==================== mem_port_arbiter_flat
Fig. 1: mem_port_arbiter_flat, cell density map
Scale bar: 50 um. The die is cut into 13 by 13 equal tiles; dark blue is low, red is high, 0 to 100% covered.
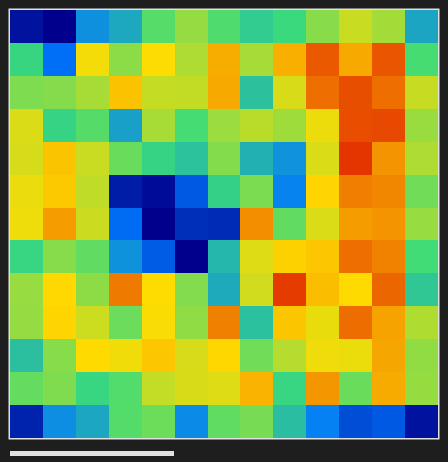

<file path="src/rtl/mem_arb_pkg.sv">
// Shared types for the data-memory port arbiter: FSM states, grant owner and
// counter widths used by mem_port_arbiter and mem_arb_picker.
package mem_arb_pkg;

  localparam int LAT_CNT_W    = 4;
  localparam int STARVE_CNT_W = 4;

  typedef enum logic [1:0] {
    IDLE   = 2'd0,
    ACCESS = 2'd1,
    RESP   = 2'd2
  } state_e;

  typedef enum logic {
    OWN_IF = 1'b0,
    OWN_D  = 1'b1
  } owner_e;

  function automatic owner_e to_owner(input logic grant_if);
    return grant_if ? OWN_IF : OWN_D;
  endfunction

endpackage

</file>
<file path="src/rtl/mem_port_arbiter_if.sv">
// Request/response and memory-side bus of the arbiter. The slave modport is the
// arbiter's view; the master modport is the surrounding datapath plus memory.
interface mem_port_arbiter_if #(
  parameter int ADDR_W = 32,
  parameter int DATA_W = 32
) ();

  // Instruction-fetch requester
  logic              if_req;
  logic [ADDR_W-1:0] if_addr;
  logic              if_ready;
  logic [DATA_W-1:0] if_rdata;

  // Load/store requester
  logic              d_req;
  logic              d_we;
  logic [ADDR_W-1:0] d_addr;
  logic [DATA_W-1:0] d_wdata;
  logic              d_ready;
  logic [DATA_W-1:0] d_rdata;

  // Shared memory port
  logic              mem_en;
  logic              mem_we;
  logic [ADDR_W-1:0] mem_addr;
  logic [DATA_W-1:0] mem_wdata;
  logic [DATA_W-1:0] mem_rdata;

  logic              busy;

  modport slave (
    input  if_req, if_addr, d_req, d_we, d_addr, d_wdata, mem_rdata,
    output if_ready, if_rdata, d_ready, d_rdata,
    output mem_en, mem_we, mem_addr, mem_wdata, busy
  );

  modport master (
    output if_req, if_addr, d_req, d_we, d_addr, d_wdata, mem_rdata,
    input  if_ready, if_rdata, d_ready, d_rdata,
    input  mem_en, mem_we, mem_addr, mem_wdata, busy
  );

endinterface

</file>
<file path="src/rtl/mem_arb_picker.sv">
// Grant decision for the shared memory port. Default build: D priority with a
// starvation guard for IF. With ARB_ROUND_ROBIN_EN defined: two-way round robin.
module mem_arb_picker
  import mem_arb_pkg::*;
#(
  parameter int STARVE_MAX = 4
) (
  input  logic clk,
  input  logic reset_n,
  input  logic arb_en_i,
  input  logic if_req_i,
  input  logic d_req_i,
  output logic grant_vld_o,
  output logic grant_if_o
);

  logic grant_if;

  assign grant_vld_o = arb_en_i && (if_req_i || d_req_i);
  assign grant_if_o  = grant_if;

`ifdef ARB_ROUND_ROBIN_EN

  // Owner of the previous grant; resets to D so IF wins the first contest.
  owner_e last_q, last_d;

  always_comb begin
    // NOTE: every always_comb output gets a default first so no path can
    // leave it unassigned and infer a latch.
    last_d   = last_q;
    grant_if = if_req_i && (!d_req_i || (last_q == OWN_D));
    if (grant_vld_o) begin
      last_d = to_owner(grant_if);
    end
  end

  always_ff @(posedge clk or negedge reset_n) begin
    if (!reset_n) begin
      last_q <= OWN_D;
    end else begin
      last_q <= last_d;
    end
  end

`else

  localparam logic [STARVE_CNT_W-1:0] STARVE_LIM = STARVE_CNT_W'(STARVE_MAX);

  logic [STARVE_CNT_W-1:0] starve_q, starve_d;
  logic                    starve_hit;

  assign starve_hit = (starve_q == STARVE_LIM);

  always_comb begin
    // NOTE: every always_comb output gets a default first so no path can
    // leave it unassigned and infer a latch.
    starve_d = starve_q;
    grant_if = if_req_i && (!d_req_i || starve_hit);
    // Only an actual arbitration in which IF asks for the port counts.
    if (arb_en_i && if_req_i) begin
      if (grant_if) begin
        starve_d = '0;
      end else if (!starve_hit) begin
        starve_d = starve_q + 1'b1;
      end
    end
  end

  always_ff @(posedge clk or negedge reset_n) begin
    if (!reset_n) begin
      starve_q <= '0;
    end else begin
      starve_q <= starve_d;
    end
  end

`endif

endmodule

</file>
<file path="src/rtl/mem_port_arbiter.sv">
// Shares one data_memory port between the IF and D requesters with a fixed
// MEM_LAT access. Optional round-robin arbitration via ARB_ROUND_ROBIN_EN.
module mem_port_arbiter
  import mem_arb_pkg::*;
#(
  parameter int ADDR_W     = 32,
  parameter int DATA_W     = 32,
  parameter int MEM_LAT    = 2,
  parameter int STARVE_MAX = 4
) (
  input logic               clk,
  input logic               reset_n,
  mem_port_arbiter_if.slave bus
);

  localparam logic [LAT_CNT_W-1:0] LAT_INIT = LAT_CNT_W'(MEM_LAT - 1);

  state_e                 state_q, state_d;
  owner_e                 owner_q, owner_d;
  logic [LAT_CNT_W-1:0]   lat_q, lat_d;
  logic [ADDR_W-1:0]      addr_q, addr_d;
  logic                   we_q, we_d;
  logic [DATA_W-1:0]      wdata_q, wdata_d;
  logic [DATA_W-1:0]      if_rdata_q, if_rdata_d;
  logic [DATA_W-1:0]      d_rdata_q, d_rdata_d;

  logic                   grant_vld;
  logic                   grant_if;
  logic                   in_access;
  logic                   in_resp;

  mem_arb_picker #(
    .STARVE_MAX (STARVE_MAX)
  ) u_picker (
    .clk         (clk),
    .reset_n     (reset_n),
    .arb_en_i    (state_q == IDLE),
    .if_req_i    (bus.if_req),
    .d_req_i     (bus.d_req),
    .grant_vld_o (grant_vld),
    .grant_if_o  (grant_if)
  );

  always_comb begin
    state_d    = state_q;
    owner_d    = owner_q;
    lat_d      = lat_q;
    addr_d     = addr_q;
    we_d       = we_q;
    wdata_d    = wdata_q;
    if_rdata_d = if_rdata_q;
    d_rdata_d  = d_rdata_q;

    case (state_q)
      IDLE: begin
        if (grant_vld) begin
          owner_d = to_owner(grant_if);
          lat_d   = LAT_INIT;
          state_d = ACCESS;
          if (grant_if) begin
            addr_d  = bus.if_addr;
            we_d    = 1'b0;
            wdata_d = '0;
          end else begin
            addr_d  = bus.d_addr;
            we_d    = bus.d_we;
            wdata_d = bus.d_wdata;
          end
        end
      end

      ACCESS: begin
        if (lat_q == '0) begin
          state_d = RESP;
          if (owner_q == OWN_IF) begin
            if_rdata_d = bus.mem_rdata;
          end else begin
            d_rdata_d = we_q ? '0 : bus.mem_rdata;
          end
        end else begin
          lat_d = lat_q - 1'b1;
        end
      end

      // Requests still pending here are arbitrated next cycle, in IDLE.
      RESP:    state_d = IDLE;
      default: state_d = IDLE;
    endcase
  end

  always_ff @(posedge clk or negedge reset_n) begin
    if (!reset_n) begin
      state_q    <= IDLE;
      owner_q    <= OWN_D;
      lat_q      <= '0;
      addr_q     <= '0;
      we_q       <= 1'b0;
      wdata_q    <= '0;
      // NOTE: the rdata holding registers are reset too, because every
      // output must read 0 while reset_n is low.
      if_rdata_q <= '0;
      d_rdata_q  <= '0;
    end else begin
      // NOTE: sequential state uses non-blocking assignments so all registers
      // update together from the values present before the clock edge.
      state_q    <= state_d;
      owner_q    <= owner_d;
      lat_q      <= lat_d;
      addr_q     <= addr_d;
      we_q       <= we_d;
      wdata_q    <= wdata_d;
      if_rdata_q <= if_rdata_d;
      d_rdata_q  <= d_rdata_d;
    end
  end

  assign in_access = (state_q == ACCESS);
  assign in_resp   = (state_q == RESP);

  // The write strobe is a single pulse in the first ACCESS cycle.
  assign bus.mem_en    = in_access;
  assign bus.mem_we    = in_access && we_q && (lat_q == LAT_INIT);
  assign bus.mem_addr  = in_access ? addr_q  : '0;
  assign bus.mem_wdata = in_access ? wdata_q : '0;

  assign bus.if_ready  = in_resp && (owner_q == OWN_IF);
  assign bus.d_ready   = in_resp && (owner_q == OWN_D);
  assign bus.if_rdata  = if_rdata_q;
  assign bus.d_rdata   = d_rdata_q;
  assign bus.busy      = (state_q != IDLE);

endmodule
</file>
<file path="src/flat_wrapper.sv">
// flat-port wrapper written by rule: the top's interface ports become plain ports
module mem_port_arbiter_flat import mem_arb_pkg::*;
#(
  parameter int ADDR_W     = 32,
  parameter int DATA_W     = 32,
  parameter int MEM_LAT    = 2,
  parameter int STARVE_MAX = 4
)
  (clk, reset_n, bus_if_req, bus_if_addr, bus_d_req, bus_d_we, bus_d_addr, bus_d_wdata, bus_mem_rdata, bus_if_ready, bus_if_rdata, bus_d_ready, bus_d_rdata, bus_mem_en, bus_mem_we, bus_mem_addr, bus_mem_wdata, bus_busy);
  mem_port_arbiter_if #(.ADDR_W(ADDR_W), .DATA_W(DATA_W)) bus_i ();
  input logic clk;
  input logic reset_n;
  input wire logic [$bits(bus_i.if_req)-1:0] bus_if_req;
  input wire logic [$bits(bus_i.if_addr)-1:0] bus_if_addr;
  input wire logic [$bits(bus_i.d_req)-1:0] bus_d_req;
  input wire logic [$bits(bus_i.d_we)-1:0] bus_d_we;
  input wire logic [$bits(bus_i.d_addr)-1:0] bus_d_addr;
  input wire logic [$bits(bus_i.d_wdata)-1:0] bus_d_wdata;
  input wire logic [$bits(bus_i.mem_rdata)-1:0] bus_mem_rdata;
  output wire logic [$bits(bus_i.if_ready)-1:0] bus_if_ready;
  output wire logic [$bits(bus_i.if_rdata)-1:0] bus_if_rdata;
  output wire logic [$bits(bus_i.d_ready)-1:0] bus_d_ready;
  output wire logic [$bits(bus_i.d_rdata)-1:0] bus_d_rdata;
  output wire logic [$bits(bus_i.mem_en)-1:0] bus_mem_en;
  output wire logic [$bits(bus_i.mem_we)-1:0] bus_mem_we;
  output wire logic [$bits(bus_i.mem_addr)-1:0] bus_mem_addr;
  output wire logic [$bits(bus_i.mem_wdata)-1:0] bus_mem_wdata;
  output wire logic [$bits(bus_i.busy)-1:0] bus_busy;
  assign bus_i.if_req = bus_if_req;
  assign bus_i.if_addr = bus_if_addr;
  assign bus_i.d_req = bus_d_req;
  assign bus_i.d_we = bus_d_we;
  assign bus_i.d_addr = bus_d_addr;
  assign bus_i.d_wdata = bus_d_wdata;
  assign bus_i.mem_rdata = bus_mem_rdata;
  assign bus_if_ready = bus_i.if_ready;
  assign bus_if_rdata = bus_i.if_rdata;
  assign bus_d_ready = bus_i.d_ready;
  assign bus_d_rdata = bus_i.d_rdata;
  assign bus_mem_en = bus_i.mem_en;
  assign bus_mem_we = bus_i.mem_we;
  assign bus_mem_addr = bus_i.mem_addr;
  assign bus_mem_wdata = bus_i.mem_wdata;
  assign bus_busy = bus_i.busy;
  mem_port_arbiter #(.ADDR_W(ADDR_W), .DATA_W(DATA_W), .MEM_LAT(MEM_LAT), .STARVE_MAX(STARVE_MAX)) u_core (.clk(clk), .reset_n(reset_n), .bus(bus_i));
endmodule
</file>
<file path="config.mk">
export PLATFORM = sky130hd
export DESIGN_NAME = mem_port_arbiter_flat
export DESIGN_NICKNAME = d
export VERILOG_FILES = /design/src/rtl/mem_arb_pkg.sv /design/src/rtl/mem_port_arbiter_if.sv /design/src/rtl/mem_arb_picker.sv /design/src/rtl/mem_port_arbiter.sv /design/src/flat_wrapper.sv
export SDC_FILE = /design/constraint.sdc
export NUM_CORES = 1
export LEC_CHECK = 0
export CORE_UTILIZATION = 41
export DETAILED_ROUTE_END_ITERATION = 6
export PLACE_DENSITY = 0.75
export SYNTH_ARGS = -nofsm -noshare
export SYNTH_HDL_FRONTEND = slang
export SYNTH_HIERARCHICAL = 1
export SYNTH_SLANG_ARGS = --single-unit
</file>
<file path="constraint.sdc">
create_clock -name clk -period 2.3 [get_ports clk]
set_clock_uncertainty 0.15 [all_clocks]
set_input_delay 0.46 -clock clk [delete_from_list [all_inputs] [get_ports clk]]
set_output_delay 0.46 -clock clk [all_outputs]
set_load 0.01 [all_outputs]
</file>
==================== input_loader_flat
===== src/rtl/input_loader_pkg.sv =====
// rtl/input_loader_pkg.sv - shared types and helpers for the input feature-map loader
//
// Contents:
//   state_t        : loader FSM states (IDLE, LOAD, DONE)
//   rows_per_bank  : ceil(height / bank_num), the number of rows one bank receives
package input_loader_pkg;

    typedef enum logic [1:0] {
        IDLE = 2'd0,
        LOAD = 2'd1,
        DONE = 2'd2
    } state_t;

    // Wide arguments so the depth product in the error check cannot overflow.
    function automatic logic [63:0] rows_per_bank(input logic [63:0] height,
                                                  input logic [63:0] bank_num);
        return (height + bank_num - 64'd1) / bank_num;
    endfunction

endpackage


===== src/rtl/input_loader_if.sv =====
// rtl/input_loader_if.sv - command, pixel stream and BRAM write bus of the input loader
//
// Signals:
//   i_start, i_img_width, i_img_height : start command and image dimensions
//   i_valid, i_data, o_ready           : pixel word stream
//   o_enable, o_wenable, o_waddress    : per-bank port-A controls
//   o_bram_data                        : shared write data
//   o_busy, o_done, o_error            : status
// Modports: slave = loader side, master = host/memory side.
interface input_loader_if #(
    parameter int INPUT_BRAM_NUM           = 4,
    parameter int INPUT_BRAM_ADDRESS_WIDTH = 16,
    parameter int DATA_WIDTH               = 32
);
    logic                                i_start;
    logic [INPUT_BRAM_ADDRESS_WIDTH-1:0] i_img_width;
    logic [INPUT_BRAM_ADDRESS_WIDTH-1:0] i_img_height;
    logic                                i_valid;
    logic [DATA_WIDTH-1:0]               i_data;
    logic                                o_ready;
    logic [0:0]                          o_enable   [0:INPUT_BRAM_NUM-1];
    logic [0:0]                          o_wenable  [0:INPUT_BRAM_NUM-1];
    logic [INPUT_BRAM_ADDRESS_WIDTH-1:0] o_waddress [0:INPUT_BRAM_NUM-1];
    logic [DATA_WIDTH-1:0]               o_bram_data;
    logic                                o_busy;
    logic                                o_done;
    logic                                o_error;

    modport slave (
        input  i_start, i_img_width, i_img_height, i_valid, i_data,
        output o_ready, o_enable, o_wenable, o_waddress, o_bram_data,
               o_busy, o_done, o_error
    );

    modport master (
        output i_start, i_img_width, i_img_height, i_valid, i_data,
        input  o_ready, o_enable, o_wenable, o_waddress, o_bram_data,
               o_busy, o_done, o_error
    );
endinterface


===== src/rtl/input_loader_addr_gen.sv =====
// rtl/input_loader_addr_gen.sv - column/row/bank/base counters for round-robin row placement
//
// Ports:
//   i_clock, i_reset     : clock, synchronous active-high reset
//   i_clear              : restart counters at the first pixel of a new image
//   i_advance            : one pixel accepted, step to the next position
//   i_width, i_height    : latched image dimensions
//   o_bank, o_address    : target bank and in-bank address of the current pixel
//   o_last               : current pixel is the final pixel of the image
module input_loader_addr_gen #(
    parameter int INPUT_BRAM_NUM           = 4,
    parameter int INPUT_BRAM_ADDRESS_WIDTH = 16,
    parameter int BANK_WIDTH               = 2
) (
    input  logic                                i_clock,
    input  logic                                i_reset,
    input  logic                                i_clear,
    input  logic                                i_advance,
    input  logic [INPUT_BRAM_ADDRESS_WIDTH-1:0] i_width,
    input  logic [INPUT_BRAM_ADDRESS_WIDTH-1:0] i_height,
    output logic [BANK_WIDTH-1:0]               o_bank,
    output logic [INPUT_BRAM_ADDRESS_WIDTH-1:0] o_address,
    output logic                                o_last
);
    localparam int AW = INPUT_BRAM_ADDRESS_WIDTH;
    localparam logic [BANK_WIDTH-1:0] BANK_LAST = BANK_WIDTH'(INPUT_BRAM_NUM - 1);

    logic [AW-1:0]         r_col;
    logic [AW-1:0]         r_row;
    logic [BANK_WIDTH-1:0] r_bank;
    logic [AW-1:0]         r_base;
    logic                  w_col_end;
    logic                  w_row_end;

    // A zero dimension minus one wraps to all ones, so zero behaves as 2^AW.
    assign w_col_end = (r_col == i_width - AW'(1));
    assign w_row_end = (r_row == i_height - AW'(1));

    always_ff @(posedge i_clock) begin
        if (i_reset || i_clear) begin
            r_col  <= '0;
            r_row  <= '0;
            r_bank <= '0;
            r_base <= '0;
        end else if (i_advance) begin
            if (w_col_end) begin
                r_col <= '0;
                r_row <= r_row + AW'(1);
                // Every bank has received one more row: move all banks down by a row.
                if (r_bank == BANK_LAST) begin
                    r_bank <= '0;
                    r_base <= r_base + i_width;
                end else begin
                    r_bank <= r_bank + BANK_WIDTH'(1);
                end
            end else begin
                r_col <= r_col + AW'(1);
            end
        end
    end

    assign o_bank    = r_bank;
    assign o_address = r_base + r_col;
    assign o_last    = w_col_end && w_row_end;

endmodule


===== src/rtl/input_loader.sv =====
// rtl/input_loader.sv - write-side sequencer spreading image rows across the input BRAM banks
//
// Ports:
//   i_clock : single clock
//   i_reset : synchronous active-high reset
//   bus     : input_loader_if.slave (start command, pixel stream, BRAM write bus, status)
// Optional feature: define INPUT_LOADER_ERR_CHECK_EN to reject zero-sized or
// oversized start commands and report them on the sticky o_error flag.
module input_loader
    import input_loader_pkg::*;
#(
    parameter int INPUT_BRAM_NUM           = 4,
    parameter int INPUT_BRAM_ADDRESS_WIDTH = 16,
    parameter int DATA_WIDTH               = 32
) (
    input  logic            i_clock,
    input  logic            i_reset,
    input_loader_if.slave   bus
);
    localparam int AW = INPUT_BRAM_ADDRESS_WIDTH;
    localparam int BW = (INPUT_BRAM_NUM > 1) ? $clog2(INPUT_BRAM_NUM) : 1;

    state_t                r_state;
    state_t                w_next_state;
    logic [AW-1:0]         r_width;
    logic [AW-1:0]         r_height;
    logic                  w_cfg_ok;
    logic                  w_start_ok;
    logic                  w_accept;
    logic [BW-1:0]         w_bank;
    logic [AW-1:0]         w_address;
    logic                  w_last;
    logic                  r_enable [0:INPUT_BRAM_NUM-1];
    logic [AW-1:0]         r_waddress;
    logic [DATA_WIDTH-1:0] r_data;

`ifdef INPUT_LOADER_ERR_CHECK_EN
    logic [63:0] w_depth;
    logic        r_error;

    assign w_depth  = 64'(bus.i_img_width)
                    * rows_per_bank(64'(bus.i_img_height), 64'(INPUT_BRAM_NUM));
    assign w_cfg_ok = (bus.i_img_width != '0) && (bus.i_img_height != '0)
                   && (w_depth <= (64'd1 << AW));

    // Sticky until reset or until a start command is actually taken.
    always_ff @(posedge i_clock) begin
        if (i_reset) begin
            r_error <= 1'b0;
        end else if (r_state == IDLE && bus.i_start) begin
            r_error <= !w_cfg_ok;
        end
    end

    assign bus.o_error = r_error;
`else
    assign w_cfg_ok    = 1'b1;
    assign bus.o_error = 1'b0;
`endif

    assign w_start_ok = (r_state == IDLE) && bus.i_start && w_cfg_ok;
    assign w_accept   = (r_state == LOAD) && bus.i_valid;

    always_ff @(posedge i_clock) begin
        if (i_reset) begin
            r_state <= IDLE;
        end else begin
            r_state <= w_next_state;
        end
    end

    always_comb begin
        w_next_state = r_state;
        case (r_state)
            IDLE:    if (w_start_ok) w_next_state = LOAD;
            LOAD:    if (w_accept && w_last) w_next_state = DONE;
            DONE:    w_next_state = IDLE;
            default: w_next_state = IDLE;
        endcase
    end

    always_ff @(posedge i_clock) begin
        if (i_reset) begin
            r_width  <= '0;
            r_height <= '0;
        end else if (w_start_ok) begin
            r_width  <= bus.i_img_width;
            r_height <= bus.i_img_height;
        end
    end

    input_loader_addr_gen #(
        .INPUT_BRAM_NUM           (INPUT_BRAM_NUM),
        .INPUT_BRAM_ADDRESS_WIDTH (AW),
        .BANK_WIDTH               (BW)
    ) u_addr_gen (
        .i_clock   (i_clock),
        .i_reset   (i_reset),
        .i_clear   (w_start_ok),
        .i_advance (w_accept),
        .i_width   (r_width),
        .i_height  (r_height),
        .o_bank    (w_bank),
        .o_address (w_address),
        .o_last    (w_last)
    );

    // Strobes last exactly one cycle; address and data hold between writes.
    always_ff @(posedge i_clock) begin
        if (i_reset) begin
            r_waddress <= '0;
            r_data     <= '0;
            for (int b = 0; b < INPUT_BRAM_NUM; b++) begin
                r_enable[b] <= 1'b0;
            end
        end else begin
            for (int b = 0; b < INPUT_BRAM_NUM; b++) begin
                r_enable[b] <= w_accept && (w_bank == BW'(b));
            end
            if (w_accept) begin
                r_waddress <= w_address;
                r_data     <= bus.i_data;
            end
        end
    end

    for (genvar g = 0; g < INPUT_BRAM_NUM; g++) begin : g_bank
        assign bus.o_enable[g]   = r_enable[g];
        assign bus.o_wenable[g]  = r_enable[g];
        assign bus.o_waddress[g] = r_waddress;
    end

    assign bus.o_bram_data = r_data;
    assign bus.o_ready     = (r_state == LOAD);
    assign bus.o_busy      = (r_state != IDLE);
    assign bus.o_done      = (r_state == DONE);

endmodule

===== src/flat_wrapper.sv =====
// flat-port wrapper written by rule: the top's interface ports become plain ports
module input_loader_flat import input_loader_pkg::*;
#(
    parameter int INPUT_BRAM_NUM           = 4,
    parameter int INPUT_BRAM_ADDRESS_WIDTH = 16,
    parameter int DATA_WIDTH               = 32
)
  (i_clock, i_reset, bus_i_start, bus_i_img_width, bus_i_img_height, bus_i_valid, bus_i_data, bus_o_ready, bus_o_enable, bus_o_wenable, bus_o_waddress, bus_o_bram_data, bus_o_busy, bus_o_done, bus_o_error);
  input_loader_if #(.INPUT_BRAM_NUM(INPUT_BRAM_NUM), .INPUT_BRAM_ADDRESS_WIDTH(INPUT_BRAM_ADDRESS_WIDTH), .DATA_WIDTH(DATA_WIDTH)) bus_i ();
  input  logic i_clock;
  input  logic i_reset;
  input wire logic [$bits(bus_i.i_start)-1:0] bus_i_start;
  input wire logic [$bits(bus_i.i_img_width)-1:0] bus_i_img_width;
  input wire logic [$bits(bus_i.i_img_height)-1:0] bus_i_img_height;
  input wire logic [$bits(bus_i.i_valid)-1:0] bus_i_valid;
  input wire logic [$bits(bus_i.i_data)-1:0] bus_i_data;
  output wire logic [$bits(bus_i.o_ready)-1:0] bus_o_ready;
  output wire logic [$bits(bus_i.o_enable)-1:0] bus_o_enable;
  output wire logic [$bits(bus_i.o_wenable)-1:0] bus_o_wenable;
  output wire logic [$bits(bus_i.o_waddress)-1:0] bus_o_waddress;
  output wire logic [$bits(bus_i.o_bram_data)-1:0] bus_o_bram_data;
  output wire logic [$bits(bus_i.o_busy)-1:0] bus_o_busy;
  output wire logic [$bits(bus_i.o_done)-1:0] bus_o_done;
  output wire logic [$bits(bus_i.o_error)-1:0] bus_o_error;
  assign bus_i.i_start = bus_i_start;
  assign bus_i.i_img_width = bus_i_img_width;
  assign bus_i.i_img_height = bus_i_img_height;
  assign bus_i.i_valid = bus_i_valid;
  assign bus_i.i_data = bus_i_data;
  assign bus_o_ready = bus_i.o_ready;
  assign bus_o_enable = {>>{bus_i.o_enable}};
  assign bus_o_wenable = {>>{bus_i.o_wenable}};
  assign bus_o_waddress = {>>{bus_i.o_waddress}};
  assign bus_o_bram_data = bus_i.o_bram_data;
  assign bus_o_busy = bus_i.o_busy;
  assign bus_o_done = bus_i.o_done;
  assign bus_o_error = bus_i.o_error;
  input_loader #(.INPUT_BRAM_NUM(INPUT_BRAM_NUM), .INPUT_BRAM_ADDRESS_WIDTH(INPUT_BRAM_ADDRESS_WIDTH), .DATA_WIDTH(DATA_WIDTH)) u_core (.i_clock(i_clock), .i_reset(i_reset), .bus(bus_i));
endmodule

===== config.mk =====
export PLATFORM = sky130hd
export DESIGN_NAME = input_loader_flat
export DESIGN_NICKNAME = d
export VERILOG_FILES = /design/src/rtl/input_loader_pkg.sv /design/src/rtl/input_loader_if.sv /design/src/rtl/input_loader_addr_gen.sv /design/src/rtl/input_loader.sv /design/src/flat_wrapper.sv
export SDC_FILE = /design/constraint.sdc
export NUM_CORES = 1
export LEC_CHECK = 0
export CORE_ASPECT_RATIO = 0.5
export CORE_MARGIN = 5
export CORE_UTILIZATION = 53
export CTS_BUF_LIST = sky130_fd_sc_hd__clkbuf_8 sky130_fd_sc_hd__clkbuf_16
export DETAILED_ROUTE_END_ITERATION = 10
export GPL_ROUTABILITY_DRIVEN = 0
export PLACE_DENSITY_LB_ADDON = 0.15
export SYNTH_ARGS = -nofsm -noshare
export SYNTH_HDL_FRONTEND = slang
export SYNTH_HIERARCHICAL = 1
export SYNTH_SLANG_ARGS = --single-unit
export TNS_END_PERCENT = 1

===== constraint.sdc =====
create_clock -name i_clock -period 3.4 [get_ports i_clock]
set_clock_uncertainty 0.05 [all_clocks]
set_input_delay 0.68 -clock i_clock [delete_from_list [all_inputs] [get_ports i_clock]]
set_output_delay 0.68 -clock i_clock [all_outputs]
set_load 0.02 [all_outputs]

==================== uart_cmd_rx
File: config.mk
export PLATFORM = sky130hd
export DESIGN_NAME = uart_cmd_rx
export DESIGN_NICKNAME = d
export VERILOG_FILES = /design/src/rtl/uart_cmd_rx_pkg.sv /design/src/rtl/uart_cmd_rx_sync.sv /design/src/rtl/uart_cmd_rx.sv
export SDC_FILE = /design/constraint.sdc
export NUM_CORES = 1
export LEC_CHECK = 0
export CAP_MARGIN = 20
export CORE_ASPECT_RATIO = 1.25
export CORE_MARGIN = 4
export CORE_UTILIZATION = 59
export CTS_CLUSTER_DIAMETER = 100
export DETAILED_ROUTE_END_ITERATION = 16
export PLACE_DENSITY_LB_ADDON = 0.1
export SYNTH_ARGS = -nofsm -noshare
export SYNTH_HDL_FRONTEND = slang
export SYNTH_SLANG_ARGS = --single-unit
File: constraint.sdc
create_clock -name clk -period 2.4 [get_ports clk]
set_clock_uncertainty 0.1 [all_clocks]
set_input_delay 0.48 -clock clk [delete_from_list [all_inputs] [get_ports clk]]
set_output_delay 0.48 -clock clk [all_outputs]
set_load 0.005 [all_outputs]
File: src/rtl/uart_cmd_rx_pkg.sv
// Shared UART constants and receiver state encoding; BAUD/HALF defaults match UART_tx (50 MHz, 19200 baud).
package uart_pkg;

    localparam int BAUD_CYCLES_DFLT = 2604;
    localparam int HALF_CYCLES_DFLT = BAUD_CYCLES_DFLT / 2;

    typedef enum logic [1:0] {
        IDLE,
        START,
        DATA,
        STOP
    } rx_state_t;

endpackage

File: src/rtl/uart_cmd_rx_sync.sv
// Two-flop RX synchronizer plus falling-edge detect; rx_s lags the pin by 2 clk, fall is combinational off rx_s.
// No backpressure: free-running, every flop presets to idle-high so reset never looks like a start edge.
module rx_sync (
    input  logic clk,
    input  logic rst,
    input  logic rx,
    output logic rx_s,
    output logic fall
);

    logic r_meta;
    logic r_sync;
    logic r_prev;

    always_ff @(posedge clk or posedge rst) begin
        if (rst) begin
            r_meta <= 1'b1;
            r_sync <= 1'b1;
            r_prev <= 1'b1;
        end else begin
            r_meta <= rx;
            r_sync <= r_meta;
            r_prev <= r_sync;
        end
    end

    assign rx_s = r_sync;
    assign fall = r_prev & ~r_sync;

endmodule

File: src/rtl/uart_cmd_rx.sv
// 8N1 command-byte receiver; rdy rises ~3+HALF+9*BAUD clk after the RX pin falls, sticky until clr_rdy or next start edge.
// No backpressure: an uncleared byte is overwritten by the next good frame; UART_RX_FRAME_CHK_EN enables stop-bit checking.
module uart_cmd_rx
    import uart_pkg::*;
#(
    parameter int BAUD_CYCLES = BAUD_CYCLES_DFLT,
    parameter int HALF_CYCLES = BAUD_CYCLES / 2
) (
    input  logic       clk,
    input  logic       rst,
    input  logic       RX,
    input  logic       clr_rdy,
    output logic [7:0] rx_data,
    output logic       rdy,
    output logic       frame_err
);

    localparam int CW = $clog2(BAUD_CYCLES);
    localparam logic [CW-1:0] BAUD_LD = CW'(BAUD_CYCLES - 1);
    localparam logic [CW-1:0] HALF_LD = CW'(HALF_CYCLES - 1);

    rx_state_t     r_state;
    logic [CW-1:0] r_baud_cnt;
    logic [3:0]    r_bit_cnt;
    logic [7:0]    r_shift;
    logic          w_rx_s;
    logic          w_fall;
    logic          w_tick;

`ifdef UART_RX_FRAME_CHK_EN
    logic          r_frame_err;
    assign frame_err = r_frame_err;
`else
    assign frame_err = 1'b0;
`endif

    rx_sync u_rx_sync (
        .clk  (clk),
        .rst  (rst),
        .rx   (RX),
        .rx_s (w_rx_s),
        .fall (w_fall)
    );

    assign w_tick = (r_baud_cnt == '0);

    always_ff @(posedge clk or posedge rst) begin
        if (rst) begin
            r_state    <= IDLE;
            r_baud_cnt <= '0;
            r_bit_cnt  <= '0;
            r_shift    <= '0;
            rx_data    <= '0;
            rdy        <= 1'b0;
`ifdef UART_RX_FRAME_CHK_EN
            r_frame_err <= 1'b0;
`endif
        end else begin
            if (clr_rdy)
                rdy <= 1'b0;

            case (r_state)
                IDLE: begin
                    if (w_fall) begin
                        r_state    <= START;
                        r_baud_cnt <= HALF_LD;
                        r_bit_cnt  <= '0;
                        rdy        <= 1'b0;
                    end
                end

                START: begin
                    if (!w_tick)
                        r_baud_cnt <= r_baud_cnt - 1'b1;
                    else if (w_rx_s)
                        r_state <= IDLE;
                    else begin
                        r_state    <= DATA;
                        r_baud_cnt <= BAUD_LD;
                    end
                end

                DATA: begin
                    if (!w_tick)
                        r_baud_cnt <= r_baud_cnt - 1'b1;
                    else begin
                        r_shift    <= {w_rx_s, r_shift[7:1]};
                        r_bit_cnt  <= r_bit_cnt + 1'b1;
                        r_baud_cnt <= BAUD_LD;
                        if (r_bit_cnt == 4'd7)
                            r_state <= STOP;
                    end
                end

                STOP: begin
                    if (!w_tick)
                        r_baud_cnt <= r_baud_cnt - 1'b1;
                    else begin
                        // Edge detector stays live here so a back-to-back start is not lost;
                        // the rdy set below is assigned last so it wins over the edge clear.
                        if (w_fall) begin
                            r_state    <= START;
                            r_baud_cnt <= HALF_LD;
                            r_bit_cnt  <= '0;
                            rdy        <= 1'b0;
                        end else begin
                            r_state <= IDLE;
                        end
`ifdef UART_RX_FRAME_CHK_EN
                        if (w_rx_s) begin
                            rx_data     <= r_shift;
                            rdy         <= 1'b1;
                            r_frame_err <= 1'b0;
                        end else begin
                            r_frame_err <= 1'b1;
                        end
`else
                        rx_data <= r_shift;
                        rdy     <= 1'b1;
`endif
                    end
                end

                default: r_state <= IDLE;
            endcase
        end
    end

endmodule


==> notes/layouts.md <==
Pictures saved along the way, in no particular order.

Cell sizes after repair.
shot_01.png
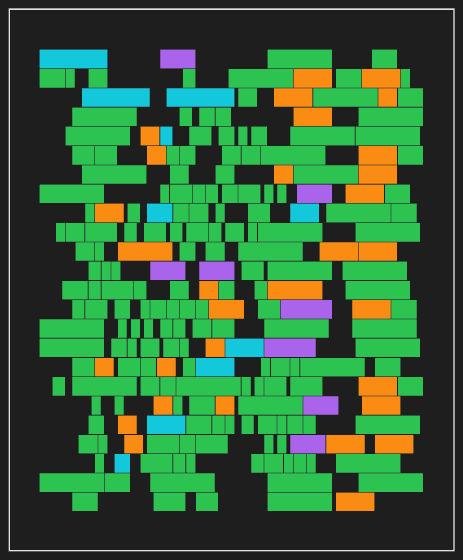
shot_02.png
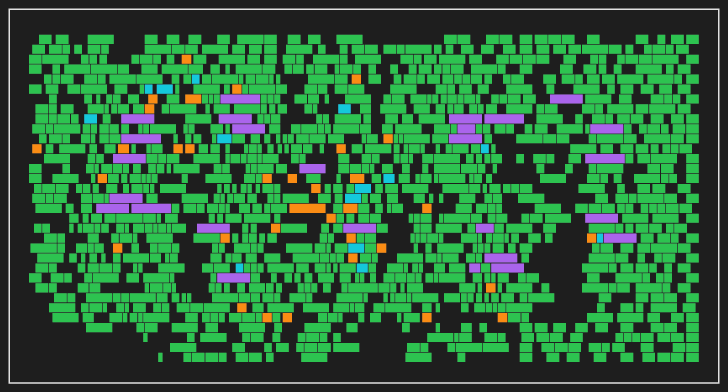
shot_03.png
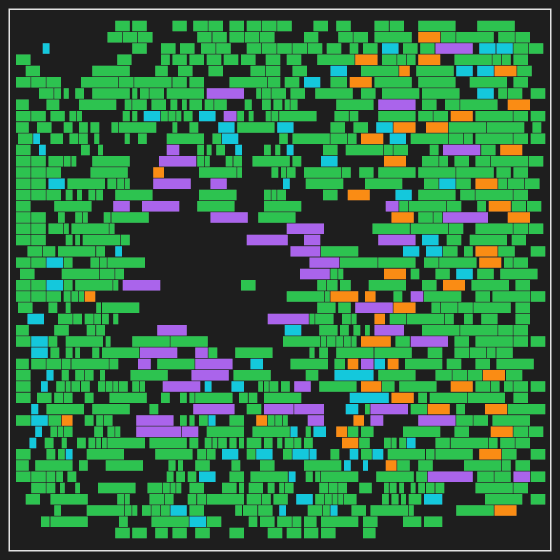
| from | picture |
|---|---|
| uart_cmd_rx | shot_01.png |
| input_loader_flat | shot_02.png |
| mem_port_arbiter_flat | shot_03.png |

Key to shot_01.png:
legend:
  x1 and smaller:
    color: green
    cells: 172
  x2:
    color: cyan
    cells: 10
  x6 and larger:
    color: purple
    cells: 8
  x3 and x4:
    color: orange
    cells: 31

Fig. 2: uart_cmd_rx, placement by cell class
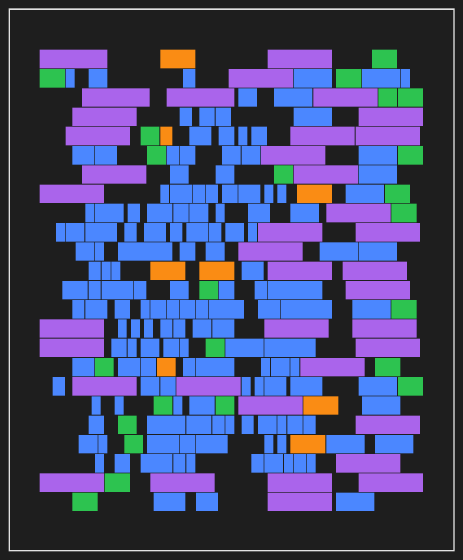
legend:
  registers:
    color: purple
    cells: 38
  clock drivers and dummy loads:
    color: orange
    cells: 8
  remaining buffers and delay cells:
    color: green
    cells: 23
  remaining logic cells:
    color: blue
    cells: 152

==> flow_metrics.env, uart_cmd_rx <==
# flow metrics
export IMPL_fp_row_count=24
export IMPL_syn_nets=211
export IMPL_final_max_slew_viol_count=0
export IMPL_setup_viol=0
export IMPL_ant_nets=0
export IMPL_drt_met1_wl_mm=1.947
export IMPL_worstReg2RegEnd="rx_data[4]$_DFFE_PP0P_"
export IMPL_layout_top_cells="dfrtp_1 (35), mux2_4 (15), nor2_1 (14)"
export IMPL_clk_share=0.03823
export IMPL_num_multi_input_gates=143
export IMPL_status="finished, final reports clean"
export IMPL_synth_edff_count=0
export IMPL_diodes=0
export IMPL_grt_use_total=0.2145
export IMPL_cts_tree="built"
export IMPL_nets=231
export IMPL_top_cell="dfrtp_1"
export IMPL_grt_max_degree=39
export IMPL_core_area_mm2=0.003543
export IMPL_die_size_y_um=76.29
export IMPL_final_cell_count_no_fill=260
export IMPL_cts_root_buf="clkbuf_8"
export IMPL_clock_buffers=6
export IMPL_ios=14
export IMPL_place_area_mm2=0.002390
export IMPL_cts_hold_buf=0
export IMPL_top_area_frac=0.3980
export IMPL_holdPathEnd="u_rx_sync.rx_s$_DFF_PP1_"
export IMPL_holdPathStages=0
export IMPL_ff_count=38
export IMPL_syn_area_mm2=0.002201
export IMPL_h_tree_depth=2
export IMPL_yosys_area_share_simple=0.1899
export IMPL_ys_types=56
export IMPL_ys_async_sr_fraction=1.000
export IMPL_numSynthFlops=38
export IMPL_nNonClkInverters=9
export IMPL_r2r_start="r_baud_cnt[0]$_DFFE_PP0P_"
export IMPL_path_cells="inv_1, ha_1, nor2b_1, and4b_4, and2_1, mux2_2"
export IMPL_reg2reg_setup_slack_ns=0.24
export IMPL_post_cts_resized=0
export IMPL_yosys_area_share_aoi=0.1666
export IMPL_path_clk_slew_ns=0.08
export IMPL_biggestCellCategory="logic gates"
-- uart_cmd_rx: power by group --
part / internal, mW / total (mW) / switching [mW]
clock: 0.231 / 0.461 / 0.230
combinational: 0.651 / 1.52 / 0.866
sequential: 0.757 / 0.912 / 0.155
-- uart_cmd_rx: sequential cells by signal, summed over array words and instances, names as in the netlist, named ones only --
name	cells
r_baud_cnt	12
r_shift	8
rx_data	8
r_bit_cnt	4
r_state	1
rdy	1
u_rx_sync.r_meta	1
u_rx_sync.r_prev	1
u_rx_sync.rx_s	1
-- uart_cmd_rx: cells by family (layout without fill, tap and decap cells) --
group | count (synthesis) | in the layout
AND-OR/OR-AND | 50 | 50
XOR/XNOR | 2 | 2
adder cells (fa/ha/maj) | 7 | 7
buffers and inverters | 19 | 40
flip-flops | 38 | 38
multiplexers | 18 | 18
other | 1 | 1
AND/OR/NAND/NOR | 65 | 65
-- uart_cmd_rx: metal layers --
layer / vias to the layer above / GRT usage
met2: 49 / 0.3671
met5: - / 0
met4: 0 / 0.1258
met3: 14 / 0.03835
li1: 779 / -
met1: 814 / 0.2481
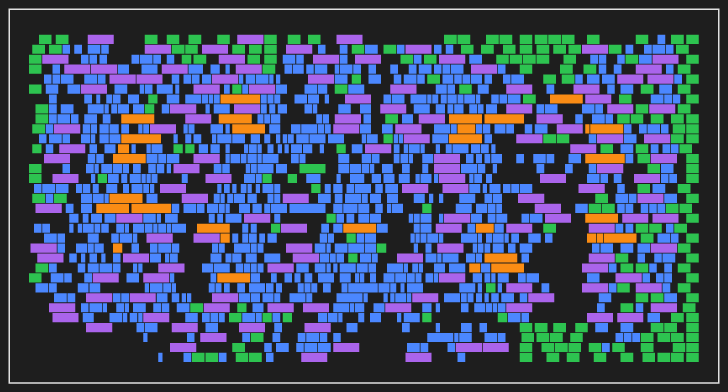
Fig. 3. Placement by cell class (input_loader_flat).
legend:
  registers:
    color: purple
    cells: 136
  clock drivers and dummy loads:
    color: orange
    cells: 31
  remaining buffers and delay cells:
    color: green
    cells: 200
  remaining logic cells:
    color: blue
    cells: 796

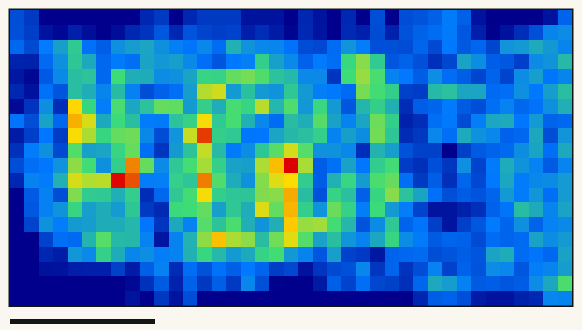
Fig. 4. Signal metal coverage by tile (input_loader_flat).
Scale bar: 50 um. The die is cut into 39 by 20 equal tiles; dark blue is low, red is high, scaled to the fullest tile. Values are wire area over tile area, all layers added.
nearly empty tiles: 8.8%
fullest tile: 0.68
densest ninth of the die: center
mean over tiles: 0.19
emptiest ninth of the die: lower left

==> flow_metrics.env, input_loader_flat <==
# flow metrics
export IMPL_status="finished, final reports clean"
export IMPL_clk_share=0.05821
export IMPL_rr_worst_depth=10
export IMPL_layout_top_cells="clkdlybuf4s50_1 (173), nand2b_1 (169), dfxtp_1 (136)"
export IMPL_grt_busiest_layer="met2"
export IMPL_num_multi_input_gates=775
export IMPL_seq_cell_power_mw=1.68
export IMPL_drtIter0Drc=545
export IMPL_core_area_mm2=0.01647
export IMPL_cts_sinks=136
export IMPL_comb_cell_share=0.4924
export IMPL_fp_util=0.5431
export IMPL_diodes=0
export IMPL_nNonClkInverters=21
export IMPL_yosysWarnings=6
export IMPL_yosys_most_used_dff="dfxtp_1"
export IMPL_yosys_top_cells_area="dfxtp_1 (30%), nand2b_1 (12%), mux2i_1 (10%)"
export IMPL_grt_met2_usage=0.3961
export IMPL_period_minus_slack_ns=3.274
export IMPL_seq_share=0.2431
export IMPL_hold_path_class="flop to flop"
export IMPL_drive_gt1_frac=0.06363
export IMPL_crit_family="simple AND/OR/NAND/NOR gates"
export IMPL_post_cts_resized=0
export IMPL_p_total_mw=4.361
export IMPL_numSynthFlops=136
export IMPL_via_per_inst=5.594
export IMPL_crit_cells=10
export IMPL_finalClockPeriodUsage=0.9630
export IMPL_clk_path_buf_depth=2
export IMPL_hold_ws_ns=0.4204
export IMPL_end_kind="flop"
export IMPL_pg_comb_uw=628
-- input_loader_flat: layer usage --
metal  up-vias  share of wire
met2       254           0.46
met3        23          0.056
met1      3682           0.47
met5         -              0
li1       3816              -
met4         0          0.012
-- input_loader_flat: cell families after synthesis --
kind of cell | after synthesis | synth area share
other | 1 | 0.0004191
muxes | 94 | 0.1053
AOI/OAI and AO/OA | 147 | 0.1115
adders and majority gates | 37 | 0.05342
xor gates and xnor gates | 73 | 0.07300
and+or+nand+nor | 423 | 0.2695
DFF | 136 | 0.3043
buffers and inverters | 129 | 0.08264
-- input_loader_flat: worst paths after layout --
check / from / endpoint / slack (ns)
worst max register to register: u_core/r_width[1]$_SDFFE_PP0P_ / u_core/u_addr_gen/r_base[4]$_SDFFE_PP0P_ / 0.13
worst min-delay path: u_core/bus.o_bram_data[2]$_SDFFE_PP0P_ / u_core/bus.o_bram_data[2]$_SDFFE_PP0P_ / 0.42
worst min register to register: u_core/bus.o_bram_data[2]$_SDFFE_PP0P_ / u_core/bus.o_bram_data[2]$_SDFFE_PP0P_ / 0.42
worst max-delay path: u_core/r_width[1]$_SDFFE_PP0P_ / u_core/u_addr_gen/r_base[4]$_SDFFE_PP0P_ / 0.13
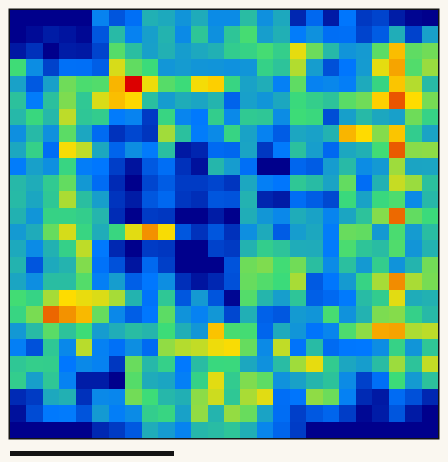
Fig. 5. Signal metal coverage by tile (mem_port_arbiter_flat).
Scale bar: 50 um. The die is cut into 26 by 26 equal tiles; dark blue is low, red is high, scaled to the fullest tile. Values are wire area over tile area, all layers added.
fullest tile: 0.49
mean over tiles: 0.17
nearly empty tiles: 5.9%
tiles over half the peak: 22%
emptiest ninth of the die: center

## Picture notes: Fig. 1
mean over tiles: 59%
nearly empty tiles: 1.8%
fullest tile: 94%
emptiest ninth of the die: center
tiles over 75% full: 27%

==> flow_metrics.env, mem_port_arbiter_flat <==
# flow metrics
export IMPL_yosys_top_cells_area="dfrtp_1 (52%), mux2_4 (6.7%), and2_1 (6.1%)"
export IMPL_portBuffers=265
export IMPL_reg2reg_setup_slack_ns=0.04
export IMPL_routed_wl_mm=18.27
export IMPL_path_cells="nand2b_4, inv_8, clkbuf_16, and2_1, dlygate4sd2_1"
export IMPL_crit_cells=5
export IMPL_cp_required_ns=1.69
export IMPL_status="finished, final reports clean"
export IMPL_top_cell="dfrtp_1"
export IMPL_startpoint="u_core/state_q[0]$_DFFE_PN0P_"
export IMPL_cp_slowest_stage_delay_ns=0.44
export IMPL_die_size_y_um=130.3
export IMPL_hold_path_class="flop to flop"
export IMPL_syn_inst=595
export IMPL_clkPwrFrac=0.212
export IMPL_holdPathStages=2
export IMPL_layout_top_cells="clkdlybuf4s50_1 (195), dfrtp_1 (138), nand2_1 (72)"
export IMPL_holdPathEnd="u_core/wdata_q[25]$_DFFE_PN0P_"
export IMPL_drtIter0Drc=227
export IMPL_p_total_mw=13.67
export IMPL_ys_async_sr_fraction=1.000
export IMPL_path_clk_slew_ns=0.06
export IMPL_top_area_cell="dfrtp_1"
export IMPL_die_area_mm2=0.01699
export IMPL_synthTopCellsByCount="dfrtp_1 (139), nand2_1 (72), and2_1 (66), o21ai_1 (66), nand2b_1 (35)"
export IMPL_vias=5329
export IMPL_post_cts_resized=127
export IMPL_cts_setup_buffers=2
export IMPL_cellInternalPower_mw=8.968
export IMPL_tool_warnings=31
export IMPL_final_cell_count_no_fill=1097
export IMPL_top_layer_used="met5"
## mem_port_arbiter_flat: power groups by stage
stage | registers (mW) | clock network [mW] | logic [mW]
final | 4.24 | 2.90 | 6.53
after global routing | 4.39 | 3.08 | 7.08
after CTS | 4.24 | 2.96 | 6.40
after detailed placement | 4.27 | 0 | 6.44
after global placement | 4.21 | 0 | 6.28
after floorplan | 4.40 | 0 | 3.13
## mem_port_arbiter_flat: logic make-up (layout without fill, tap and decap cells)
group,Yosys count,count (layout),share of synthesized area
AND-OR/OR-AND,77,77,0.06263
multiplexers,98,98,0.1740
adder cells (fa/ha/maj),5,5,0.009264
AND/OR/NAND/NOR,230,231,0.1912
buffers and inverters,45,330,0.04391
flip-flops,140,140,0.5190
## mem_port_arbiter_flat: cell type report
cell class / count / area (um^2)
clock buffers: 17 / 425.4
clock inverters: 15 / 197.7
fillers: 1260 / 5639
inverters: 6 / 30.03
multi-input cells: 411 / 2965
flip-flops and latches: 140 / 3506
well taps: 216 / 270.3
repair buffers: 292 / 2967

==================== adder_share_arbiter
Fig. 6: adder_share_arbiter, signal metal coverage by tile
Scale bar: 50 um. The die is cut into 28 by 28 equal tiles; dark blue is low, red is high, scaled to the fullest tile. Values are wire area over tile area, all layers added.
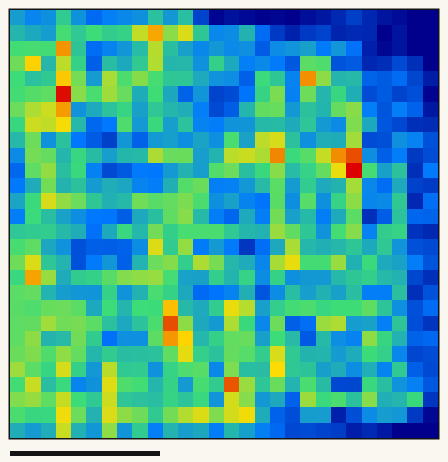

`config.mk`:
```
export PLATFORM = sky130hd
export DESIGN_NAME = adder_share_arbiter
export DESIGN_NICKNAME = d
export VERILOG_FILES = /design/src/rtl/adder_share_arbiter.sv
export SDC_FILE = /design/constraint.sdc
export NUM_CORES = 1
export LEC_CHECK = 0
export ABC_AREA = 1
export CAP_MARGIN = 25
export CORE_MARGIN = 1.5
export CORE_UTILIZATION = 47
export CTS_CLUSTER_SIZE = 10
export DETAILED_ROUTE_END_ITERATION = 10
export PLACE_DENSITY = 0.83
export SLEW_MARGIN = 20
export SYNTH_ARGS = -nofsm -noshare
export SYNTH_HDL_FRONTEND = slang
export SYNTH_SLANG_ARGS = --single-unit
```
`constraint.sdc`:
```
create_clock -name clk -period 6.7 [get_ports clk]
set_input_delay 2.01 -clock clk [delete_from_list [all_inputs] [get_ports clk]]
set_output_delay 2.01 -clock clk [all_outputs]
set_load 0.005 [all_outputs]
```
`src/rtl/adder_share_arbiter.sv`:
```
// adder_share_arbiter
//   Round-robin shared registered adder. N_REQ requesters each offer two
//   operands; one winner is accepted per transaction. The FSM runs
//   IDLE -> EXEC -> RESP. The sum and carry come back with the winner's ID on
//   a single response channel that supports backpressure.
// Ports:
//   clk, rst_n            clock, synchronous active-low reset
//   req_valid/req_ready   per-requester handshake (req_ready is a one-hot grant)
//   req_a, req_b          packed operands, requester i at [i*DATA_W +: DATA_W]
//   resp_valid/resp_ready response handshake
//   resp_id/sum/carry     response payload, held after resp_valid drops
//   busy                  FSM not idle
//   txn_count             completed responses, wrapping
module adder_share_arbiter #(
    parameter int unsigned N_REQ  = 4,
    parameter int unsigned DATA_W = 32,
    parameter int unsigned ID_W   = 2,
    parameter int unsigned CNT_W  = 16
) (
    input  logic                     clk,
    input  logic                     rst_n,
    input  logic [N_REQ-1:0]         req_valid,
    input  logic [N_REQ*DATA_W-1:0]  req_a,
    input  logic [N_REQ*DATA_W-1:0]  req_b,
    output logic [N_REQ-1:0]         req_ready,
    output logic                     resp_valid,
    input  logic                     resp_ready,
    output logic [ID_W-1:0]          resp_id,
    output logic [DATA_W-1:0]        resp_sum,
    output logic                     resp_carry,
    output logic                     busy,
    output logic [CNT_W-1:0]         txn_count
);

    localparam logic [ID_W:0]   NReqW  = (ID_W+1)'(N_REQ);
    localparam logic [ID_W-1:0] LastId = ID_W'(N_REQ - 1);

    typedef enum logic [1:0] {StIdle, StExec, StResp} state_e;

    state_e              state_q, state_d;
    logic [ID_W-1:0]     ptr_q, ptr_d;
    logic [DATA_W-1:0]   a_q, a_d, b_q, b_d;
    logic [ID_W-1:0]     id_q, id_d;
    logic                resp_valid_q, resp_valid_d;
    logic [ID_W-1:0]     resp_id_q, resp_id_d;
    logic [DATA_W-1:0]   sum_q, sum_d;
    logic                carry_q, carry_d;
    logic [CNT_W-1:0]    cnt_q, cnt_d;

    // Round-robin search: rotate the request vector so that ptr lands at bit 0,
    // take the lowest set bit, then map the offset back into requester space.
    logic [2*N_REQ-1:0]  dbl;
    logic [N_REQ-1:0]    rot;
    logic [ID_W-1:0]     off;
    logic [ID_W:0]       win_ext;
    logic [ID_W-1:0]     win_id;
    logic                win_found;

    always_comb begin
        dbl       = {req_valid, req_valid} >> ptr_q;
        rot       = dbl[N_REQ-1:0];
        win_found = |rot;
        off       = '0;
        for (int k = int'(N_REQ) - 1; k >= 0; k--) begin
            if (rot[k]) begin
                off = ID_W'(k);
            end
        end
        win_ext = {1'b0, ptr_q} + {1'b0, off};
        if (win_ext >= NReqW) begin
            win_ext = win_ext - NReqW;
        end
        win_id = win_ext[ID_W-1:0];
    end

    logic [DATA_W-1:0] a_sel, b_sel;

    always_comb begin
        a_sel = '0;
        b_sel = '0;
        for (int i = 0; i < int'(N_REQ); i++) begin
            if (win_id == ID_W'(i)) begin
                a_sel = req_a[i*DATA_W +: DATA_W];
                b_sel = req_b[i*DATA_W +: DATA_W];
            end
        end
    end

    always_comb begin
        state_d      = state_q;
        ptr_d        = ptr_q;
        a_d          = a_q;
        b_d          = b_q;
        id_d         = id_q;
        resp_valid_d = resp_valid_q;
        resp_id_d    = resp_id_q;
        sum_d        = sum_q;
        carry_d      = carry_q;
        cnt_d        = cnt_q;
        req_ready    = '0;

        case (state_q)
            StIdle: begin
                if (win_found) begin
                    req_ready = N_REQ'(1) << win_id;
                    a_d       = a_sel;
                    b_d       = b_sel;
                    id_d      = win_id;
                    ptr_d     = (win_id == LastId) ? '0 : win_id + 1'b1;
                    state_d   = StExec;
                end
            end
            StExec: begin
                {carry_d, sum_d} = {1'b0, a_q} + {1'b0, b_q};
                resp_id_d        = id_q;
                resp_valid_d     = 1'b1;
                state_d          = StResp;
            end
            StResp: begin
                // resp_valid is always set in this state, so ready alone completes.
                if (resp_ready) begin
                    resp_valid_d = 1'b0;
                    cnt_d        = cnt_q + 1'b1;
                    state_d      = StIdle;
                end
            end
            default: begin
                state_d = StIdle;
            end
        endcase

        if (!rst_n) begin
            req_ready = '0;
        end
    end

    always_ff @(posedge clk) begin
        if (!rst_n) begin
            state_q      <= StIdle;
            ptr_q        <= '0;
            a_q          <= '0;
            b_q          <= '0;
            id_q         <= '0;
            resp_valid_q <= 1'b0;
            resp_id_q    <= '0;
            sum_q        <= '0;
            carry_q      <= 1'b0;
            cnt_q        <= '0;
        end else begin
            state_q      <= state_d;
            ptr_q        <= ptr_d;
            a_q          <= a_d;
            b_q          <= b_d;
            id_q         <= id_d;
            resp_valid_q <= resp_valid_d;
            resp_id_q    <= resp_id_d;
            sum_q        <= sum_d;
            carry_q      <= carry_d;
            cnt_q        <= cnt_d;
        end
    end

    assign resp_valid = resp_valid_q;
    assign resp_id    = resp_id_q;
    assign resp_sum   = sum_q;
    assign resp_carry = carry_q;
    assign busy       = (state_q != StIdle);
    assign txn_count  = cnt_q;

endmodule

```
==================== alu_sequencer
File: src/rtl/alu_sequencer.sv
// alu_sequencer: multi-cycle issue controller driving a combinational ALU.
// Accepts one request per Start/Done handshake, iterates single-bit shift
// steps for LSL/LSR/MSK, and registers the final ALU result and flags.
// Optional feature macro: ALU_SEQ_SAT_EN (shift/mask amounts >= W clamp to W).
module alu_sequencer #(
  parameter int W   = 8,
  parameter int Ops = 3,
  parameter int SW  = 3
) (
  input  logic           Clk,
  input  logic           Reset_n,
  input  logic           Start,
  input  logic [Ops-1:0] OpIn,
  input  logic [W-1:0]   A,
  input  logic [W-1:0]   B,
  output logic           Busy,
  output logic           Done,
  output logic           Err,
  output logic [W-1:0]   Result,
  output logic           FlagZero,
  output logic           FlagParity,
  output logic           FlagOdd,
  output logic [W-1:0]   AluA,
  output logic [W-1:0]   AluB,
  output logic [Ops-1:0] AluOp,
  output logic           AluSC,
  input  logic [W-1:0]   AluOut,
  input  logic           AluZero,
  input  logic           AluParity,
  input  logic           AluOdd
);

  localparam logic [Ops-1:0] OP_ADD = Ops'(0);
  localparam logic [Ops-1:0] OP_LSL = Ops'(1);
  localparam logic [Ops-1:0] OP_LSR = Ops'(2);
  localparam logic [Ops-1:0] OP_XOR = Ops'(3);
  localparam logic [Ops-1:0] OP_SNE = Ops'(4);
  localparam logic [Ops-1:0] OP_SEQ = Ops'(5);
  localparam logic [Ops-1:0] OP_MSK = Ops'(6);

  localparam logic [SW:0]  CNT_ONE = (SW+1)'(1);
  localparam logic [SW:0]  CNT_MAX = (SW+1)'(W);
  localparam logic [W-1:0] W_VAL   = W'(W);
  localparam logic [W-1:0] ONE_W   = W'(1);

  typedef enum logic [1:0] {
    S_IDLE = 2'd0,
    S_STEP = 2'd1,
    S_EXEC = 2'd2,
    S_DONE = 2'd3
  } state_t;

  state_t         state;
  logic [Ops-1:0] op_reg;
  logic [W-1:0]   a_reg;
  logic [SW:0]    cnt;
  logic           illegal;
  logic [SW:0]    step_n;

`ifdef ALU_SEQ_SAT_EN
  // Step count: any amount at or beyond the word width saturates to W
  always_comb begin
    step_n = {1'b0, B[SW-1:0]};
    if (B >= W_VAL) step_n = CNT_MAX;
  end
`else
  // Step count: amount taken modulo W
  always_comb begin
    step_n = {1'b0, B[SW-1:0]};
  end
`endif

  // Carry/shift-in to the ALU is never used
  assign AluSC = 1'b0;

  // Sequencer FSM; AluA doubles as the step accumulator while in STEP
  always_ff @(posedge Clk) begin
    if (!Reset_n) begin
      state      <= S_IDLE;
      Busy       <= 1'b0;
      Done       <= 1'b0;
      Err        <= 1'b0;
      Result     <= '0;
      FlagZero   <= 1'b1;
      FlagParity <= 1'b0;
      FlagOdd    <= 1'b0;
      AluA       <= '0;
      AluB       <= '0;
      AluOp      <= OP_ADD;
      op_reg     <= OP_ADD;
      a_reg      <= '0;
      cnt        <= '0;
      illegal    <= 1'b0;
    end else begin
      case (state)
        S_IDLE: begin
          Done <= 1'b0;
          Err  <= 1'b0;
          if (Start) begin
            Busy    <= 1'b1;
            op_reg  <= OpIn;
            a_reg   <= A;
            cnt     <= step_n;
            illegal <= 1'b0;
            case (OpIn)
              OP_ADD, OP_XOR, OP_SNE, OP_SEQ: begin
                state <= S_EXEC;
                AluOp <= OpIn;
                AluA  <= A;
                AluB  <= B;
              end
              OP_LSL, OP_LSR: begin
                if (step_n != '0) begin
                  state <= S_STEP;
                  AluOp <= OpIn;
                  AluA  <= A;
                  AluB  <= ONE_W;
                end else begin
                  // Zero-length shift degenerates to A+0
                  state <= S_EXEC;
                  AluOp <= OP_ADD;
                  AluA  <= A;
                  AluB  <= '0;
                end
              end
              OP_MSK: begin
                if (step_n != '0) begin
                  // Build the mask 1<<n by shifting a seed of 1
                  state <= S_STEP;
                  AluOp <= OP_LSL;
                  AluA  <= ONE_W;
                  AluB  <= ONE_W;
                end else begin
                  state <= S_EXEC;
                  AluOp <= OP_XOR;
                  AluA  <= A;
                  AluB  <= ONE_W;
                end
              end
              default: begin
                // Illegal opcode spends its EXEC slot with the ALU left idle
                state   <= S_EXEC;
                illegal <= 1'b1;
              end
            endcase
          end
        end

        S_STEP: begin
          AluA       <= AluOut;
          FlagZero   <= AluZero;
          FlagParity <= AluParity;
          FlagOdd    <= AluOdd;
          cnt        <= cnt - CNT_ONE;
          if (cnt == CNT_ONE) begin
            if (op_reg == OP_MSK) begin
              state <= S_EXEC;
              AluOp <= OP_XOR;
              AluA  <= a_reg;
              AluB  <= AluOut;
            end else begin
              state  <= S_DONE;
              Done   <= 1'b1;
              Result <= AluOut;
              AluOp  <= OP_ADD;
              AluA   <= '0;
              AluB   <= '0;
            end
          end
        end

        S_EXEC: begin
          state <= S_DONE;
          Done  <= 1'b1;
          AluOp <= OP_ADD;
          AluA  <= '0;
          AluB  <= '0;
          if (illegal) begin
            Err        <= 1'b1;
            Result     <= '0;
            FlagZero   <= 1'b1;
            FlagParity <= 1'b0;
            FlagOdd    <= 1'b0;
          end else begin
            Result     <= AluOut;
            FlagZero   <= AluZero;
            FlagParity <= AluParity;
            FlagOdd    <= AluOdd;
          end
        end

        S_DONE: begin
          state <= S_IDLE;
          Done  <= 1'b0;
          Err   <= 1'b0;
          Busy  <= 1'b0;
        end

        default: state <= S_IDLE;
      endcase
    end
  end

endmodule

File: config.mk
export PLATFORM = sky130hd
export DESIGN_NAME = alu_sequencer
export DESIGN_NICKNAME = d
export VERILOG_FILES = /design/src/rtl/alu_sequencer.sv
export SDC_FILE = /design/constraint.sdc
export NUM_CORES = 1
export LEC_CHECK = 0
export CAP_MARGIN = 20
export CORE_ASPECT_RATIO = 1.75
export CORE_MARGIN = 5
export CORE_UTILIZATION = 25
export DETAILED_ROUTE_END_ITERATION = 10
export SETUP_SLACK_MARGIN = 0.5
export SYNTH_ARGS = -nofsm -noshare
export SYNTH_HDL_FRONTEND = slang
export SYNTH_SLANG_ARGS = --single-unit
File: constraint.sdc
create_clock -name Clk -period 2.1 [get_ports Clk]
set_input_delay 0.21 -clock Clk [delete_from_list [all_inputs] [get_ports Clk]]
set_output_delay 0.21 -clock Clk [all_outputs]
set_load 0.005 [all_outputs]
==================== pipe_scoreboard_hazard
`src/rtl/pipe_scoreboard_hazard.sv`:
```
// Register scoreboard for a variable-latency in-order pipeline: per-register countdown
// of cycles until a result is forwardable, with stall/flush generation and branch rollback.
module pipe_scoreboard_hazard #(
    parameter int NUM_REGS = 32,
    parameter int REG_AW   = $clog2(NUM_REGS),
    parameter int MAX_LAT  = 4,
    parameter int LAT_W    = $clog2(MAX_LAT + 1),
    parameter int CNT_W    = 16
) (
    input  logic                clk,
    input  logic                srst,
    input  logic                valid_d,
    input  logic [REG_AW-1:0]   rs1_d,
    input  logic [REG_AW-1:0]   rs2_d,
    input  logic                use_rs1_d,
    input  logic                use_rs2_d,
    input  logic [REG_AW-1:0]   rd_d,
    input  logic                reg_write_d,
    input  logic [LAT_W-1:0]    lat_d,
    input  logic                pcsrc_e,
    output logic                stall_f,
    output logic                stall_d,
    output logic                flush_d,
    output logic                flush_e,
    output logic [NUM_REGS-1:0] busy_map,
    output logic [CNT_W-1:0]    stall_cnt,
    output logic [CNT_W-1:0]    flush_cnt
);

    localparam logic [LAT_W-1:0] LAT_ONE = LAT_W'(1);
    localparam logic [LAT_W-1:0] LAT_MAX = LAT_W'(MAX_LAT);

    logic [LAT_W-1:0]  cnt_q [NUM_REGS];
    logic [LAT_W-1:0]  cnt_d [NUM_REGS];
    logic              last_vld_q, last_vld_d;
    logic [REG_AW-1:0] last_rd_q, last_rd_d;
    logic [LAT_W-1:0]  last_prev_q, last_prev_d;
    logic [CNT_W-1:0]  stall_cnt_q, flush_cnt_q;

    logic [LAT_W-1:0]  lat_eff;
    logic              raw, waw, hz, issue, issue_wr;

    function automatic logic [LAT_W-1:0] sat_dec(input logic [LAT_W-1:0] v);
        return (v == '0) ? '0 : v - LAT_ONE;
    endfunction

    always_comb begin
        lat_eff = lat_d;
        if (lat_d == '0)
            lat_eff = LAT_ONE;
        else if (lat_d > LAT_MAX)
            lat_eff = LAT_MAX;
    end

    // x0 is excluded explicitly even though its counter is never written
    always_comb begin
        raw = valid_d &
              ((use_rs1_d & (rs1_d != '0) & (cnt_q[rs1_d] != '0)) |
               (use_rs2_d & (rs2_d != '0) & (cnt_q[rs2_d] != '0)));
        waw = valid_d & reg_write_d & (rd_d != '0) & (cnt_q[rd_d] >= lat_eff);
        hz       = (raw | waw) & ~pcsrc_e;
        issue    = valid_d & ~hz & ~pcsrc_e;
        issue_wr = issue & reg_write_d & (rd_d != '0);
    end

    always_comb begin
        for (int i = 0; i < NUM_REGS; i++)
            cnt_d[i] = sat_dec(cnt_q[i]);
        last_vld_d  = 1'b0;
        last_rd_d   = last_rd_q;
        last_prev_d = last_prev_q;

        if (issue_wr) begin
            cnt_d[rd_d] = lat_eff - LAT_ONE;
            last_vld_d  = 1'b1;
            last_rd_d   = rd_d;
            last_prev_d = sat_dec(cnt_q[rd_d]);
        end

        // restore the older writer's countdown as it would have been after this edge
        if (pcsrc_e && last_vld_q)
            cnt_d[last_rd_q] = sat_dec(last_prev_q);

        cnt_d[0] = '0;
    end

    always_ff @(posedge clk or posedge srst) begin
        if (srst) begin
            for (int i = 0; i < NUM_REGS; i++)
                cnt_q[i] <= '0;
            last_vld_q  <= 1'b0;
            last_rd_q   <= '0;
            last_prev_q <= '0;
            stall_cnt_q <= '0;
            flush_cnt_q <= '0;
        end else begin
            for (int i = 0; i < NUM_REGS; i++)
                cnt_q[i] <= cnt_d[i];
            last_vld_q  <= last_vld_d;
            last_rd_q   <= last_rd_d;
            last_prev_q <= last_prev_d;
            if (hz && (stall_cnt_q != '1))
                stall_cnt_q <= stall_cnt_q + CNT_W'(1);
            if (pcsrc_e && (flush_cnt_q != '1))
                flush_cnt_q <= flush_cnt_q + CNT_W'(1);
        end
    end

    always_comb begin
        stall_f = hz & ~srst;
        stall_d = hz & ~srst;
        flush_d = pcsrc_e & ~srst;
        flush_e = (hz | pcsrc_e) & ~srst;
        for (int i = 0; i < NUM_REGS; i++)
            busy_map[i] = (cnt_q[i] != '0) & ~srst;
        stall_cnt = stall_cnt_q;
        flush_cnt = flush_cnt_q;
    end

endmodule

```
`config.mk`:
```
export PLATFORM = sky130hd
export DESIGN_NAME = pipe_scoreboard_hazard
export DESIGN_NICKNAME = d
export VERILOG_FILES = /design/src/rtl/pipe_scoreboard_hazard.sv
export SDC_FILE = /design/constraint.sdc
export NUM_CORES = 1
export LEC_CHECK = 0
export CAP_MARGIN = 20
export CORE_UTILIZATION = 60
export CTS_BUF_LIST = sky130_fd_sc_hd__clkbuf_16
export CTS_CLUSTER_DIAMETER = 150
export DETAILED_ROUTE_END_ITERATION = 8
export GPL_TIMING_DRIVEN = 1
export MAX_ROUTING_LAYER = met4
export PLACE_DENSITY = 0.85
export SYNTH_ARGS = -nofsm -noshare
export SYNTH_HDL_FRONTEND = slang
export SYNTH_SLANG_ARGS = --single-unit
```
`constraint.sdc`:
```
create_clock -name clk -period 5.65 [get_ports clk]
set_input_delay 0.565 -clock clk [delete_from_list [all_inputs] [get_ports clk]]
set_output_delay 0.565 -clock clk [all_outputs]
set_load 0.01 [all_outputs]
```
==================== wb_ram_macro_ctrl
<file path="src/rtl/wb_ram_ctrl_pkg.sv">
// Shared types and helpers for the Wishbone RAM macro controller.
//   ram_state_e      : power state of the macro (ACTIVE / SLEEP / WAKE)
//   IDLE_CNT_W       : width of the idle counter (covers IDLE_CYCLES up to 65535)
//   WAKE_CNT_W       : width of the wake counter (covers WAKE_CYCLES up to 255)
//   sel_to_bit_mask  : expands Wishbone byte enables into the macro's per-bit
//                      write mask (1 = bit masked, i.e. not written)
package wb_ram_ctrl_pkg;

    localparam int unsigned IDLE_CNT_W = 16;
    localparam int unsigned WAKE_CNT_W = 8;

    typedef enum logic [1:0] {
        ST_ACTIVE = 2'd0,
        ST_SLEEP  = 2'd1,
        ST_WAKE   = 2'd2
    } ram_state_e;

    function automatic logic [31:0] sel_to_bit_mask(input logic [3:0] sel);
        logic [31:0] mask;
        mask = '0;
        for (int unsigned k = 0; k < 4; k++) begin
            mask[8*k +: 8] = {8{~sel[k]}};
        end
        return mask;
    endfunction

endpackage

</file>
<file path="src/rtl/ram_sleep_fsm.sv">
// Power-state sequencer for the RAM macro: state register, idle counter and
// wake counter.
//   clk, rst     : clock, synchronous active-high reset (forces WAKE)
//   sleep_en     : permits auto-sleep; low aborts any idle countdown and
//                  wakes the macro from SLEEP
//   req          : wb_cyc & wb_stb this cycle
//   ack_pending  : an ack is due this cycle (keeps the macro from idling)
//   state        : current power state
module ram_sleep_fsm
    import wb_ram_ctrl_pkg::*;
#(
    parameter int unsigned IDLE_CYCLES = 64,
    parameter int unsigned WAKE_CYCLES = 4
) (
    input  logic       clk,
    input  logic       rst,
    input  logic       sleep_en,
    input  logic       req,
    input  logic       ack_pending,
    output ram_state_e state
);

    localparam logic [IDLE_CNT_W-1:0] IDLE_MAX  = IDLE_CNT_W'(IDLE_CYCLES);
    localparam logic [WAKE_CNT_W-1:0] WAKE_LOAD = WAKE_CNT_W'(WAKE_CYCLES);

    ram_state_e            state_q, state_d;
    logic [IDLE_CNT_W-1:0] idle_q, idle_d, idle_inc;
    logic [WAKE_CNT_W-1:0] wake_q, wake_d;

    always_ff @(posedge clk) begin
        if (rst) begin
            state_q <= ST_WAKE;
            idle_q  <= '0;
            wake_q  <= WAKE_LOAD;
        end else begin
            state_q <= state_d;
            idle_q  <= idle_d;
            wake_q  <= wake_d;
        end
    end

    always_comb begin
        state_d  = state_q;
        idle_d   = idle_q;
        wake_d   = wake_q;
        idle_inc = (idle_q >= IDLE_MAX) ? IDLE_MAX : idle_q + 1'b1;

        case (state_q)
            ST_ACTIVE: begin
                // Sleep is taken on the idle cycle that brings the count to
                // the threshold; a request in that cycle makes it non-idle,
                // so the request wins and no sleep is entered.
                if (!sleep_en || req || ack_pending) begin
                    idle_d = '0;
                end else begin
                    idle_d = idle_inc;
                    if (idle_inc == IDLE_MAX) begin
                        state_d = ST_SLEEP;
                        idle_d  = '0;
                    end
                end
            end
            ST_SLEEP: begin
                if (req || !sleep_en) begin
                    state_d = ST_WAKE;
                    wake_d  = WAKE_LOAD;
                end
            end
            ST_WAKE: begin
                if (wake_q <= WAKE_CNT_W'(1)) begin
                    state_d = ST_ACTIVE;
                    idle_d  = '0;
                end else begin
                    wake_d = wake_q - 1'b1;
                end
            end
            default: begin
                state_d = ST_WAKE;
                wake_d  = WAKE_LOAD;
            end
        endcase
    end

    assign state = state_q;

endmodule

</file>
<file path="src/rtl/wb_ram_macro_ctrl.sv">
// Pipelined Wishbone B4 front end for a single-port 32-bit RAM macro with
// automatic sleep after an idle period.
//   clk, rst                       : clock, synchronous active-high reset
//   wb_cyc/stb/we/adr/sel/dat_w    : Wishbone request
//   wb_dat_r/ack/stall             : Wishbone response (ack one cycle after accept)
//   ram_ce/we/ia/i/dm/fo           : macro controls, address, write data,
//                                    bit mask (1 = masked), fuse word
//   ram_slp                        : macro sleep pin
//   ram_a                          : macro read data (valid the cycle after access)
//   sleep_en                       : permits auto-sleep
//   asleep                         : high while the macro is in SLEEP
module wb_ram_macro_ctrl
    import wb_ram_ctrl_pkg::*;
#(
    parameter int unsigned ADDR_W      = 14,
    parameter int unsigned IDLE_CYCLES = 64,
    parameter int unsigned WAKE_CYCLES = 4,
    parameter logic [5:0]  FUSE_VAL    = 6'h00
) (
    input  logic              clk,
    input  logic              rst,
    input  logic              wb_cyc,
    input  logic              wb_stb,
    input  logic              wb_we,
    input  logic [ADDR_W-1:0] wb_adr,
    input  logic [3:0]        wb_sel,
    input  logic [31:0]       wb_dat_w,
    output logic [31:0]       wb_dat_r,
    output logic              wb_ack,
    output logic              wb_stall,
    output logic              ram_ce,
    output logic              ram_we,
    output logic              ram_slp,
    output logic [ADDR_W-1:0] ram_ia,
    output logic [31:0]       ram_i,
    output logic [31:0]       ram_dm,
    output logic [5:0]        ram_fo,
    input  logic [31:0]       ram_a,
    input  logic              sleep_en,
    output logic              asleep
);

    ram_state_e state;
    logic       req;
    logic       in_active;
    logic       accept;
    logic       ack_q;
    logic       rd_q;

    assign req       = wb_cyc & wb_stb;
    // Reset is synchronous, so gate with rst to hold outputs safe in the
    // very first reset cycle, before the state register has been loaded.
    assign in_active = (state == ST_ACTIVE) & ~rst;
    assign accept    = in_active & req;

    ram_sleep_fsm #(
        .IDLE_CYCLES (IDLE_CYCLES),
        .WAKE_CYCLES (WAKE_CYCLES)
    ) u_sleep_fsm (
        .clk         (clk),
        .rst         (rst),
        .sleep_en    (sleep_en),
        .req         (req),
        .ack_pending (ack_q),
        .state       (state)
    );

    always_ff @(posedge clk) begin
        if (rst) begin
            ack_q <= 1'b0;
            rd_q  <= 1'b0;
        end else begin
            ack_q <= accept;
            rd_q  <= accept & ~wb_we;
        end
    end

    always_comb begin
        ram_ce   = accept;
        ram_we   = accept & wb_we;
        ram_ia   = wb_adr;
        ram_i    = wb_dat_w;
        ram_dm   = (accept & wb_we) ? sel_to_bit_mask(wb_sel) : '0;
        ram_fo   = FUSE_VAL;
        // Dropping wb_cyc abandons the in-flight ack.
        wb_ack   = ack_q & wb_cyc & ~rst;
        wb_dat_r = (wb_ack & rd_q) ? ram_a : '0;
        wb_stall = ~in_active;
        ram_slp  = (state == ST_SLEEP) & ~rst;
        asleep   = ram_slp;
    end

endmodule

</file>
<file path="config.mk">
export PLATFORM = sky130hd
export DESIGN_NAME = wb_ram_macro_ctrl
export DESIGN_NICKNAME = d
export VERILOG_FILES = /design/src/rtl/wb_ram_ctrl_pkg.sv /design/src/rtl/ram_sleep_fsm.sv /design/src/rtl/wb_ram_macro_ctrl.sv
export SDC_FILE = /design/constraint.sdc
export NUM_CORES = 1
export LEC_CHECK = 0
export ABC_AREA = 1
export CAP_MARGIN = 20
export CORE_AREA = 2 2 86 88
export DETAILED_ROUTE_END_ITERATION = 10
export DIE_AREA = 0 0 88 90
export GPL_TIMING_DRIVEN = 1
export PLACE_DENSITY = 0.84
export SYNTH_ARGS = -nofsm -noshare
export SYNTH_HDL_FRONTEND = slang
export SYNTH_SLANG_ARGS = --single-unit
</file>
<file path="constraint.sdc">
create_clock -name clk -period 3.8 [get_ports clk]
set_clock_uncertainty 0.2 [all_clocks]
set_input_delay 0.76 -clock clk [delete_from_list [all_inputs] [get_ports clk]]
set_output_delay 0.76 -clock clk [all_outputs]
set_load 0.01 [all_outputs]
</file>
Fig. 7: alu_sequencer, cell sizes after repair
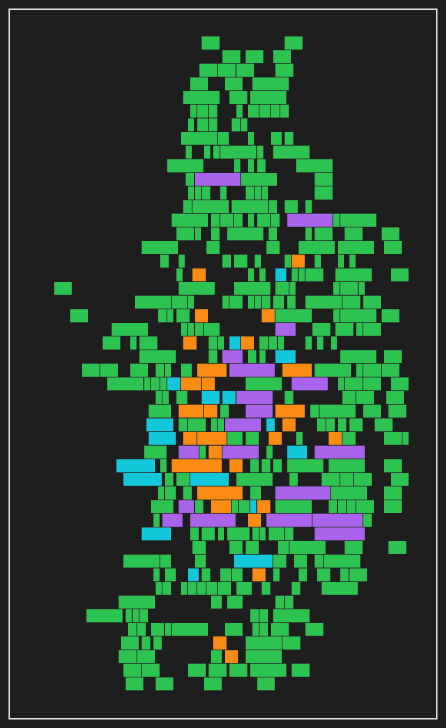
legend:
  x6 and larger:
    color: purple
    cells: 19
  x1 and smaller:
    color: green
    cells: 325
  x3 and x4:
    color: orange
    cells: 28
  x2:
    color: cyan
    cells: 17

==> flow_metrics.env, alu_sequencer <==
# flow metrics
export IMPL_die_area_mm2=0.01200
export IMPL_seq_cell_power_mw=1.51
export IMPL_portBuffers=65
export IMPL_routed_wl_mm=8.009
export IMPL_worstReg2RegEnd="AluB[6]$_SDFFE_PN0P_"
export IMPL_post_cts_resized=25
export IMPL_cts_sinks=51
export IMPL_avgSynthCellArea_um2=8.065
export IMPL_yosys_area_share_aoi=0.2543
export IMPL_ys_seq_frac=0.4151
export IMPL_ys_sh_mux=0.04069
export IMPL_path_cells="inv_2, ha_4, or3b_4, a2111oi_4, buf_6, buf_12, buf_16, o21ai_1, a21oi_1"
export IMPL_period_minus_slack_ns=1.860
export IMPL_status="finished, final reports clean"
export IMPL_fp_row_count=48
export IMPL_drtIter0Drc=214
export IMPL_wire_per_inst_um=15.58
export IMPL_cp_arrival_ns=2.08
export IMPL_tool_warnings=34
export IMPL_antenna_found_initial=0
export IMPL_clkPwrFrac=0.175
export IMPL_syn_nets=345
export IMPL_crit_buf_inv=4
export IMPL_yosys_cells=305
export IMPL_dr_pass1_iters=4
export IMPL_maxCapViolCount=0
alu_sequencer: cell type report:
| type | count | share of cell area |
|---|---|---|
| Multi-Input combinational cell | 228 | 0.3701 |
| Timing Repair Buffer | 95 | 0.2658 |
| Sequential cell | 51 | 0.2704 |
| Tap cell | 125 | 0.04123 |
| Inverter | 7 | 0.007256 |
| Clock inverter | 3 | 0.01220 |
| Clock buffer | 5 | 0.03298 |
alu_sequencer: cells in the final DEF (no fill, tap or decap), types with 3 or more instances in the layout:
cell type        netlist  final
inv_1                  6      5
dfxtp_2                0      4
o21ai_1                0      5
mux2i_1               10     10
a22oi_1                7      7
buf_4                  1     18
ha_1                   7      4
clkbuf_16              0      5
clkdlybuf4s50_1        0     65
o21ai_0               26     20
dfxtp_1               51     47
buf_12                 0      4
buf_16                 0      3
a21o_1                 8      8
o21bai_1               3      3
nor2_1                 9      9
nand2_1               66     64
buf_6                  2      4
nand2b_1               3      3
a21oi_1               33     32
a31oi_1                9      9
nand3_1               10     10
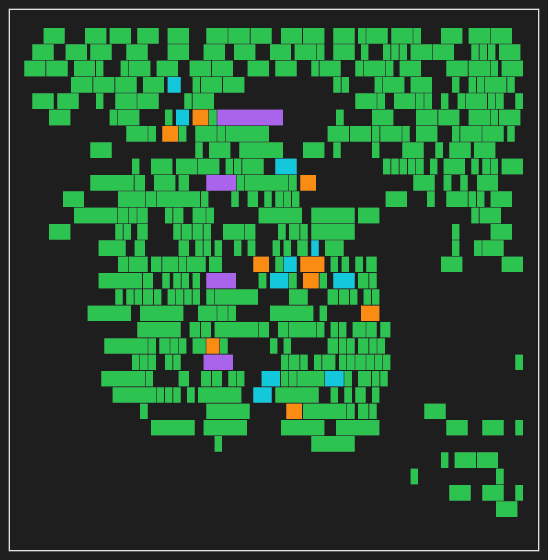
Fig. 8. Cell sizes after repair (wb_ram_macro_ctrl).
legend:
  x3 and x4:
    color: orange
    cells: 9
  x1 and smaller:
    color: green
    cells: 368
  x2:
    color: cyan
    cells: 10
  x6 and larger:
    color: purple
    cells: 4

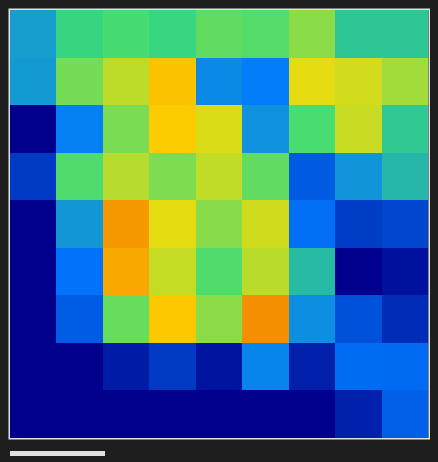
Fig. 9. Cell density map (wb_ram_macro_ctrl).
Scale bar: 20 um. The die is cut into 9 by 9 equal tiles; dark blue is low, red is high, 0 to 100% covered.
tiles over 75% full: 7.4%
emptiest ninth of the die: lower left
mean over tiles: 36%
fullest tile: 84%
densest ninth of the die: center

==> flow_metrics.env, wb_ram_macro_ctrl <==
# flow metrics
export IMPL_status="finished, final reports clean"
export IMPL_end_kind="output pin"
export IMPL_syn_area_mm2=0.002287
export IMPL_final_util=0.4279
export IMPL_ys_seq_frac=0.2451
export IMPL_clk_insertion_delay_late_ns=0.28
export IMPL_grt_max_degree=33
export IMPL_finalInstanceArea_mm2=0.003004
export IMPL_relSlewSlack=0.5991
export IMPL_cp_max_fo=32
export IMPL_dr_pass1_iters=5
export IMPL_tightest_slew_ns=0.5991
export IMPL_power_leakage_nw=1.324
export IMPL_yosysWarnings=0
export IMPL_routed_wl_mm=8.760
export IMPL_switching_share=0.3991
export IMPL_top_area_cell="buf_4"
export IMPL_p_total_mw=1.163
export IMPL_ant_nets=0
export IMPL_numCtsBuffers=3
export IMPL_fin_setup_tns_ns=0
export IMPL_powerDensity_mw_per_mm2=387.0
export IMPL_grt_overflow=0
export IMPL_antenna_found_initial=0
export IMPL_holdPathEnd="u_sleep_fsm.idle_q[9]$_SDFFE_PP0P_"
export IMPL_vias=2112
export IMPL_startpoint="rst"
export IMPL_avgSynthCellArea_um2=6.443
[wb_ram_macro_ctrl: layout make-up]
cell class                      count  area share
Timing Repair Buffer              117      0.3848
Multi-Input combinational cell    185      0.2915
Inverter                           57     0.07205
Tap cell                           99     0.04123
Clock inverter                      1    0.009996
Sequential cell                    28      0.1866
Clock buffer                        3     0.01374
[wb_ram_macro_ctrl: metal layers]
layer / vias up / track usage
met5: - / 0
met4: 0 / 0.04103
met2: 123 / 0.3598
met3: 15 / 0.1965
met1: 927 / 0.2034
li1: 1047 / -
[wb_ram_macro_ctrl: worst max-delay path, stage by stage]
cell,delay [ns]
clkdlybuf4s50_1,0.49
buf_4,0.22
nor2_1,0.17
nand2_1,0.07
buf_4,0.23
nor2_1,0.13
clkdlybuf4s50_1,0.58
[wb_ram_macro_ctrl: power by group through the flow]
| stage | clock network, mW | logic [mW] | registers, mW |
|---|---|---|---|
| 2_1_floorplan | 0 | 0.487 | 0.392 |
| 3_3_place_gp | 0 | 0.512 | 0.402 |
| 3_5_place_dp | 0 | 0.527 | 0.405 |
| 4_1_cts | 0.237 | 0.533 | 0.399 |
| 5_1_grt | 0.252 | 0.597 | 0.408 |
| 6_report | 0.234 | 0.530 | 0.399 |
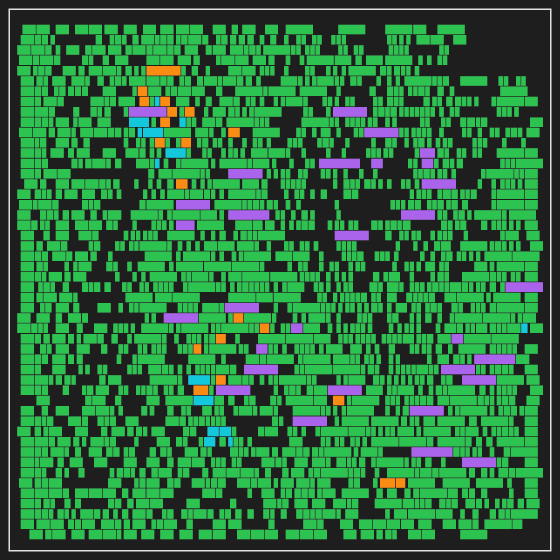
Fig. 10. Cell sizes after repair (adder_share_arbiter).
legend:
  x1 and smaller:
    color: green
    cells: 1851
  x2:
    color: cyan
    cells: 14
  x6 and larger:
    color: purple
    cells: 30
  x3 and x4:
    color: orange
    cells: 20

Notes on Fig. 6 above:
mean over tiles: 0.26
fullest tile: 0.66
tiles over half the peak: 28%

==> flow_metrics.env, adder_share_arbiter <==
# flow metrics
export IMPL_numSynthFlops=122
export IMPL_cp_common_cell="nand2_1"
export IMPL_cts_tree="built"
export IMPL_comb_cell_share=0.4367
export IMPL_first_global_vias=10140
export IMPL_dp_hpwl_mm=24.94
export IMPL_diodes=3
export IMPL_grt_setup_unrepaired="yes"
export IMPL_biggestCellCategory="logic gates"
export IMPL_final_common_cell="nand2_1"
export IMPL_switchingPower_mw=3.463
export IMPL_drtIter0Drc=744
export IMPL_post_cts_resized=2
export IMPL_cts_sinks=122
export IMPL_pwr_share_comb=0.683
export IMPL_status="finished, final reports clean"
export IMPL_fp_dieW_um=142.5
export IMPL_vias=11040
export IMPL_seq_share=0.1854
export IMPL_power_frac_seq=0.166
export IMPL_worstReg2RegEnd="a_q[1]$_SDFFE_PN0P_"
export IMPL_crit_cells=16
export IMPL_fp_row_count=50
export IMPL_top_area_frac=0.2671
export IMPL_reg2reg_setup_slack_ns=2.86
export IMPL_hold_ws_ns=0.4851
export IMPL_clkPwrFrac=0.151
-- adder_share_arbiter: worst min-delay path, stage by stage, from the launching register on --
cell,delay (ns)
dfxtp_1,0.33
inv_1,0.06
a21oi_1,0.05
-- adder_share_arbiter: per-layer routing --
layer | share of wire | track usage
met5 | 0 | 0
met4 | 0.031 | 0.1150
met3 | 0.070 | 0.06763
met2 | 0.48 | 0.5393
met1 | 0.42 | 0.3959
-- adder_share_arbiter: logic make-up after synthesis --
kind of cell | Yosys count | share of synthesized area
AND/OR/NAND/NOR | 921 | 0.3994
buffers and inverters | 258 | 0.1086
adder cells (fa/ha/maj) | 39 | 0.05419
XOR/XNOR | 16 | 0.01533
flip-flops | 122 | 0.2671
AND-OR/OR-AND | 277 | 0.1553
-- adder_share_arbiter: per-stage QoR --
stage	cell area (um^2)	cells	TNS [ns]
after CTS	13090	2172	0
after global routing	13170	2177	-0.05293
final	13180	2178	0
after detailed placement	12440	2140	-0.2146
after floorplan	9144	1633	0
after global placement	12410	2139	-0.008794
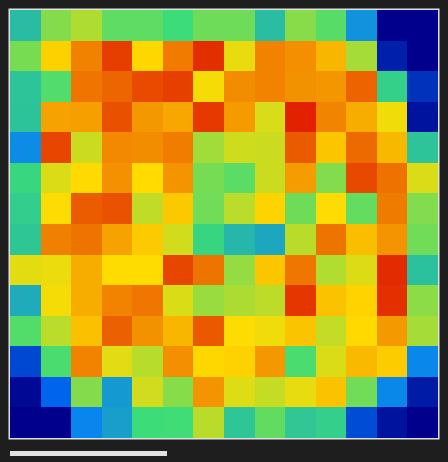
Fig. 11. Cell density map (pipe_scoreboard_hazard).
Scale bar: 50 um. The die is cut into 14 by 14 equal tiles; dark blue is low, red is high, 0 to 100% covered.
mean over tiles: 65%
nearly empty tiles: 3.6%
tiles over 75% full: 43%
fullest tile: 96%

==> flow_metrics.env, pipe_scoreboard_hazard <==
# flow metrics
export IMPL_drc_errors=0
export IMPL_via_per_inst=7.074
export IMPL_crit_buf_inv=2
export IMPL_synthTopCellsByCount="nand2_1 (151), dfrtp_1 (134), nor2_1 (106)"
export IMPL_wire_per_inst_um=24.02
export IMPL_hold_path_class="flop to flop"
export IMPL_grt_setup_unrepaired="no"
export IMPL_placed_cells=1511
export IMPL_crit_path_start_kind="primary input"
export IMPL_hold_violations=0
export IMPL_power_frac_seq=0.356
export IMPL_syn_area_mm2=0.01082
export IMPL_min_from="stall_cnt[6]$_DFFE_PP0P_"
export IMPL_cp_arrival_ns=4.36
export IMPL_status="finished, final reports clean"
export IMPL_area_delta_synth_final_pct=14.56
export IMPL_grt_max_degree=83
export IMPL_fp_row_count=48
export IMPL_clock_buffers=17
==> pipe_scoreboard_hazard: cells in the final DEF (no fill, tap or decap), types with 22 or more instances in the layout <==
cell,Yosys,final
ha_1,70,70
inv_1,75,74
xnor2_1,22,22
o31ai_1,55,55
clkdlybuf4s50_1,0,89
a21oi_1,26,26
o21ai_0,29,29
mux4_2,30,30
a311oi_1,26,26
or2_2,25,25
buf_4,7,32
o31a_1,40,40
dfrtp_1,134,134
nor4_1,88,88
nand3_1,23,23
nand2_1,151,151
nor3_1,28,28
a31oi_1,48,48
nor2_1,106,106
==> pipe_scoreboard_hazard: sequential cells by signal, indices dropped and copies added, names as in the netlist <==
name / flops
cnt_q: 93
flush_cnt: 16
last_prev_q: 3
last_rd_q: 5
last_vld_q: 1
stall_cnt: 16
==> pipe_scoreboard_hazard: cell families after synthesis <==
kind of cell,synth area share
AOI/OAI and AO/OA,0.1859
xor gates and xnor gates,0.02509
adders and majority gates,0.08093
buffers and inverters,0.07284
DFF,0.3099
muxes,0.08359
other,0.0003465
and+or+nand+nor,0.2414

==================== pipe_hazard_ctrl_flat
Fig. 12: pipe_hazard_ctrl_flat, cell density map
Scale bar: 20 um. The die is cut into 11 by 11 equal tiles; dark blue is low, red is high, 0 to 100% covered.
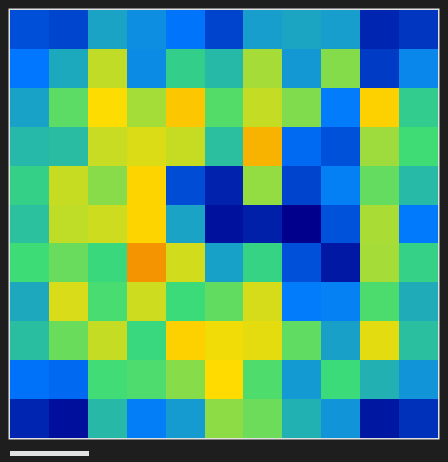

$ cat src/rtl/pipe_hazard_ctrl_if.sv
// ============================================================================
// pipe_hazard_ctrl_if : hazard/redirect control bundle between pipeline and
//                       the stall/flush sequencer.
// Rev 1.0 - initial release
// ============================================================================
`default_nettype none

interface pipe_hazard_ctrl_if #(
    parameter int PC_W  = 64,
    parameter int CNT_W = 32
);
    logic             iwait;
    logic             dwait;
    logic             load_use;
    logic             redirect_valid;
    logic [PC_W-1:0]  redirect_pc;
    logic             stall_f;
    logic             stall_d;
    logic             stall_e;
    logic             stall_m;
    logic             flush_d;
    logic             flush_e;
    logic             flush_w;
    logic             pc_redirect_valid;
    logic [PC_W-1:0]  pc_redirect;
    logic             redir_pending;
    logic [CNT_W-1:0] stall_cycles;
    logic [CNT_W-1:0] redirect_count;

    // Pipeline side: reports waits/hazards, consumes the controls
    modport master (
        output iwait, dwait, load_use, redirect_valid, redirect_pc,
        input  stall_f, stall_d, stall_e, stall_m, flush_d, flush_e, flush_w,
        input  pc_redirect_valid, pc_redirect, redir_pending,
        input  stall_cycles, redirect_count
    );

    modport slave (
        input  iwait, dwait, load_use, redirect_valid, redirect_pc,
        output stall_f, stall_d, stall_e, stall_m, flush_d, flush_e, flush_w,
        output pc_redirect_valid, pc_redirect, redir_pending,
        output stall_cycles, redirect_count
    );
endinterface

`default_nettype wire

$ cat src/rtl/pipe_hazard_ctrl.sv
// ============================================================================
// pipe_hazard_ctrl : stall/flush sequencer with redirect-pending FSM for the
//                    5-stage pipeline. Optional perf counters: PIPE_HAZARD_PERF_CNT_EN
// Rev 1.0 - initial release
// ============================================================================
`default_nettype none

module pipe_hazard_ctrl #(
    parameter int              PC_W     = 64,
    parameter logic [PC_W-1:0] RESET_PC = 64'h8000_0000,
    parameter int              CNT_W    = 32
) (
    input  wire logic         clk,
    input  wire logic         reset,
    pipe_hazard_ctrl_if.slave hz
);

    typedef enum logic [0:0] {
        RUN  = 1'b0,
        PEND = 1'b1
    } state_t;

    state_t          r_state;
    state_t          w_nextState;
    logic [PC_W-1:0] r_pendPc;
    logic [PC_W-1:0] w_nextPendPc;

    logic            w_stallF, w_stallD, w_stallE, w_stallM;
    logic            w_flushD, w_flushE, w_flushW;
    logic            w_pcRedirValid;
    logic [PC_W-1:0] w_pcRedir;

    always_comb begin
        w_stallF       = 1'b0;
        w_stallD       = 1'b0;
        w_stallE       = 1'b0;
        w_stallM       = 1'b0;
        w_flushD       = 1'b0;
        w_flushE       = 1'b0;
        w_flushW       = 1'b0;
        w_pcRedirValid = 1'b0;
        w_pcRedir      = '0;
        w_nextState    = r_state;
        w_nextPendPc   = r_pendPc;

        if (reset) begin
            w_flushD    = 1'b1;
            w_flushE    = 1'b1;
            w_flushW    = 1'b1;
            w_nextState = RUN;
        end else if (hz.dwait) begin
            // Execute is frozen; any redirect re-presents once memory returns
            w_stallF = 1'b1;
            w_stallD = 1'b1;
            w_stallE = 1'b1;
            w_stallM = 1'b1;
            w_flushW = 1'b1;
        end else if (hz.redirect_valid) begin
            w_flushD = 1'b1;
            w_flushE = 1'b1;
            if (hz.iwait) begin
                w_stallF     = 1'b1;
                w_nextState  = PEND;
                w_nextPendPc = hz.redirect_pc;
            end else begin
                w_pcRedirValid = 1'b1;
                w_pcRedir      = hz.redirect_pc;
                w_nextState    = RUN;
            end
        end else if (r_state == PEND) begin
            // Wrong-path fetch is discarded whether or not it has returned
            w_flushD = 1'b1;
            if (hz.iwait) begin
                w_stallF = 1'b1;
            end else begin
                w_pcRedirValid = 1'b1;
                w_pcRedir      = r_pendPc;
                w_nextState    = RUN;
            end
        end else if (hz.load_use) begin
            w_stallF = 1'b1;
            w_stallD = 1'b1;
            w_flushE = 1'b1;
        end else if (hz.iwait) begin
            w_stallF = 1'b1;
            w_flushD = 1'b1;
        end
    end

    always_ff @(posedge clk) begin
        if (reset) begin
            r_state  <= RUN;
            r_pendPc <= RESET_PC;
        end else begin
            r_state  <= w_nextState;
            r_pendPc <= w_nextPendPc;
        end
    end

    assign hz.stall_f           = w_stallF;
    assign hz.stall_d           = w_stallD;
    assign hz.stall_e           = w_stallE;
    assign hz.stall_m           = w_stallM;
    assign hz.flush_d           = w_flushD;
    assign hz.flush_e           = w_flushE;
    assign hz.flush_w           = w_flushW;
    assign hz.pc_redirect_valid = w_pcRedirValid;
    assign hz.pc_redirect       = w_pcRedir;
    assign hz.redir_pending     = !reset && (r_state == PEND);

`ifdef PIPE_HAZARD_PERF_CNT_EN
    localparam logic [CNT_W-1:0] c_ONE = CNT_W'(1);

    logic [CNT_W-1:0] r_stallCycles;
    logic [CNT_W-1:0] r_redirectCount;
    logic             w_stallEvent;

    assign w_stallEvent = hz.dwait | hz.iwait | hz.load_use | (r_state == PEND);

    // Saturating counters: stick at all-ones rather than wrap
    always_ff @(posedge clk) begin
        if (reset) begin
            r_stallCycles   <= '0;
            r_redirectCount <= '0;
        end else begin
            if (w_stallEvent && (r_stallCycles != '1))
                r_stallCycles <= r_stallCycles + c_ONE;
            if (w_pcRedirValid && (r_redirectCount != '1))
                r_redirectCount <= r_redirectCount + c_ONE;
        end
    end

    assign hz.stall_cycles   = r_stallCycles;
    assign hz.redirect_count = r_redirectCount;
`else
    assign hz.stall_cycles   = '0;
    assign hz.redirect_count = '0;
`endif

endmodule

`default_nettype wire

$ cat src/flat_wrapper.sv
// flat-port wrapper written by rule: the top's interface ports become plain ports
module pipe_hazard_ctrl_flat 
#(
    parameter int              PC_W     = 64,
    parameter logic [PC_W-1:0] RESET_PC = 64'h8000_0000,
    parameter int              CNT_W    = 32
)
  (clk, reset, hz_iwait, hz_dwait, hz_load_use, hz_redirect_valid, hz_redirect_pc, hz_stall_f, hz_stall_d, hz_stall_e, hz_stall_m, hz_flush_d, hz_flush_e, hz_flush_w, hz_pc_redirect_valid, hz_pc_redirect, hz_redir_pending, hz_stall_cycles, hz_redirect_count);
  pipe_hazard_ctrl_if #(.PC_W(PC_W), .CNT_W(CNT_W)) hz_i ();
  input  wire logic clk;
  input  wire logic reset;
  input wire logic [$bits(hz_i.iwait)-1:0] hz_iwait;
  input wire logic [$bits(hz_i.dwait)-1:0] hz_dwait;
  input wire logic [$bits(hz_i.load_use)-1:0] hz_load_use;
  input wire logic [$bits(hz_i.redirect_valid)-1:0] hz_redirect_valid;
  input wire logic [$bits(hz_i.redirect_pc)-1:0] hz_redirect_pc;
  output wire logic [$bits(hz_i.stall_f)-1:0] hz_stall_f;
  output wire logic [$bits(hz_i.stall_d)-1:0] hz_stall_d;
  output wire logic [$bits(hz_i.stall_e)-1:0] hz_stall_e;
  output wire logic [$bits(hz_i.stall_m)-1:0] hz_stall_m;
  output wire logic [$bits(hz_i.flush_d)-1:0] hz_flush_d;
  output wire logic [$bits(hz_i.flush_e)-1:0] hz_flush_e;
  output wire logic [$bits(hz_i.flush_w)-1:0] hz_flush_w;
  output wire logic [$bits(hz_i.pc_redirect_valid)-1:0] hz_pc_redirect_valid;
  output wire logic [$bits(hz_i.pc_redirect)-1:0] hz_pc_redirect;
  output wire logic [$bits(hz_i.redir_pending)-1:0] hz_redir_pending;
  output wire logic [$bits(hz_i.stall_cycles)-1:0] hz_stall_cycles;
  output wire logic [$bits(hz_i.redirect_count)-1:0] hz_redirect_count;
  assign hz_i.iwait = hz_iwait;
  assign hz_i.dwait = hz_dwait;
  assign hz_i.load_use = hz_load_use;
  assign hz_i.redirect_valid = hz_redirect_valid;
  assign hz_i.redirect_pc = hz_redirect_pc;
  assign hz_stall_f = hz_i.stall_f;
  assign hz_stall_d = hz_i.stall_d;
  assign hz_stall_e = hz_i.stall_e;
  assign hz_stall_m = hz_i.stall_m;
  assign hz_flush_d = hz_i.flush_d;
  assign hz_flush_e = hz_i.flush_e;
  assign hz_flush_w = hz_i.flush_w;
  assign hz_pc_redirect_valid = hz_i.pc_redirect_valid;
  assign hz_pc_redirect = hz_i.pc_redirect;
  assign hz_redir_pending = hz_i.redir_pending;
  assign hz_stall_cycles = hz_i.stall_cycles;
  assign hz_redirect_count = hz_i.redirect_count;
  pipe_hazard_ctrl #(.PC_W(PC_W), .RESET_PC(RESET_PC), .CNT_W(CNT_W)) u_core (.clk(clk), .reset(reset), .hz(hz_i));
endmodule
$ cat config.mk
export PLATFORM = sky130hd
export DESIGN_NAME = pipe_hazard_ctrl_flat
export DESIGN_NICKNAME = d
export VERILOG_FILES = /design/src/rtl/pipe_hazard_ctrl_if.sv /design/src/rtl/pipe_hazard_ctrl.sv /design/src/flat_wrapper.sv
export SDC_FILE = /design/constraint.sdc
export NUM_CORES = 1
export LEC_CHECK = 0
export ABC_CLOCK_PERIOD_IN_PS = 3350
export CAP_MARGIN = 20
export CORE_MARGIN = 2
export CORE_UTILIZATION = 35
export DETAILED_ROUTE_END_ITERATION = 10
export PLACE_DENSITY_LB_ADDON = 0.15
export SYNTH_ARGS = -nofsm -noshare
export SYNTH_HDL_FRONTEND = slang
export SYNTH_SLANG_ARGS = --single-unit
$ cat constraint.sdc
create_clock -name clk -period 3.35 [get_ports clk]
set_clock_uncertainty 0.05 [all_clocks]
set_input_delay 0.8375 -clock clk [delete_from_list [all_inputs] [get_ports clk]]
set_output_delay 0.8375 -clock clk [all_outputs]
set_load 0.005 [all_outputs]
==================== fifo_wr_arbiter_flat
<file path="config.mk">
export PLATFORM = sky130hd
export DESIGN_NAME = fifo_wr_arbiter_flat
export DESIGN_NICKNAME = d
export VERILOG_FILES = /design/src/rtl/fifo_wr_arbiter_pkg.sv /design/src/rtl/fifo_wr_arbiter_if.sv /design/src/rtl/fifo_wr_arbiter_rr_pick.sv /design/src/rtl/fifo_wr_arbiter.sv /design/src/flat_wrapper.sv
export SDC_FILE = /design/constraint.sdc
export NUM_CORES = 1
export LEC_CHECK = 0
export CORE_AREA = 4 4 71 53
export DETAILED_ROUTE_END_ITERATION = 10
export DIE_AREA = 0 0 75 57
export GPL_ROUTABILITY_DRIVEN = 0
export PLACE_DENSITY_LB_ADDON = 0.05
export SETUP_SLACK_MARGIN = 0.4
export SYNTH_ARGS = -nofsm -noshare
export SYNTH_HDL_FRONTEND = slang
export SYNTH_SLANG_ARGS = --single-unit
</file>
<file path="constraint.sdc">
create_clock -name wclk -period 2.8 [get_ports wclk]
set_clock_uncertainty 0.15 [all_clocks]
set_input_delay 0.28 -clock wclk [delete_from_list [all_inputs] [get_ports wclk]]
set_output_delay 0.28 -clock wclk [all_outputs]
set_load 0.03 [all_outputs]
</file>
<file path="src/rtl/fifo_wr_arbiter_pkg.sv">
// Shared definitions for the FIFO write-port arbiter: width helper, FSM encoding
// and the widths of the default configuration.
package fifo_arb_pkg;

  function automatic int unsigned clog2(input int unsigned v);
    int unsigned r;
    int unsigned x;
    r = 0;
    x = (v > 0) ? v - 1 : 0;
    while (x > 0) begin
      r++;
      x = x >> 1;
    end
    return r;
  endfunction

  localparam logic IDLE = 1'b0;
  localparam logic BUSY = 1'b1;

  localparam int unsigned DATASIZE_DEF = 8;
  localparam int unsigned NREQ_DEF     = 4;
  localparam int unsigned MAXBURST_DEF = 4;

  localparam int unsigned GID_W = clog2(NREQ_DEF);
  localparam int unsigned CNT_W = clog2(MAXBURST_DEF + 1);

endpackage

</file>
<file path="src/rtl/fifo_wr_arbiter_if.sv">
// Requester-side and FIFO-side signals of the write arbiter.
// The slave modport is the arbiter itself; the master modport is its environment.
interface fifo_wr_arbiter_if
  import fifo_arb_pkg::*;
#(
  parameter int unsigned DATASIZE = 8,
  parameter int unsigned NREQ     = 4
);

  localparam int unsigned GW = clog2(NREQ);

  logic [NREQ-1:0]          req_valid;
  logic [NREQ-1:0]          req_last;
  logic [NREQ*DATASIZE-1:0] req_data;
  logic [NREQ-1:0]          req_ready;
  logic                     wfull;
  logic                     w_req_val;
  logic [DATASIZE-1:0]      wdata;
  logic [GW-1:0]            grant_id;
  logic                     busy;

  modport master (
    output req_valid, req_last, req_data, wfull,
    input  req_ready, w_req_val, wdata, grant_id, busy
  );

  modport slave (
    input  req_valid, req_last, req_data, wfull,
    output req_ready, w_req_val, wdata, grant_id, busy
  );

endinterface

</file>
<file path="src/rtl/fifo_wr_arbiter_rr_pick.sv">
// Round-robin search: first set request bit at or above the pointer, wrapping
// modulo NREQ (NREQ need not be a power of two).
module rr_pick
  import fifo_arb_pkg::*;
#(
  parameter int unsigned NREQ = 4,
  localparam int unsigned GW  = clog2(NREQ)
) (
  input  logic [NREQ-1:0] i_req,
  input  logic [GW-1:0]   i_ptr,
  output logic [GW-1:0]   o_idx,
  output logic            o_any
);

  int unsigned w_cand;

  always_comb begin
    o_idx  = i_ptr;
    o_any  = 1'b0;
    w_cand = 0;
    for (int unsigned k = 0; k < NREQ; k++) begin
      w_cand = 32'(i_ptr) + k;
      if (w_cand >= NREQ) w_cand = w_cand - NREQ;
      if (!o_any && i_req[GW'(w_cand)]) begin
        o_any = 1'b1;
        o_idx = GW'(w_cand);
      end
    end
  end

endmodule

</file>
<file path="src/rtl/fifo_wr_arbiter.sv">
// Shares the async-FIFO write port among NREQ requesters: round-robin grant held
// for a packet, capped at MAXBURST beats, with wfull backpressure.
module fifo_wr_arbiter
  import fifo_arb_pkg::*;
#(
  parameter int unsigned DATASIZE = 8,
  parameter int unsigned NREQ     = 4,
  parameter int unsigned MAXBURST = 4
) (
  input  logic              wclk,
  input  logic              wrst_n,
  fifo_wr_arbiter_if.slave  bus
);

  localparam int unsigned     GW       = clog2(NREQ);
  localparam int unsigned     CW       = clog2(MAXBURST + 1);
  localparam logic [CW-1:0]   CNT_LAST = CW'(MAXBURST - 1);
  localparam logic [GW-1:0]   GID_MAX  = GW'(NREQ - 1);

  logic                r_state;
  logic                w_state_nxt;
  logic [GW-1:0]       r_gid;
  logic [GW-1:0]       w_gid_nxt;
  logic [GW-1:0]       r_ptr;
  logic [GW-1:0]       w_ptr_nxt;
  logic [CW-1:0]       r_cnt;
  logic [CW-1:0]       w_cnt_nxt;
  logic [GW-1:0]       w_win;
  logic                w_any;
  logic                w_accept;
  logic                w_release;
  logic [NREQ-1:0]     w_ready;
  logic                w_wval;
  logic [DATASIZE-1:0] w_wdata;

  rr_pick #(
    .NREQ (NREQ)
  ) u_pick (
    .i_req (bus.req_valid),
    .i_ptr (r_ptr),
    .o_idx (w_win),
    .o_any (w_any)
  );

  assign w_accept  = (r_state == BUSY) & bus.req_valid[r_gid] & ~bus.wfull;
  // A forced release at the burst cap looks the same as end-of-packet here.
  assign w_release = w_accept & (bus.req_last[r_gid] | (r_cnt == CNT_LAST));

  // State register
  always_ff @(posedge wclk or negedge wrst_n) begin
    if (!wrst_n) r_state <= IDLE;
    else         r_state <= w_state_nxt;
  end

  // Grant, pointer and beat counter registers
  always_ff @(posedge wclk or negedge wrst_n) begin
    if (!wrst_n) begin
      r_gid <= '0;
      r_ptr <= '0;
      r_cnt <= '0;
    end else begin
      r_gid <= w_gid_nxt;
      r_ptr <= w_ptr_nxt;
      r_cnt <= w_cnt_nxt;
    end
  end

  // Next-state logic
  always_comb begin
    w_state_nxt = r_state;
    w_gid_nxt   = r_gid;
    w_ptr_nxt   = r_ptr;
    w_cnt_nxt   = r_cnt;
    case (r_state)
      IDLE: begin
        if (w_any) begin
          w_state_nxt = BUSY;
          w_gid_nxt   = w_win;
          w_cnt_nxt   = '0;
        end
      end
      BUSY: begin
        if (w_release) begin
          w_state_nxt = IDLE;
          w_ptr_nxt   = (r_gid == GID_MAX) ? '0 : r_gid + 1'b1;
          w_cnt_nxt   = '0;
        end else if (w_accept) begin
          w_cnt_nxt = r_cnt + 1'b1;
        end
      end
    endcase
  end

  // Output steering; everything is zero outside a grant
  always_comb begin
    w_ready = '0;
    w_wval  = 1'b0;
    w_wdata = '0;
    if (r_state == BUSY) begin
      w_ready[r_gid] = ~bus.wfull;
      w_wval         = w_accept;
      w_wdata        = bus.req_data[32'(r_gid) * DATASIZE +: DATASIZE];
    end
  end

  assign bus.req_ready = w_ready;
  assign bus.w_req_val = w_wval;
  assign bus.wdata     = w_wdata;
  assign bus.grant_id  = r_gid;
  assign bus.busy      = r_state;

endmodule
</file>
<file path="src/flat_wrapper.sv">
// flat-port wrapper written by rule: the top's interface ports become plain ports
module fifo_wr_arbiter_flat import fifo_arb_pkg::*;
#(
  parameter int unsigned DATASIZE = 8,
  parameter int unsigned NREQ     = 4,
  parameter int unsigned MAXBURST = 4
)
  (wclk, wrst_n, bus_req_valid, bus_req_last, bus_req_data, bus_wfull, bus_req_ready, bus_w_req_val, bus_wdata, bus_grant_id, bus_busy);
  fifo_wr_arbiter_if #(.DATASIZE(DATASIZE), .NREQ(NREQ)) bus_i ();
  input  logic wclk;
  input  logic wrst_n;
  input wire logic [$bits(bus_i.req_valid)-1:0] bus_req_valid;
  input wire logic [$bits(bus_i.req_last)-1:0] bus_req_last;
  input wire logic [$bits(bus_i.req_data)-1:0] bus_req_data;
  input wire logic [$bits(bus_i.wfull)-1:0] bus_wfull;
  output wire logic [$bits(bus_i.req_ready)-1:0] bus_req_ready;
  output wire logic [$bits(bus_i.w_req_val)-1:0] bus_w_req_val;
  output wire logic [$bits(bus_i.wdata)-1:0] bus_wdata;
  output wire logic [$bits(bus_i.grant_id)-1:0] bus_grant_id;
  output wire logic [$bits(bus_i.busy)-1:0] bus_busy;
  assign bus_i.req_valid = bus_req_valid;
  assign bus_i.req_last = bus_req_last;
  assign bus_i.req_data = bus_req_data;
  assign bus_i.wfull = bus_wfull;
  assign bus_req_ready = bus_i.req_ready;
  assign bus_w_req_val = bus_i.w_req_val;
  assign bus_wdata = bus_i.wdata;
  assign bus_grant_id = bus_i.grant_id;
  assign bus_busy = bus_i.busy;
  fifo_wr_arbiter #(.DATASIZE(DATASIZE), .NREQ(NREQ), .MAXBURST(MAXBURST)) u_core (.wclk(wclk), .wrst_n(wrst_n), .bus(bus_i));
endmodule
</file>
==================== config_loader
[src/rtl/config_loader_pkg.sv]
// Shared types and sizing helpers for the tile configuration loader.
// Holds the FSM state encoding and frame/counter width functions.
package config_loader_pkg;

  typedef enum logic [1:0] {
    IDLE,
    LOAD,
    CHECK,
    DONE
  } state_t;

  function automatic int num_words(input int cw, input int ww);
    return (cw + ww - 1) / ww;
  endfunction

  // Bits needed to count 0 .. n+1.
  function automatic int cnt_width(input int n);
    return $clog2(n + 2);
  endfunction

  localparam int CNT_WIDTH = cnt_width(num_words(524, 8));

endpackage

[src/rtl/config_loader.sv]
// Tile configuration loader: assembles bitstream words in a shadow
// register and commits them atomically. Option: CONFIG_LOADER_CHECKSUM_EN.
module config_loader
  import config_loader_pkg::*;
#(
  parameter int CONFIG_WIDTH = 524,
  parameter int WORD_WIDTH   = 8
) (
  input  logic                    clock,
  input  logic                    reset,
  input  logic                    start,
  input  logic [WORD_WIDTH-1:0]   data_in,
  input  logic                    data_valid,
  output logic                    data_ready,
  output logic                    busy,
  output logic [CONFIG_WIDTH-1:0] config_out,
  output logic                    config_done,
  output logic                    config_error
);

  localparam int NW    = num_words(CONFIG_WIDTH, WORD_WIDTH);
  localparam int CW    = cnt_width(NW);
  localparam int LASTW = CONFIG_WIDTH - (NW - 1) * WORD_WIDTH;

  state_t                  state;
  logic [CW-1:0]           cnt;
  logic [CONFIG_WIDTH-1:0] shadow;
  logic [CONFIG_WIDTH-1:0] shadow_nxt;
  logic                    xfer;
  logic                    last_word;

`ifdef CONFIG_LOADER_CHECKSUM_EN
  logic [WORD_WIDTH-1:0]   sum;
`else
  assign config_error = 1'b0;
`endif

  assign data_ready = (state == LOAD) || (state == CHECK);
  assign busy       = data_ready;
  assign xfer       = data_valid && data_ready;
  assign last_word  = (cnt == CW'(NW - 1));

  // Shadow image with the current word merged at its slot.
  always_comb begin
    shadow_nxt = shadow;
    for (int k = 0; k < NW - 1; k++) begin
      if (cnt == CW'(k))
        shadow_nxt[k*WORD_WIDTH +: WORD_WIDTH] = data_in;
    end
    if (last_word)
      shadow_nxt[CONFIG_WIDTH-1 -: LASTW] = data_in[LASTW-1:0];
  end

  // Frame FSM: start restarts, payload fills shadow, commit on completion.
  always_ff @(posedge clock) begin
    if (reset) begin
      state       <= IDLE;
      cnt         <= '0;
      shadow      <= '0;
      config_out  <= '0;
      config_done <= 1'b0;
`ifdef CONFIG_LOADER_CHECKSUM_EN
      sum          <= '0;
      config_error <= 1'b0;
`endif
    end else if (start) begin
      state       <= LOAD;
      cnt         <= '0;
      shadow      <= '0;
      config_done <= 1'b0;
`ifdef CONFIG_LOADER_CHECKSUM_EN
      sum          <= '0;
      config_error <= 1'b0;
`endif
    end else begin
      case (state)
        LOAD: begin
          if (xfer) begin
            shadow <= shadow_nxt;
            cnt    <= cnt + CW'(1);
`ifdef CONFIG_LOADER_CHECKSUM_EN
            sum    <= sum + data_in;
            if (last_word)
              state <= CHECK;
`else
            if (last_word) begin
              config_out  <= shadow_nxt;
              config_done <= 1'b1;
              state       <= DONE;
            end
`endif
          end
        end
`ifdef CONFIG_LOADER_CHECKSUM_EN
        CHECK: begin
          if (xfer) begin
            if (data_in == sum) begin
              config_out   <= shadow;
              config_done  <= 1'b1;
              config_error <= 1'b0;
              state        <= DONE;
            end else begin
              config_done  <= 1'b0;
              config_error <= 1'b1;
              state        <= IDLE;
            end
          end
        end
`endif
        default: ;
      endcase
    end
  end

endmodule

[config.mk]
export PLATFORM = sky130hd
export DESIGN_NAME = config_loader
export DESIGN_NICKNAME = d
export VERILOG_FILES = /design/src/rtl/config_loader_pkg.sv /design/src/rtl/config_loader.sv
export SDC_FILE = /design/constraint.sdc
export NUM_CORES = 2
export LEC_CHECK = 0
export CORE_MARGIN = 2
export CORE_UTILIZATION = 52
export CTS_BUF_LIST = sky130_fd_sc_hd__clkbuf_4
export DETAILED_ROUTE_END_ITERATION = 10
export MAX_ROUTING_LAYER = met4
export PLACE_DENSITY_LB_ADDON = 0.15
export SETUP_SLACK_MARGIN = 0.3
export SLEW_MARGIN = 20
export SYNTH_ARGS = -nofsm -noshare
export SYNTH_HDL_FRONTEND = slang
export SYNTH_SLANG_ARGS = --single-unit
[constraint.sdc]
create_clock -name clock -period 4.3 [get_ports clock]
set_clock_uncertainty 0.05 [all_clocks]
set_input_delay 0.645 -clock clock [delete_from_list [all_inputs] [get_ports clock]]
set_output_delay 0.645 -clock clock [all_outputs]
set_load 0.01 [all_outputs]
Fig. 13: fifo_wr_arbiter_flat, cell density map
Scale bar: 20 um. The die is cut into 8 by 6 equal tiles; dark blue is low, red is high, 0 to 100% covered.
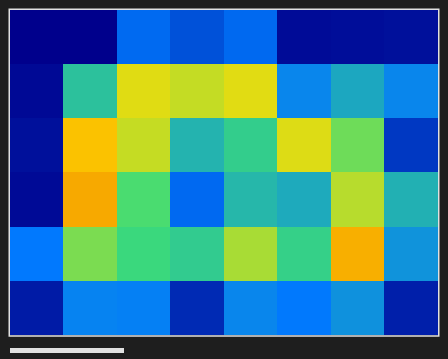
fullest tile: 81%
emptiest ninth of the die: upper right
nearly empty tiles: 6.2%
mean over tiles: 35%
tiles over 75% full: 6.2%

==> flow_metrics.env, fifo_wr_arbiter_flat <==
# flow metrics
export IMPL_clk_share=0.02655
export IMPL_ios=59
export IMPL_cellInternalPower_uw=724.3
export IMPL_maxCapViolCount=0
export IMPL_avgSynthCellArea_um2=10.42
export IMPL_hold_violations=0
export IMPL_power_top_group="combinational logic"
export IMPL_crit_buf_inv=2
export IMPL_routed_wl_met3_um=247
export IMPL_cp_slowest_stage_delay_ns=0.67
export IMPL_wire_per_inst_um=14.63
export IMPL_top_area_frac=0.2263
export IMPL_n_tap_cell=38
export IMPL_grt_max_degree=13
export IMPL_p_clk_uw=133
export IMPL_routed_wl_mm=2.707
export IMPL_ys_chip_area_um2=895.9
export IMPL_comb_cell_share=0.4119
export IMPL_dp_hpwl_mm=2.309
export IMPL_p_total_mw=1.353
export IMPL_cp_required_ns=2.37
export IMPL_clkPwrFrac=0.099
export IMPL_drive_gt1_frac=0.1565
export IMPL_status="finished, final reports clean"
export IMPL_max_clock_freq_mhz=433.9
export IMPL_via_per_inst=4.957
export IMPL_syn_inst=86
export IMPL_pg_comb_uw=999
export IMPL_yosys_top_cells_area="mux4_2 (23%), dfrtp_1 (22%), and2_1 (8.4%)"
export IMPL_dr_pass1_iters=6
export IMPL_period_minus_slack_ns=2.305
export IMPL_end_kind="output pin"
export IMPL_biggestCellCategory="logic gates"
[fifo_wr_arbiter_flat: Yosys cell counts, types with 2 or more instances]
library cell,n
nor2b_1,4
inv_1,4
nand2_1,2
ha_1,6
nor3_1,3
mux4_2,9
mux2i_1,4
dfrtp_1,8
and2_1,12
buf_6,3
nand3_1,2
o31ai_1,2
nor2_1,5
mux2_2,2
o21ai_0,4
[fifo_wr_arbiter_flat: metrics by stage]
| stage | instances | instance area (um^2) | utilization |
|---|---|---|---|
| after floorplan | 86 | 895.9 | - |
| after global placement | 182 | 1519 | 0.4925 |
| after detailed placement | 182 | 1519 | 0.4925 |
| after CTS | 185 | 1553 | 0.5034 |
| after global routing | 185 | 1555 | 0.5043 |
| final | 185 | 1555 | 0.5043 |
[fifo_wr_arbiter_flat: sequential cells by signal, summed over array words and instances (netlist names)]
signal and count:
u_core.r_ptr 2, u_core.r_cnt 3, u_core.bus.busy 1, u_core.bus.grant_id 2
[fifo_wr_arbiter_flat: timing repair]
| action | 4_1_cts | 5_1_grt |
|---|---|---|
| setup endpoints to repair | 11 | 1 |
| gates resized | 11 | 1 |
| pin swaps | 0 | 0 |
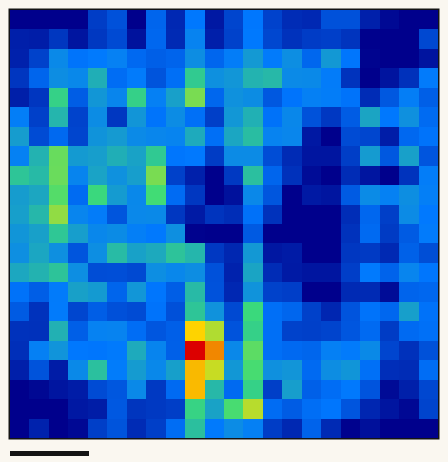
Fig. 14. Signal metal coverage by tile (pipe_hazard_ctrl_flat).
Scale bar: 20 um. The die is cut into 22 by 22 equal tiles; dark blue is low, red is high, scaled to the fullest tile. Values are wire area over tile area, all layers added.
nearly empty tiles: 9.9%
fullest tile: 0.65
tiles over half the peak: 3.7%

Notes on Fig. 12 above:
fullest tile: 83%
mean over tiles: 44%
tiles over 75% full: 6.6%
nearly empty tiles: 0.80%

==> flow_metrics.env, pipe_hazard_ctrl_flat <==
# flow metrics
export IMPL_ant_nets=0
export IMPL_path_cells="dlygate4sd2_1, or4_4, buf_6, buf_6, buf_12, nor2_1, dlygate4sd2_1"
export IMPL_yosys_cells=509
export IMPL_ys_sh_xor=0
export IMPL_drc_errors=0
export IMPL_numSynthFlops=65
export IMPL_ys_sh_adder=0
export IMPL_top_area_cell="dfxtp_1"
export IMPL_ys_chip_area_mm2=0.003776
export IMPL_reg_top3="u_core.r_pendPc (64), u_core.r_state (1)"
export IMPL_tightest_slew_ns=0.7689
export IMPL_post_cts_resized=80
export IMPL_ys_types=20
export IMPL_h_tree_depth=3
export IMPL_syn_area_mm2=0.003776
export IMPL_core_area_mm2=0.01042
export IMPL_ys_sh_mux=0.1696
export IMPL_holdPathStages=2
export IMPL_synth_edff_count=0
export IMPL_ir_drop_v=0.0002036
export IMPL_cp_max_fo=6
export IMPL_layout_top_cells="nand2_1 (127), clkdlybuf4s50_1 (73), nor2_1 (67), a21oi_1 (67), dfxtp_1 (65)"
export IMPL_ys_seq_frac=0.3446
export IMPL_status="finished, final reports clean"
export IMPL_tool_warnings=26
export IMPL_fillCellCount=1060
export IMPL_clk_path_buf_depth=2
export IMPL_numCtsBuffers=9
export IMPL_regMostFlops="u_core.r_pendPc"
==> pipe_hazard_ctrl_flat: per-stage QoR <==
step           utilization  hold slack (ns)  instances  TNS, ns
2_1_floorplan            -           0.3857        572        0
3_3_place_gp        0.4824           0.3918        757   -27.05
3_5_place_dp        0.4824           0.3958        757   -29.10
4_1_cts             0.5069           0.4066        780        0
5_1_grt             0.5049           0.4209        780        0
6_report            0.5049           0.4034        780        0
==> pipe_hazard_ctrl_flat: metal layers <==
metal / GRT usage / vias to the layer above / share of wire
met3: 0.04298 / 17 / 0.071
met5: 0 / - / 0
met4: 0.06777 / 0 / 0.026
met2: 0.3046 / 138 / 0.51
met1: 0.1896 / 1580 / 0.39
li1: - / 1784 / -
==> pipe_hazard_ctrl_flat: power breakdown <==
part           leakage [nW]  internal (mW)  switching [mW]
combinational          1.77          0.164           0.152
clock                0.0953          0.362           0.300
sequential            0.528          0.798          0.0122
==> pipe_hazard_ctrl_flat: layout make-up <==
cell class                      instances  share of cell area
Multi-Input combinational cell        401              0.3864
Inverter                                4            0.002855
Clock inverter                          5             0.01047
Tap cell                              136             0.03236
Sequential cell                        65              0.2474
Clock buffer                           11             0.02689
Timing Repair Buffer                  158              0.2936
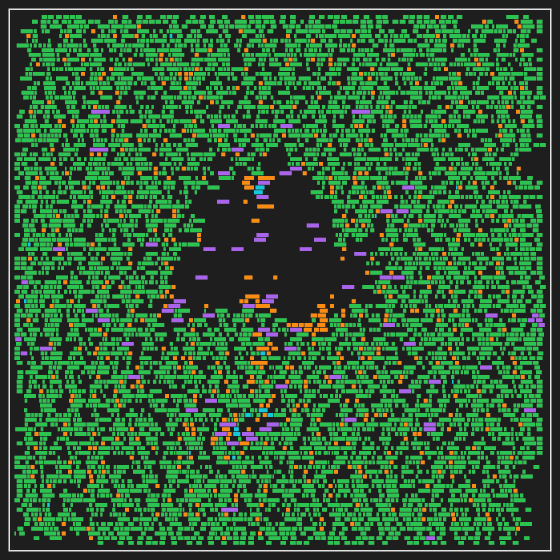
Fig. 15. Cell sizes after repair (config_loader).
legend:
  x6 and larger:
    color: purple
    cells: 76
  x1 and smaller:
    color: green
    cells: 5323
  x3 and x4:
    color: orange
    cells: 535
  x2:
    color: cyan
    cells: 18

==> flow_metrics.env, config_loader <==
# flow metrics
export IMPL_status="finished, final reports clean"
export IMPL_numSynthFlops=1053
export IMPL_power_leakage_nw=15.08
export IMPL_drc_errors=0
export IMPL_h_tree_depth=5
export IMPL_switching_share=0.2505
export IMPL_seq_cell_power_mw=9.75
export IMPL_rr_worst_depth=8
export IMPL_ys_seq_frac=0.4329
export IMPL_crit_path_start_kind="flop"
export IMPL_cp_max_fo=4
export IMPL_drtIter0Drc=7778
export IMPL_fillCellCount=8289
export IMPL_clkPwrFrac=0.456
export IMPL_clk_share=0.05946
export IMPL_cp_arrival_ns=2.63
export IMPL_yosys_area_share_aoi=0.3472
export IMPL_area_delta_synth_final_pct=17.36
export IMPL_dr_pass1_iters=8
export IMPL_nets=5802
export IMPL_cp_required_ns=3.61
export IMPL_cts_sinks=1053
export IMPL_diodes=2
export IMPL_fin_setup_tns_ns=0
export IMPL_holdPathEnd="state[0]$_SDFFE_PP0P_"
export IMPL_worstReg2RegEnd="config_out[138]$_SDFFE_PP0P_"
export IMPL_pwr_share_comb=0.039
export IMPL_hold_violations=0
export IMPL_finalInstanceArea_mm2=0.05715
export IMPL_place_ws_ns=0.9638
export IMPL_buffers=692
export IMPL_grt_use_total=0.3687
export IMPL_ys_types=41
export IMPL_finalClockPeriodUsage=0.7724
export IMPL_final_util=0.6142
export IMPL_power_frac_seq=0.505
export IMPL_worst_slack_ns=0.9786
export IMPL_first_global_vias=47480
export IMPL_wire_per_inst_um=25.32
export IMPL_n_tap_cell=1254
export IMPL_setup_viol=0
export IMPL_antenna_found_initial=1
export IMPL_seq_share=0.3689
export IMPL_ys_sh_adder=0.001285
export IMPL_grt_setup_unrepaired="no"
## config_loader: worst max-delay path by stage
stage / start / to / slack, ns / depth (start not counted)
after floorplan: state[1]$_SDFFE_PP0P_ / shadow[452]$_SDFFE_PP0P_ / 2.06 / 9
after global placement: start / config_out[489]$_SDFFE_PP0P_ / 1.03 / 6
after detailed placement: start / config_out[460]$_SDFFE_PP0P_ / 0.96 / 6
after CTS: state[1]$_SDFFE_PP0P_ / busy / 0.89 / 4
after global routing: state[1]$_SDFFE_PP0P_ / data_ready / 0.89 / 4
final: state[1]$_SDFFE_PP0P_ / busy / 0.98 / 4
## config_loader: routing by layer
layer / part of all wire / wire (um) / track usage
met2: 0.44 / 81200 / 0.5234
met1: 0.40 / 72810 / 0.4911
met5: 0 / 0 / -
met4: 0.051 / 9329 / 0.2027
met3: 0.10 / 19150 / 0.07274
## config_loader: critical path: cells and delay by family, from the launching register on
| kind | cells | cell delay [ns] |
|---|---|---|
| buffers and inverters | 3 | 0.72 |
| DFF | 1 | 0.37 |
| adders and majority gates | 1 | 0.36 |
## config_loader: sequential cells by signal, indices dropped and copies added (netlist names)
signal and flops:
config_out 524, shadow 520, cnt 7, state 2

==> gallery <==
Track usage over the die.
image #1
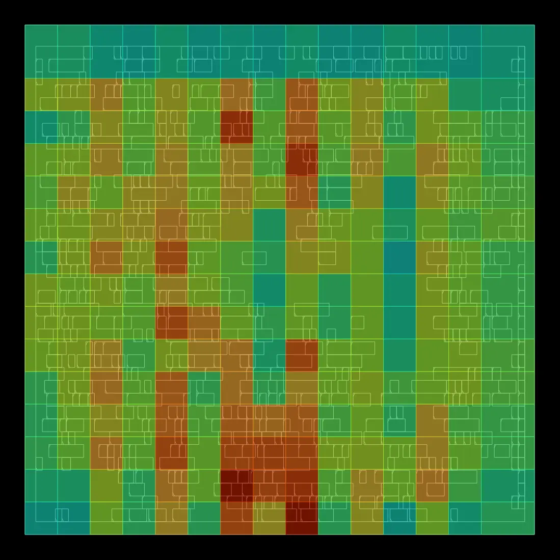
image #2
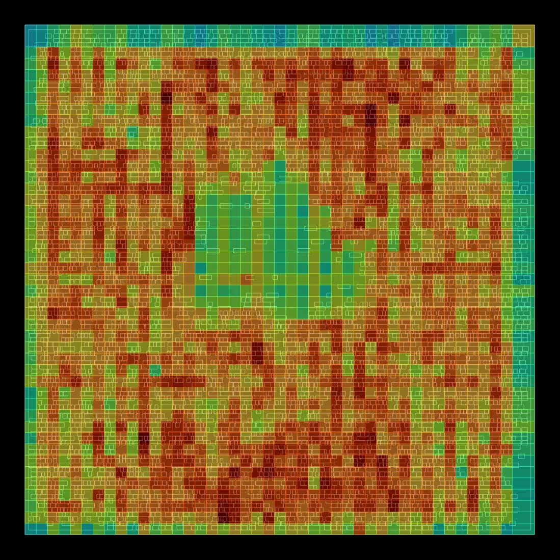
image #3
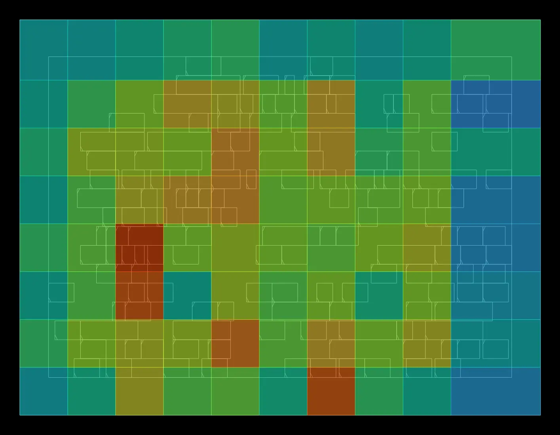
Of these, highest track usage: image #2
- fifo_wr_arbiter_flat = image #3
- config_loader = image #2
- pipe_hazard_ctrl_flat = image #1



==> gallery <==
Placement by cell class.
panel A
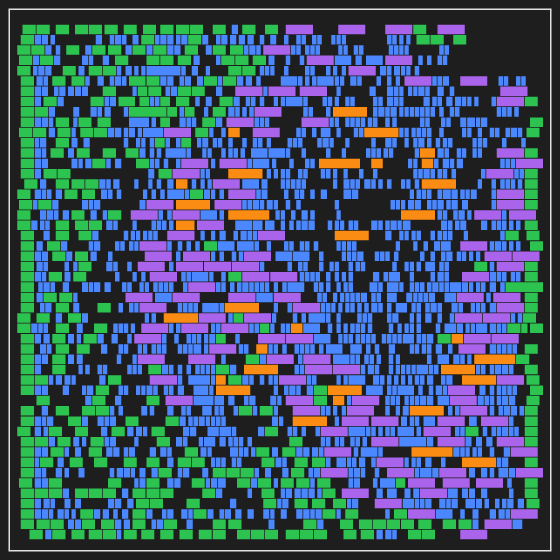
panel B
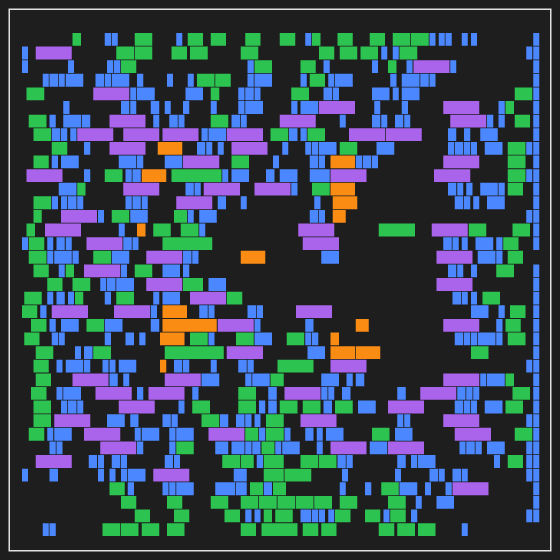
panel C
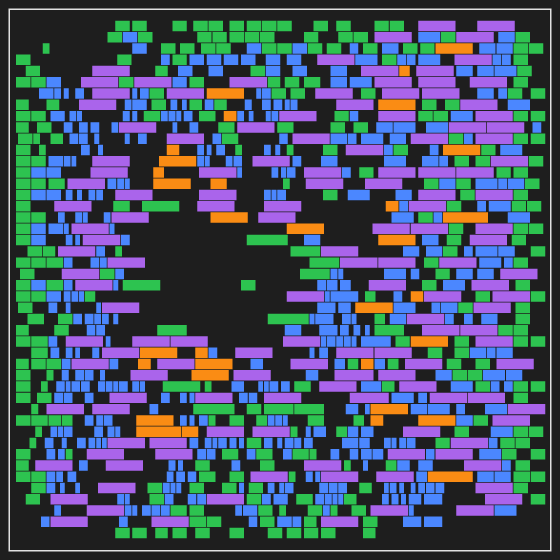
panel D
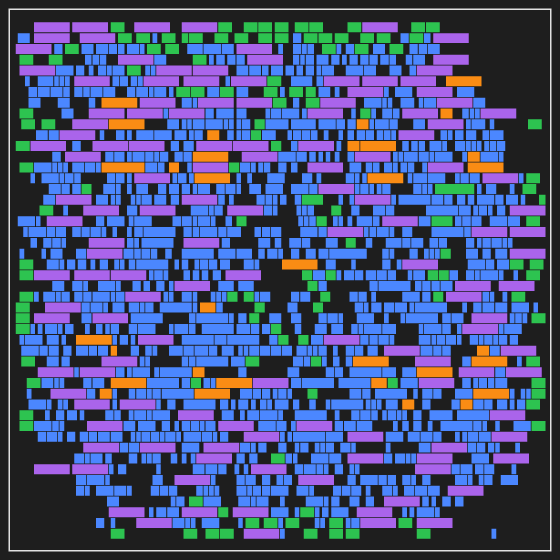
panel E
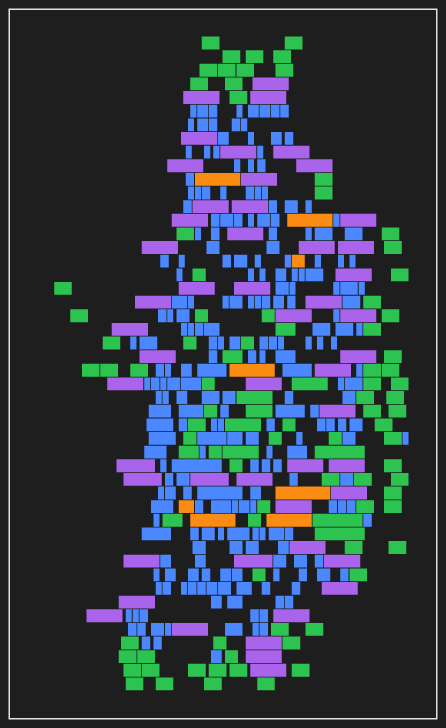
panel F
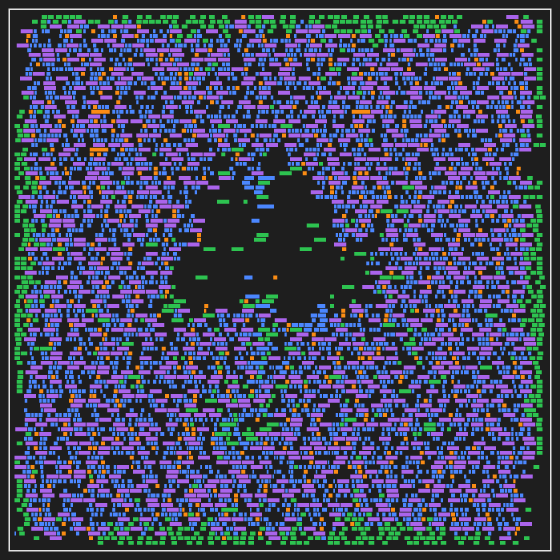
Panel D comes from pipe_scoreboard_hazard.
Panel C comes from mem_port_arbiter_flat.
Panel A comes from adder_share_arbiter.
Panel B comes from pipe_hazard_ctrl_flat.
Panel F comes from config_loader.
Panel E comes from alu_sequencer.


==> screenshots <==
Cell sizes after repair.
(a)
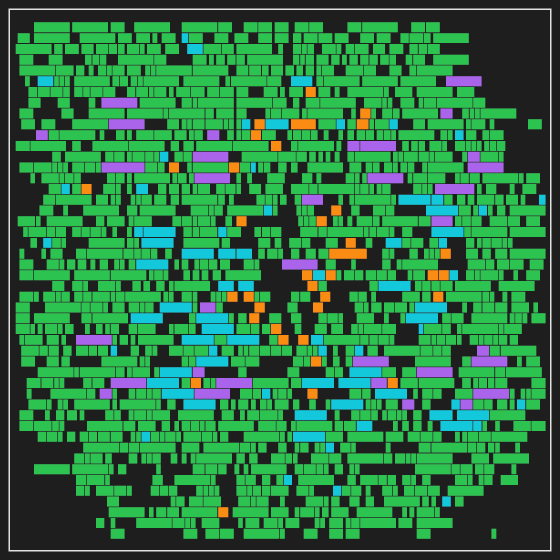
(b)
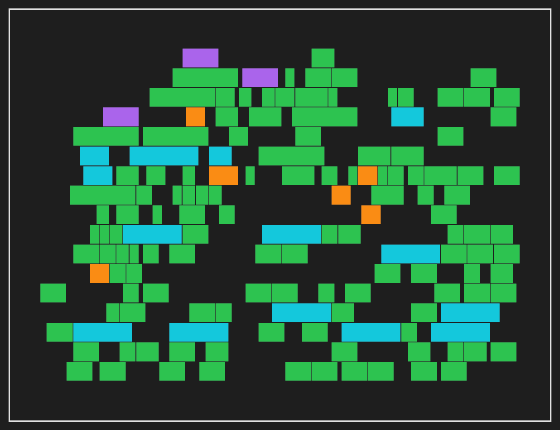
(c)
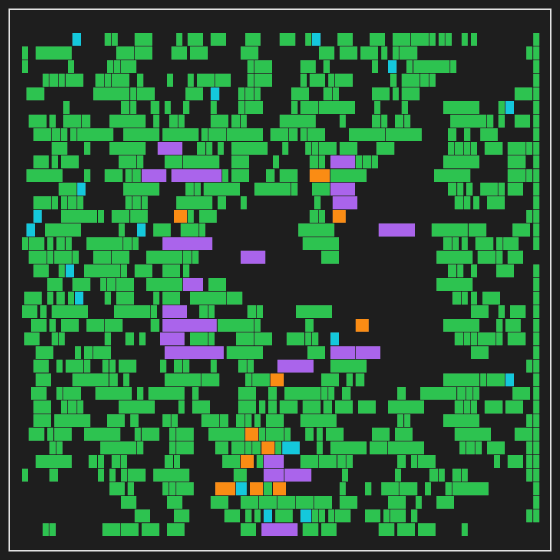
pipe_hazard_ctrl_flat: (c)
pipe_scoreboard_hazard: (a)
fifo_wr_arbiter_flat: (b)
- fewest cells: (b)

Power figures rest on the tool's default switching activity, not on a simulated workload.
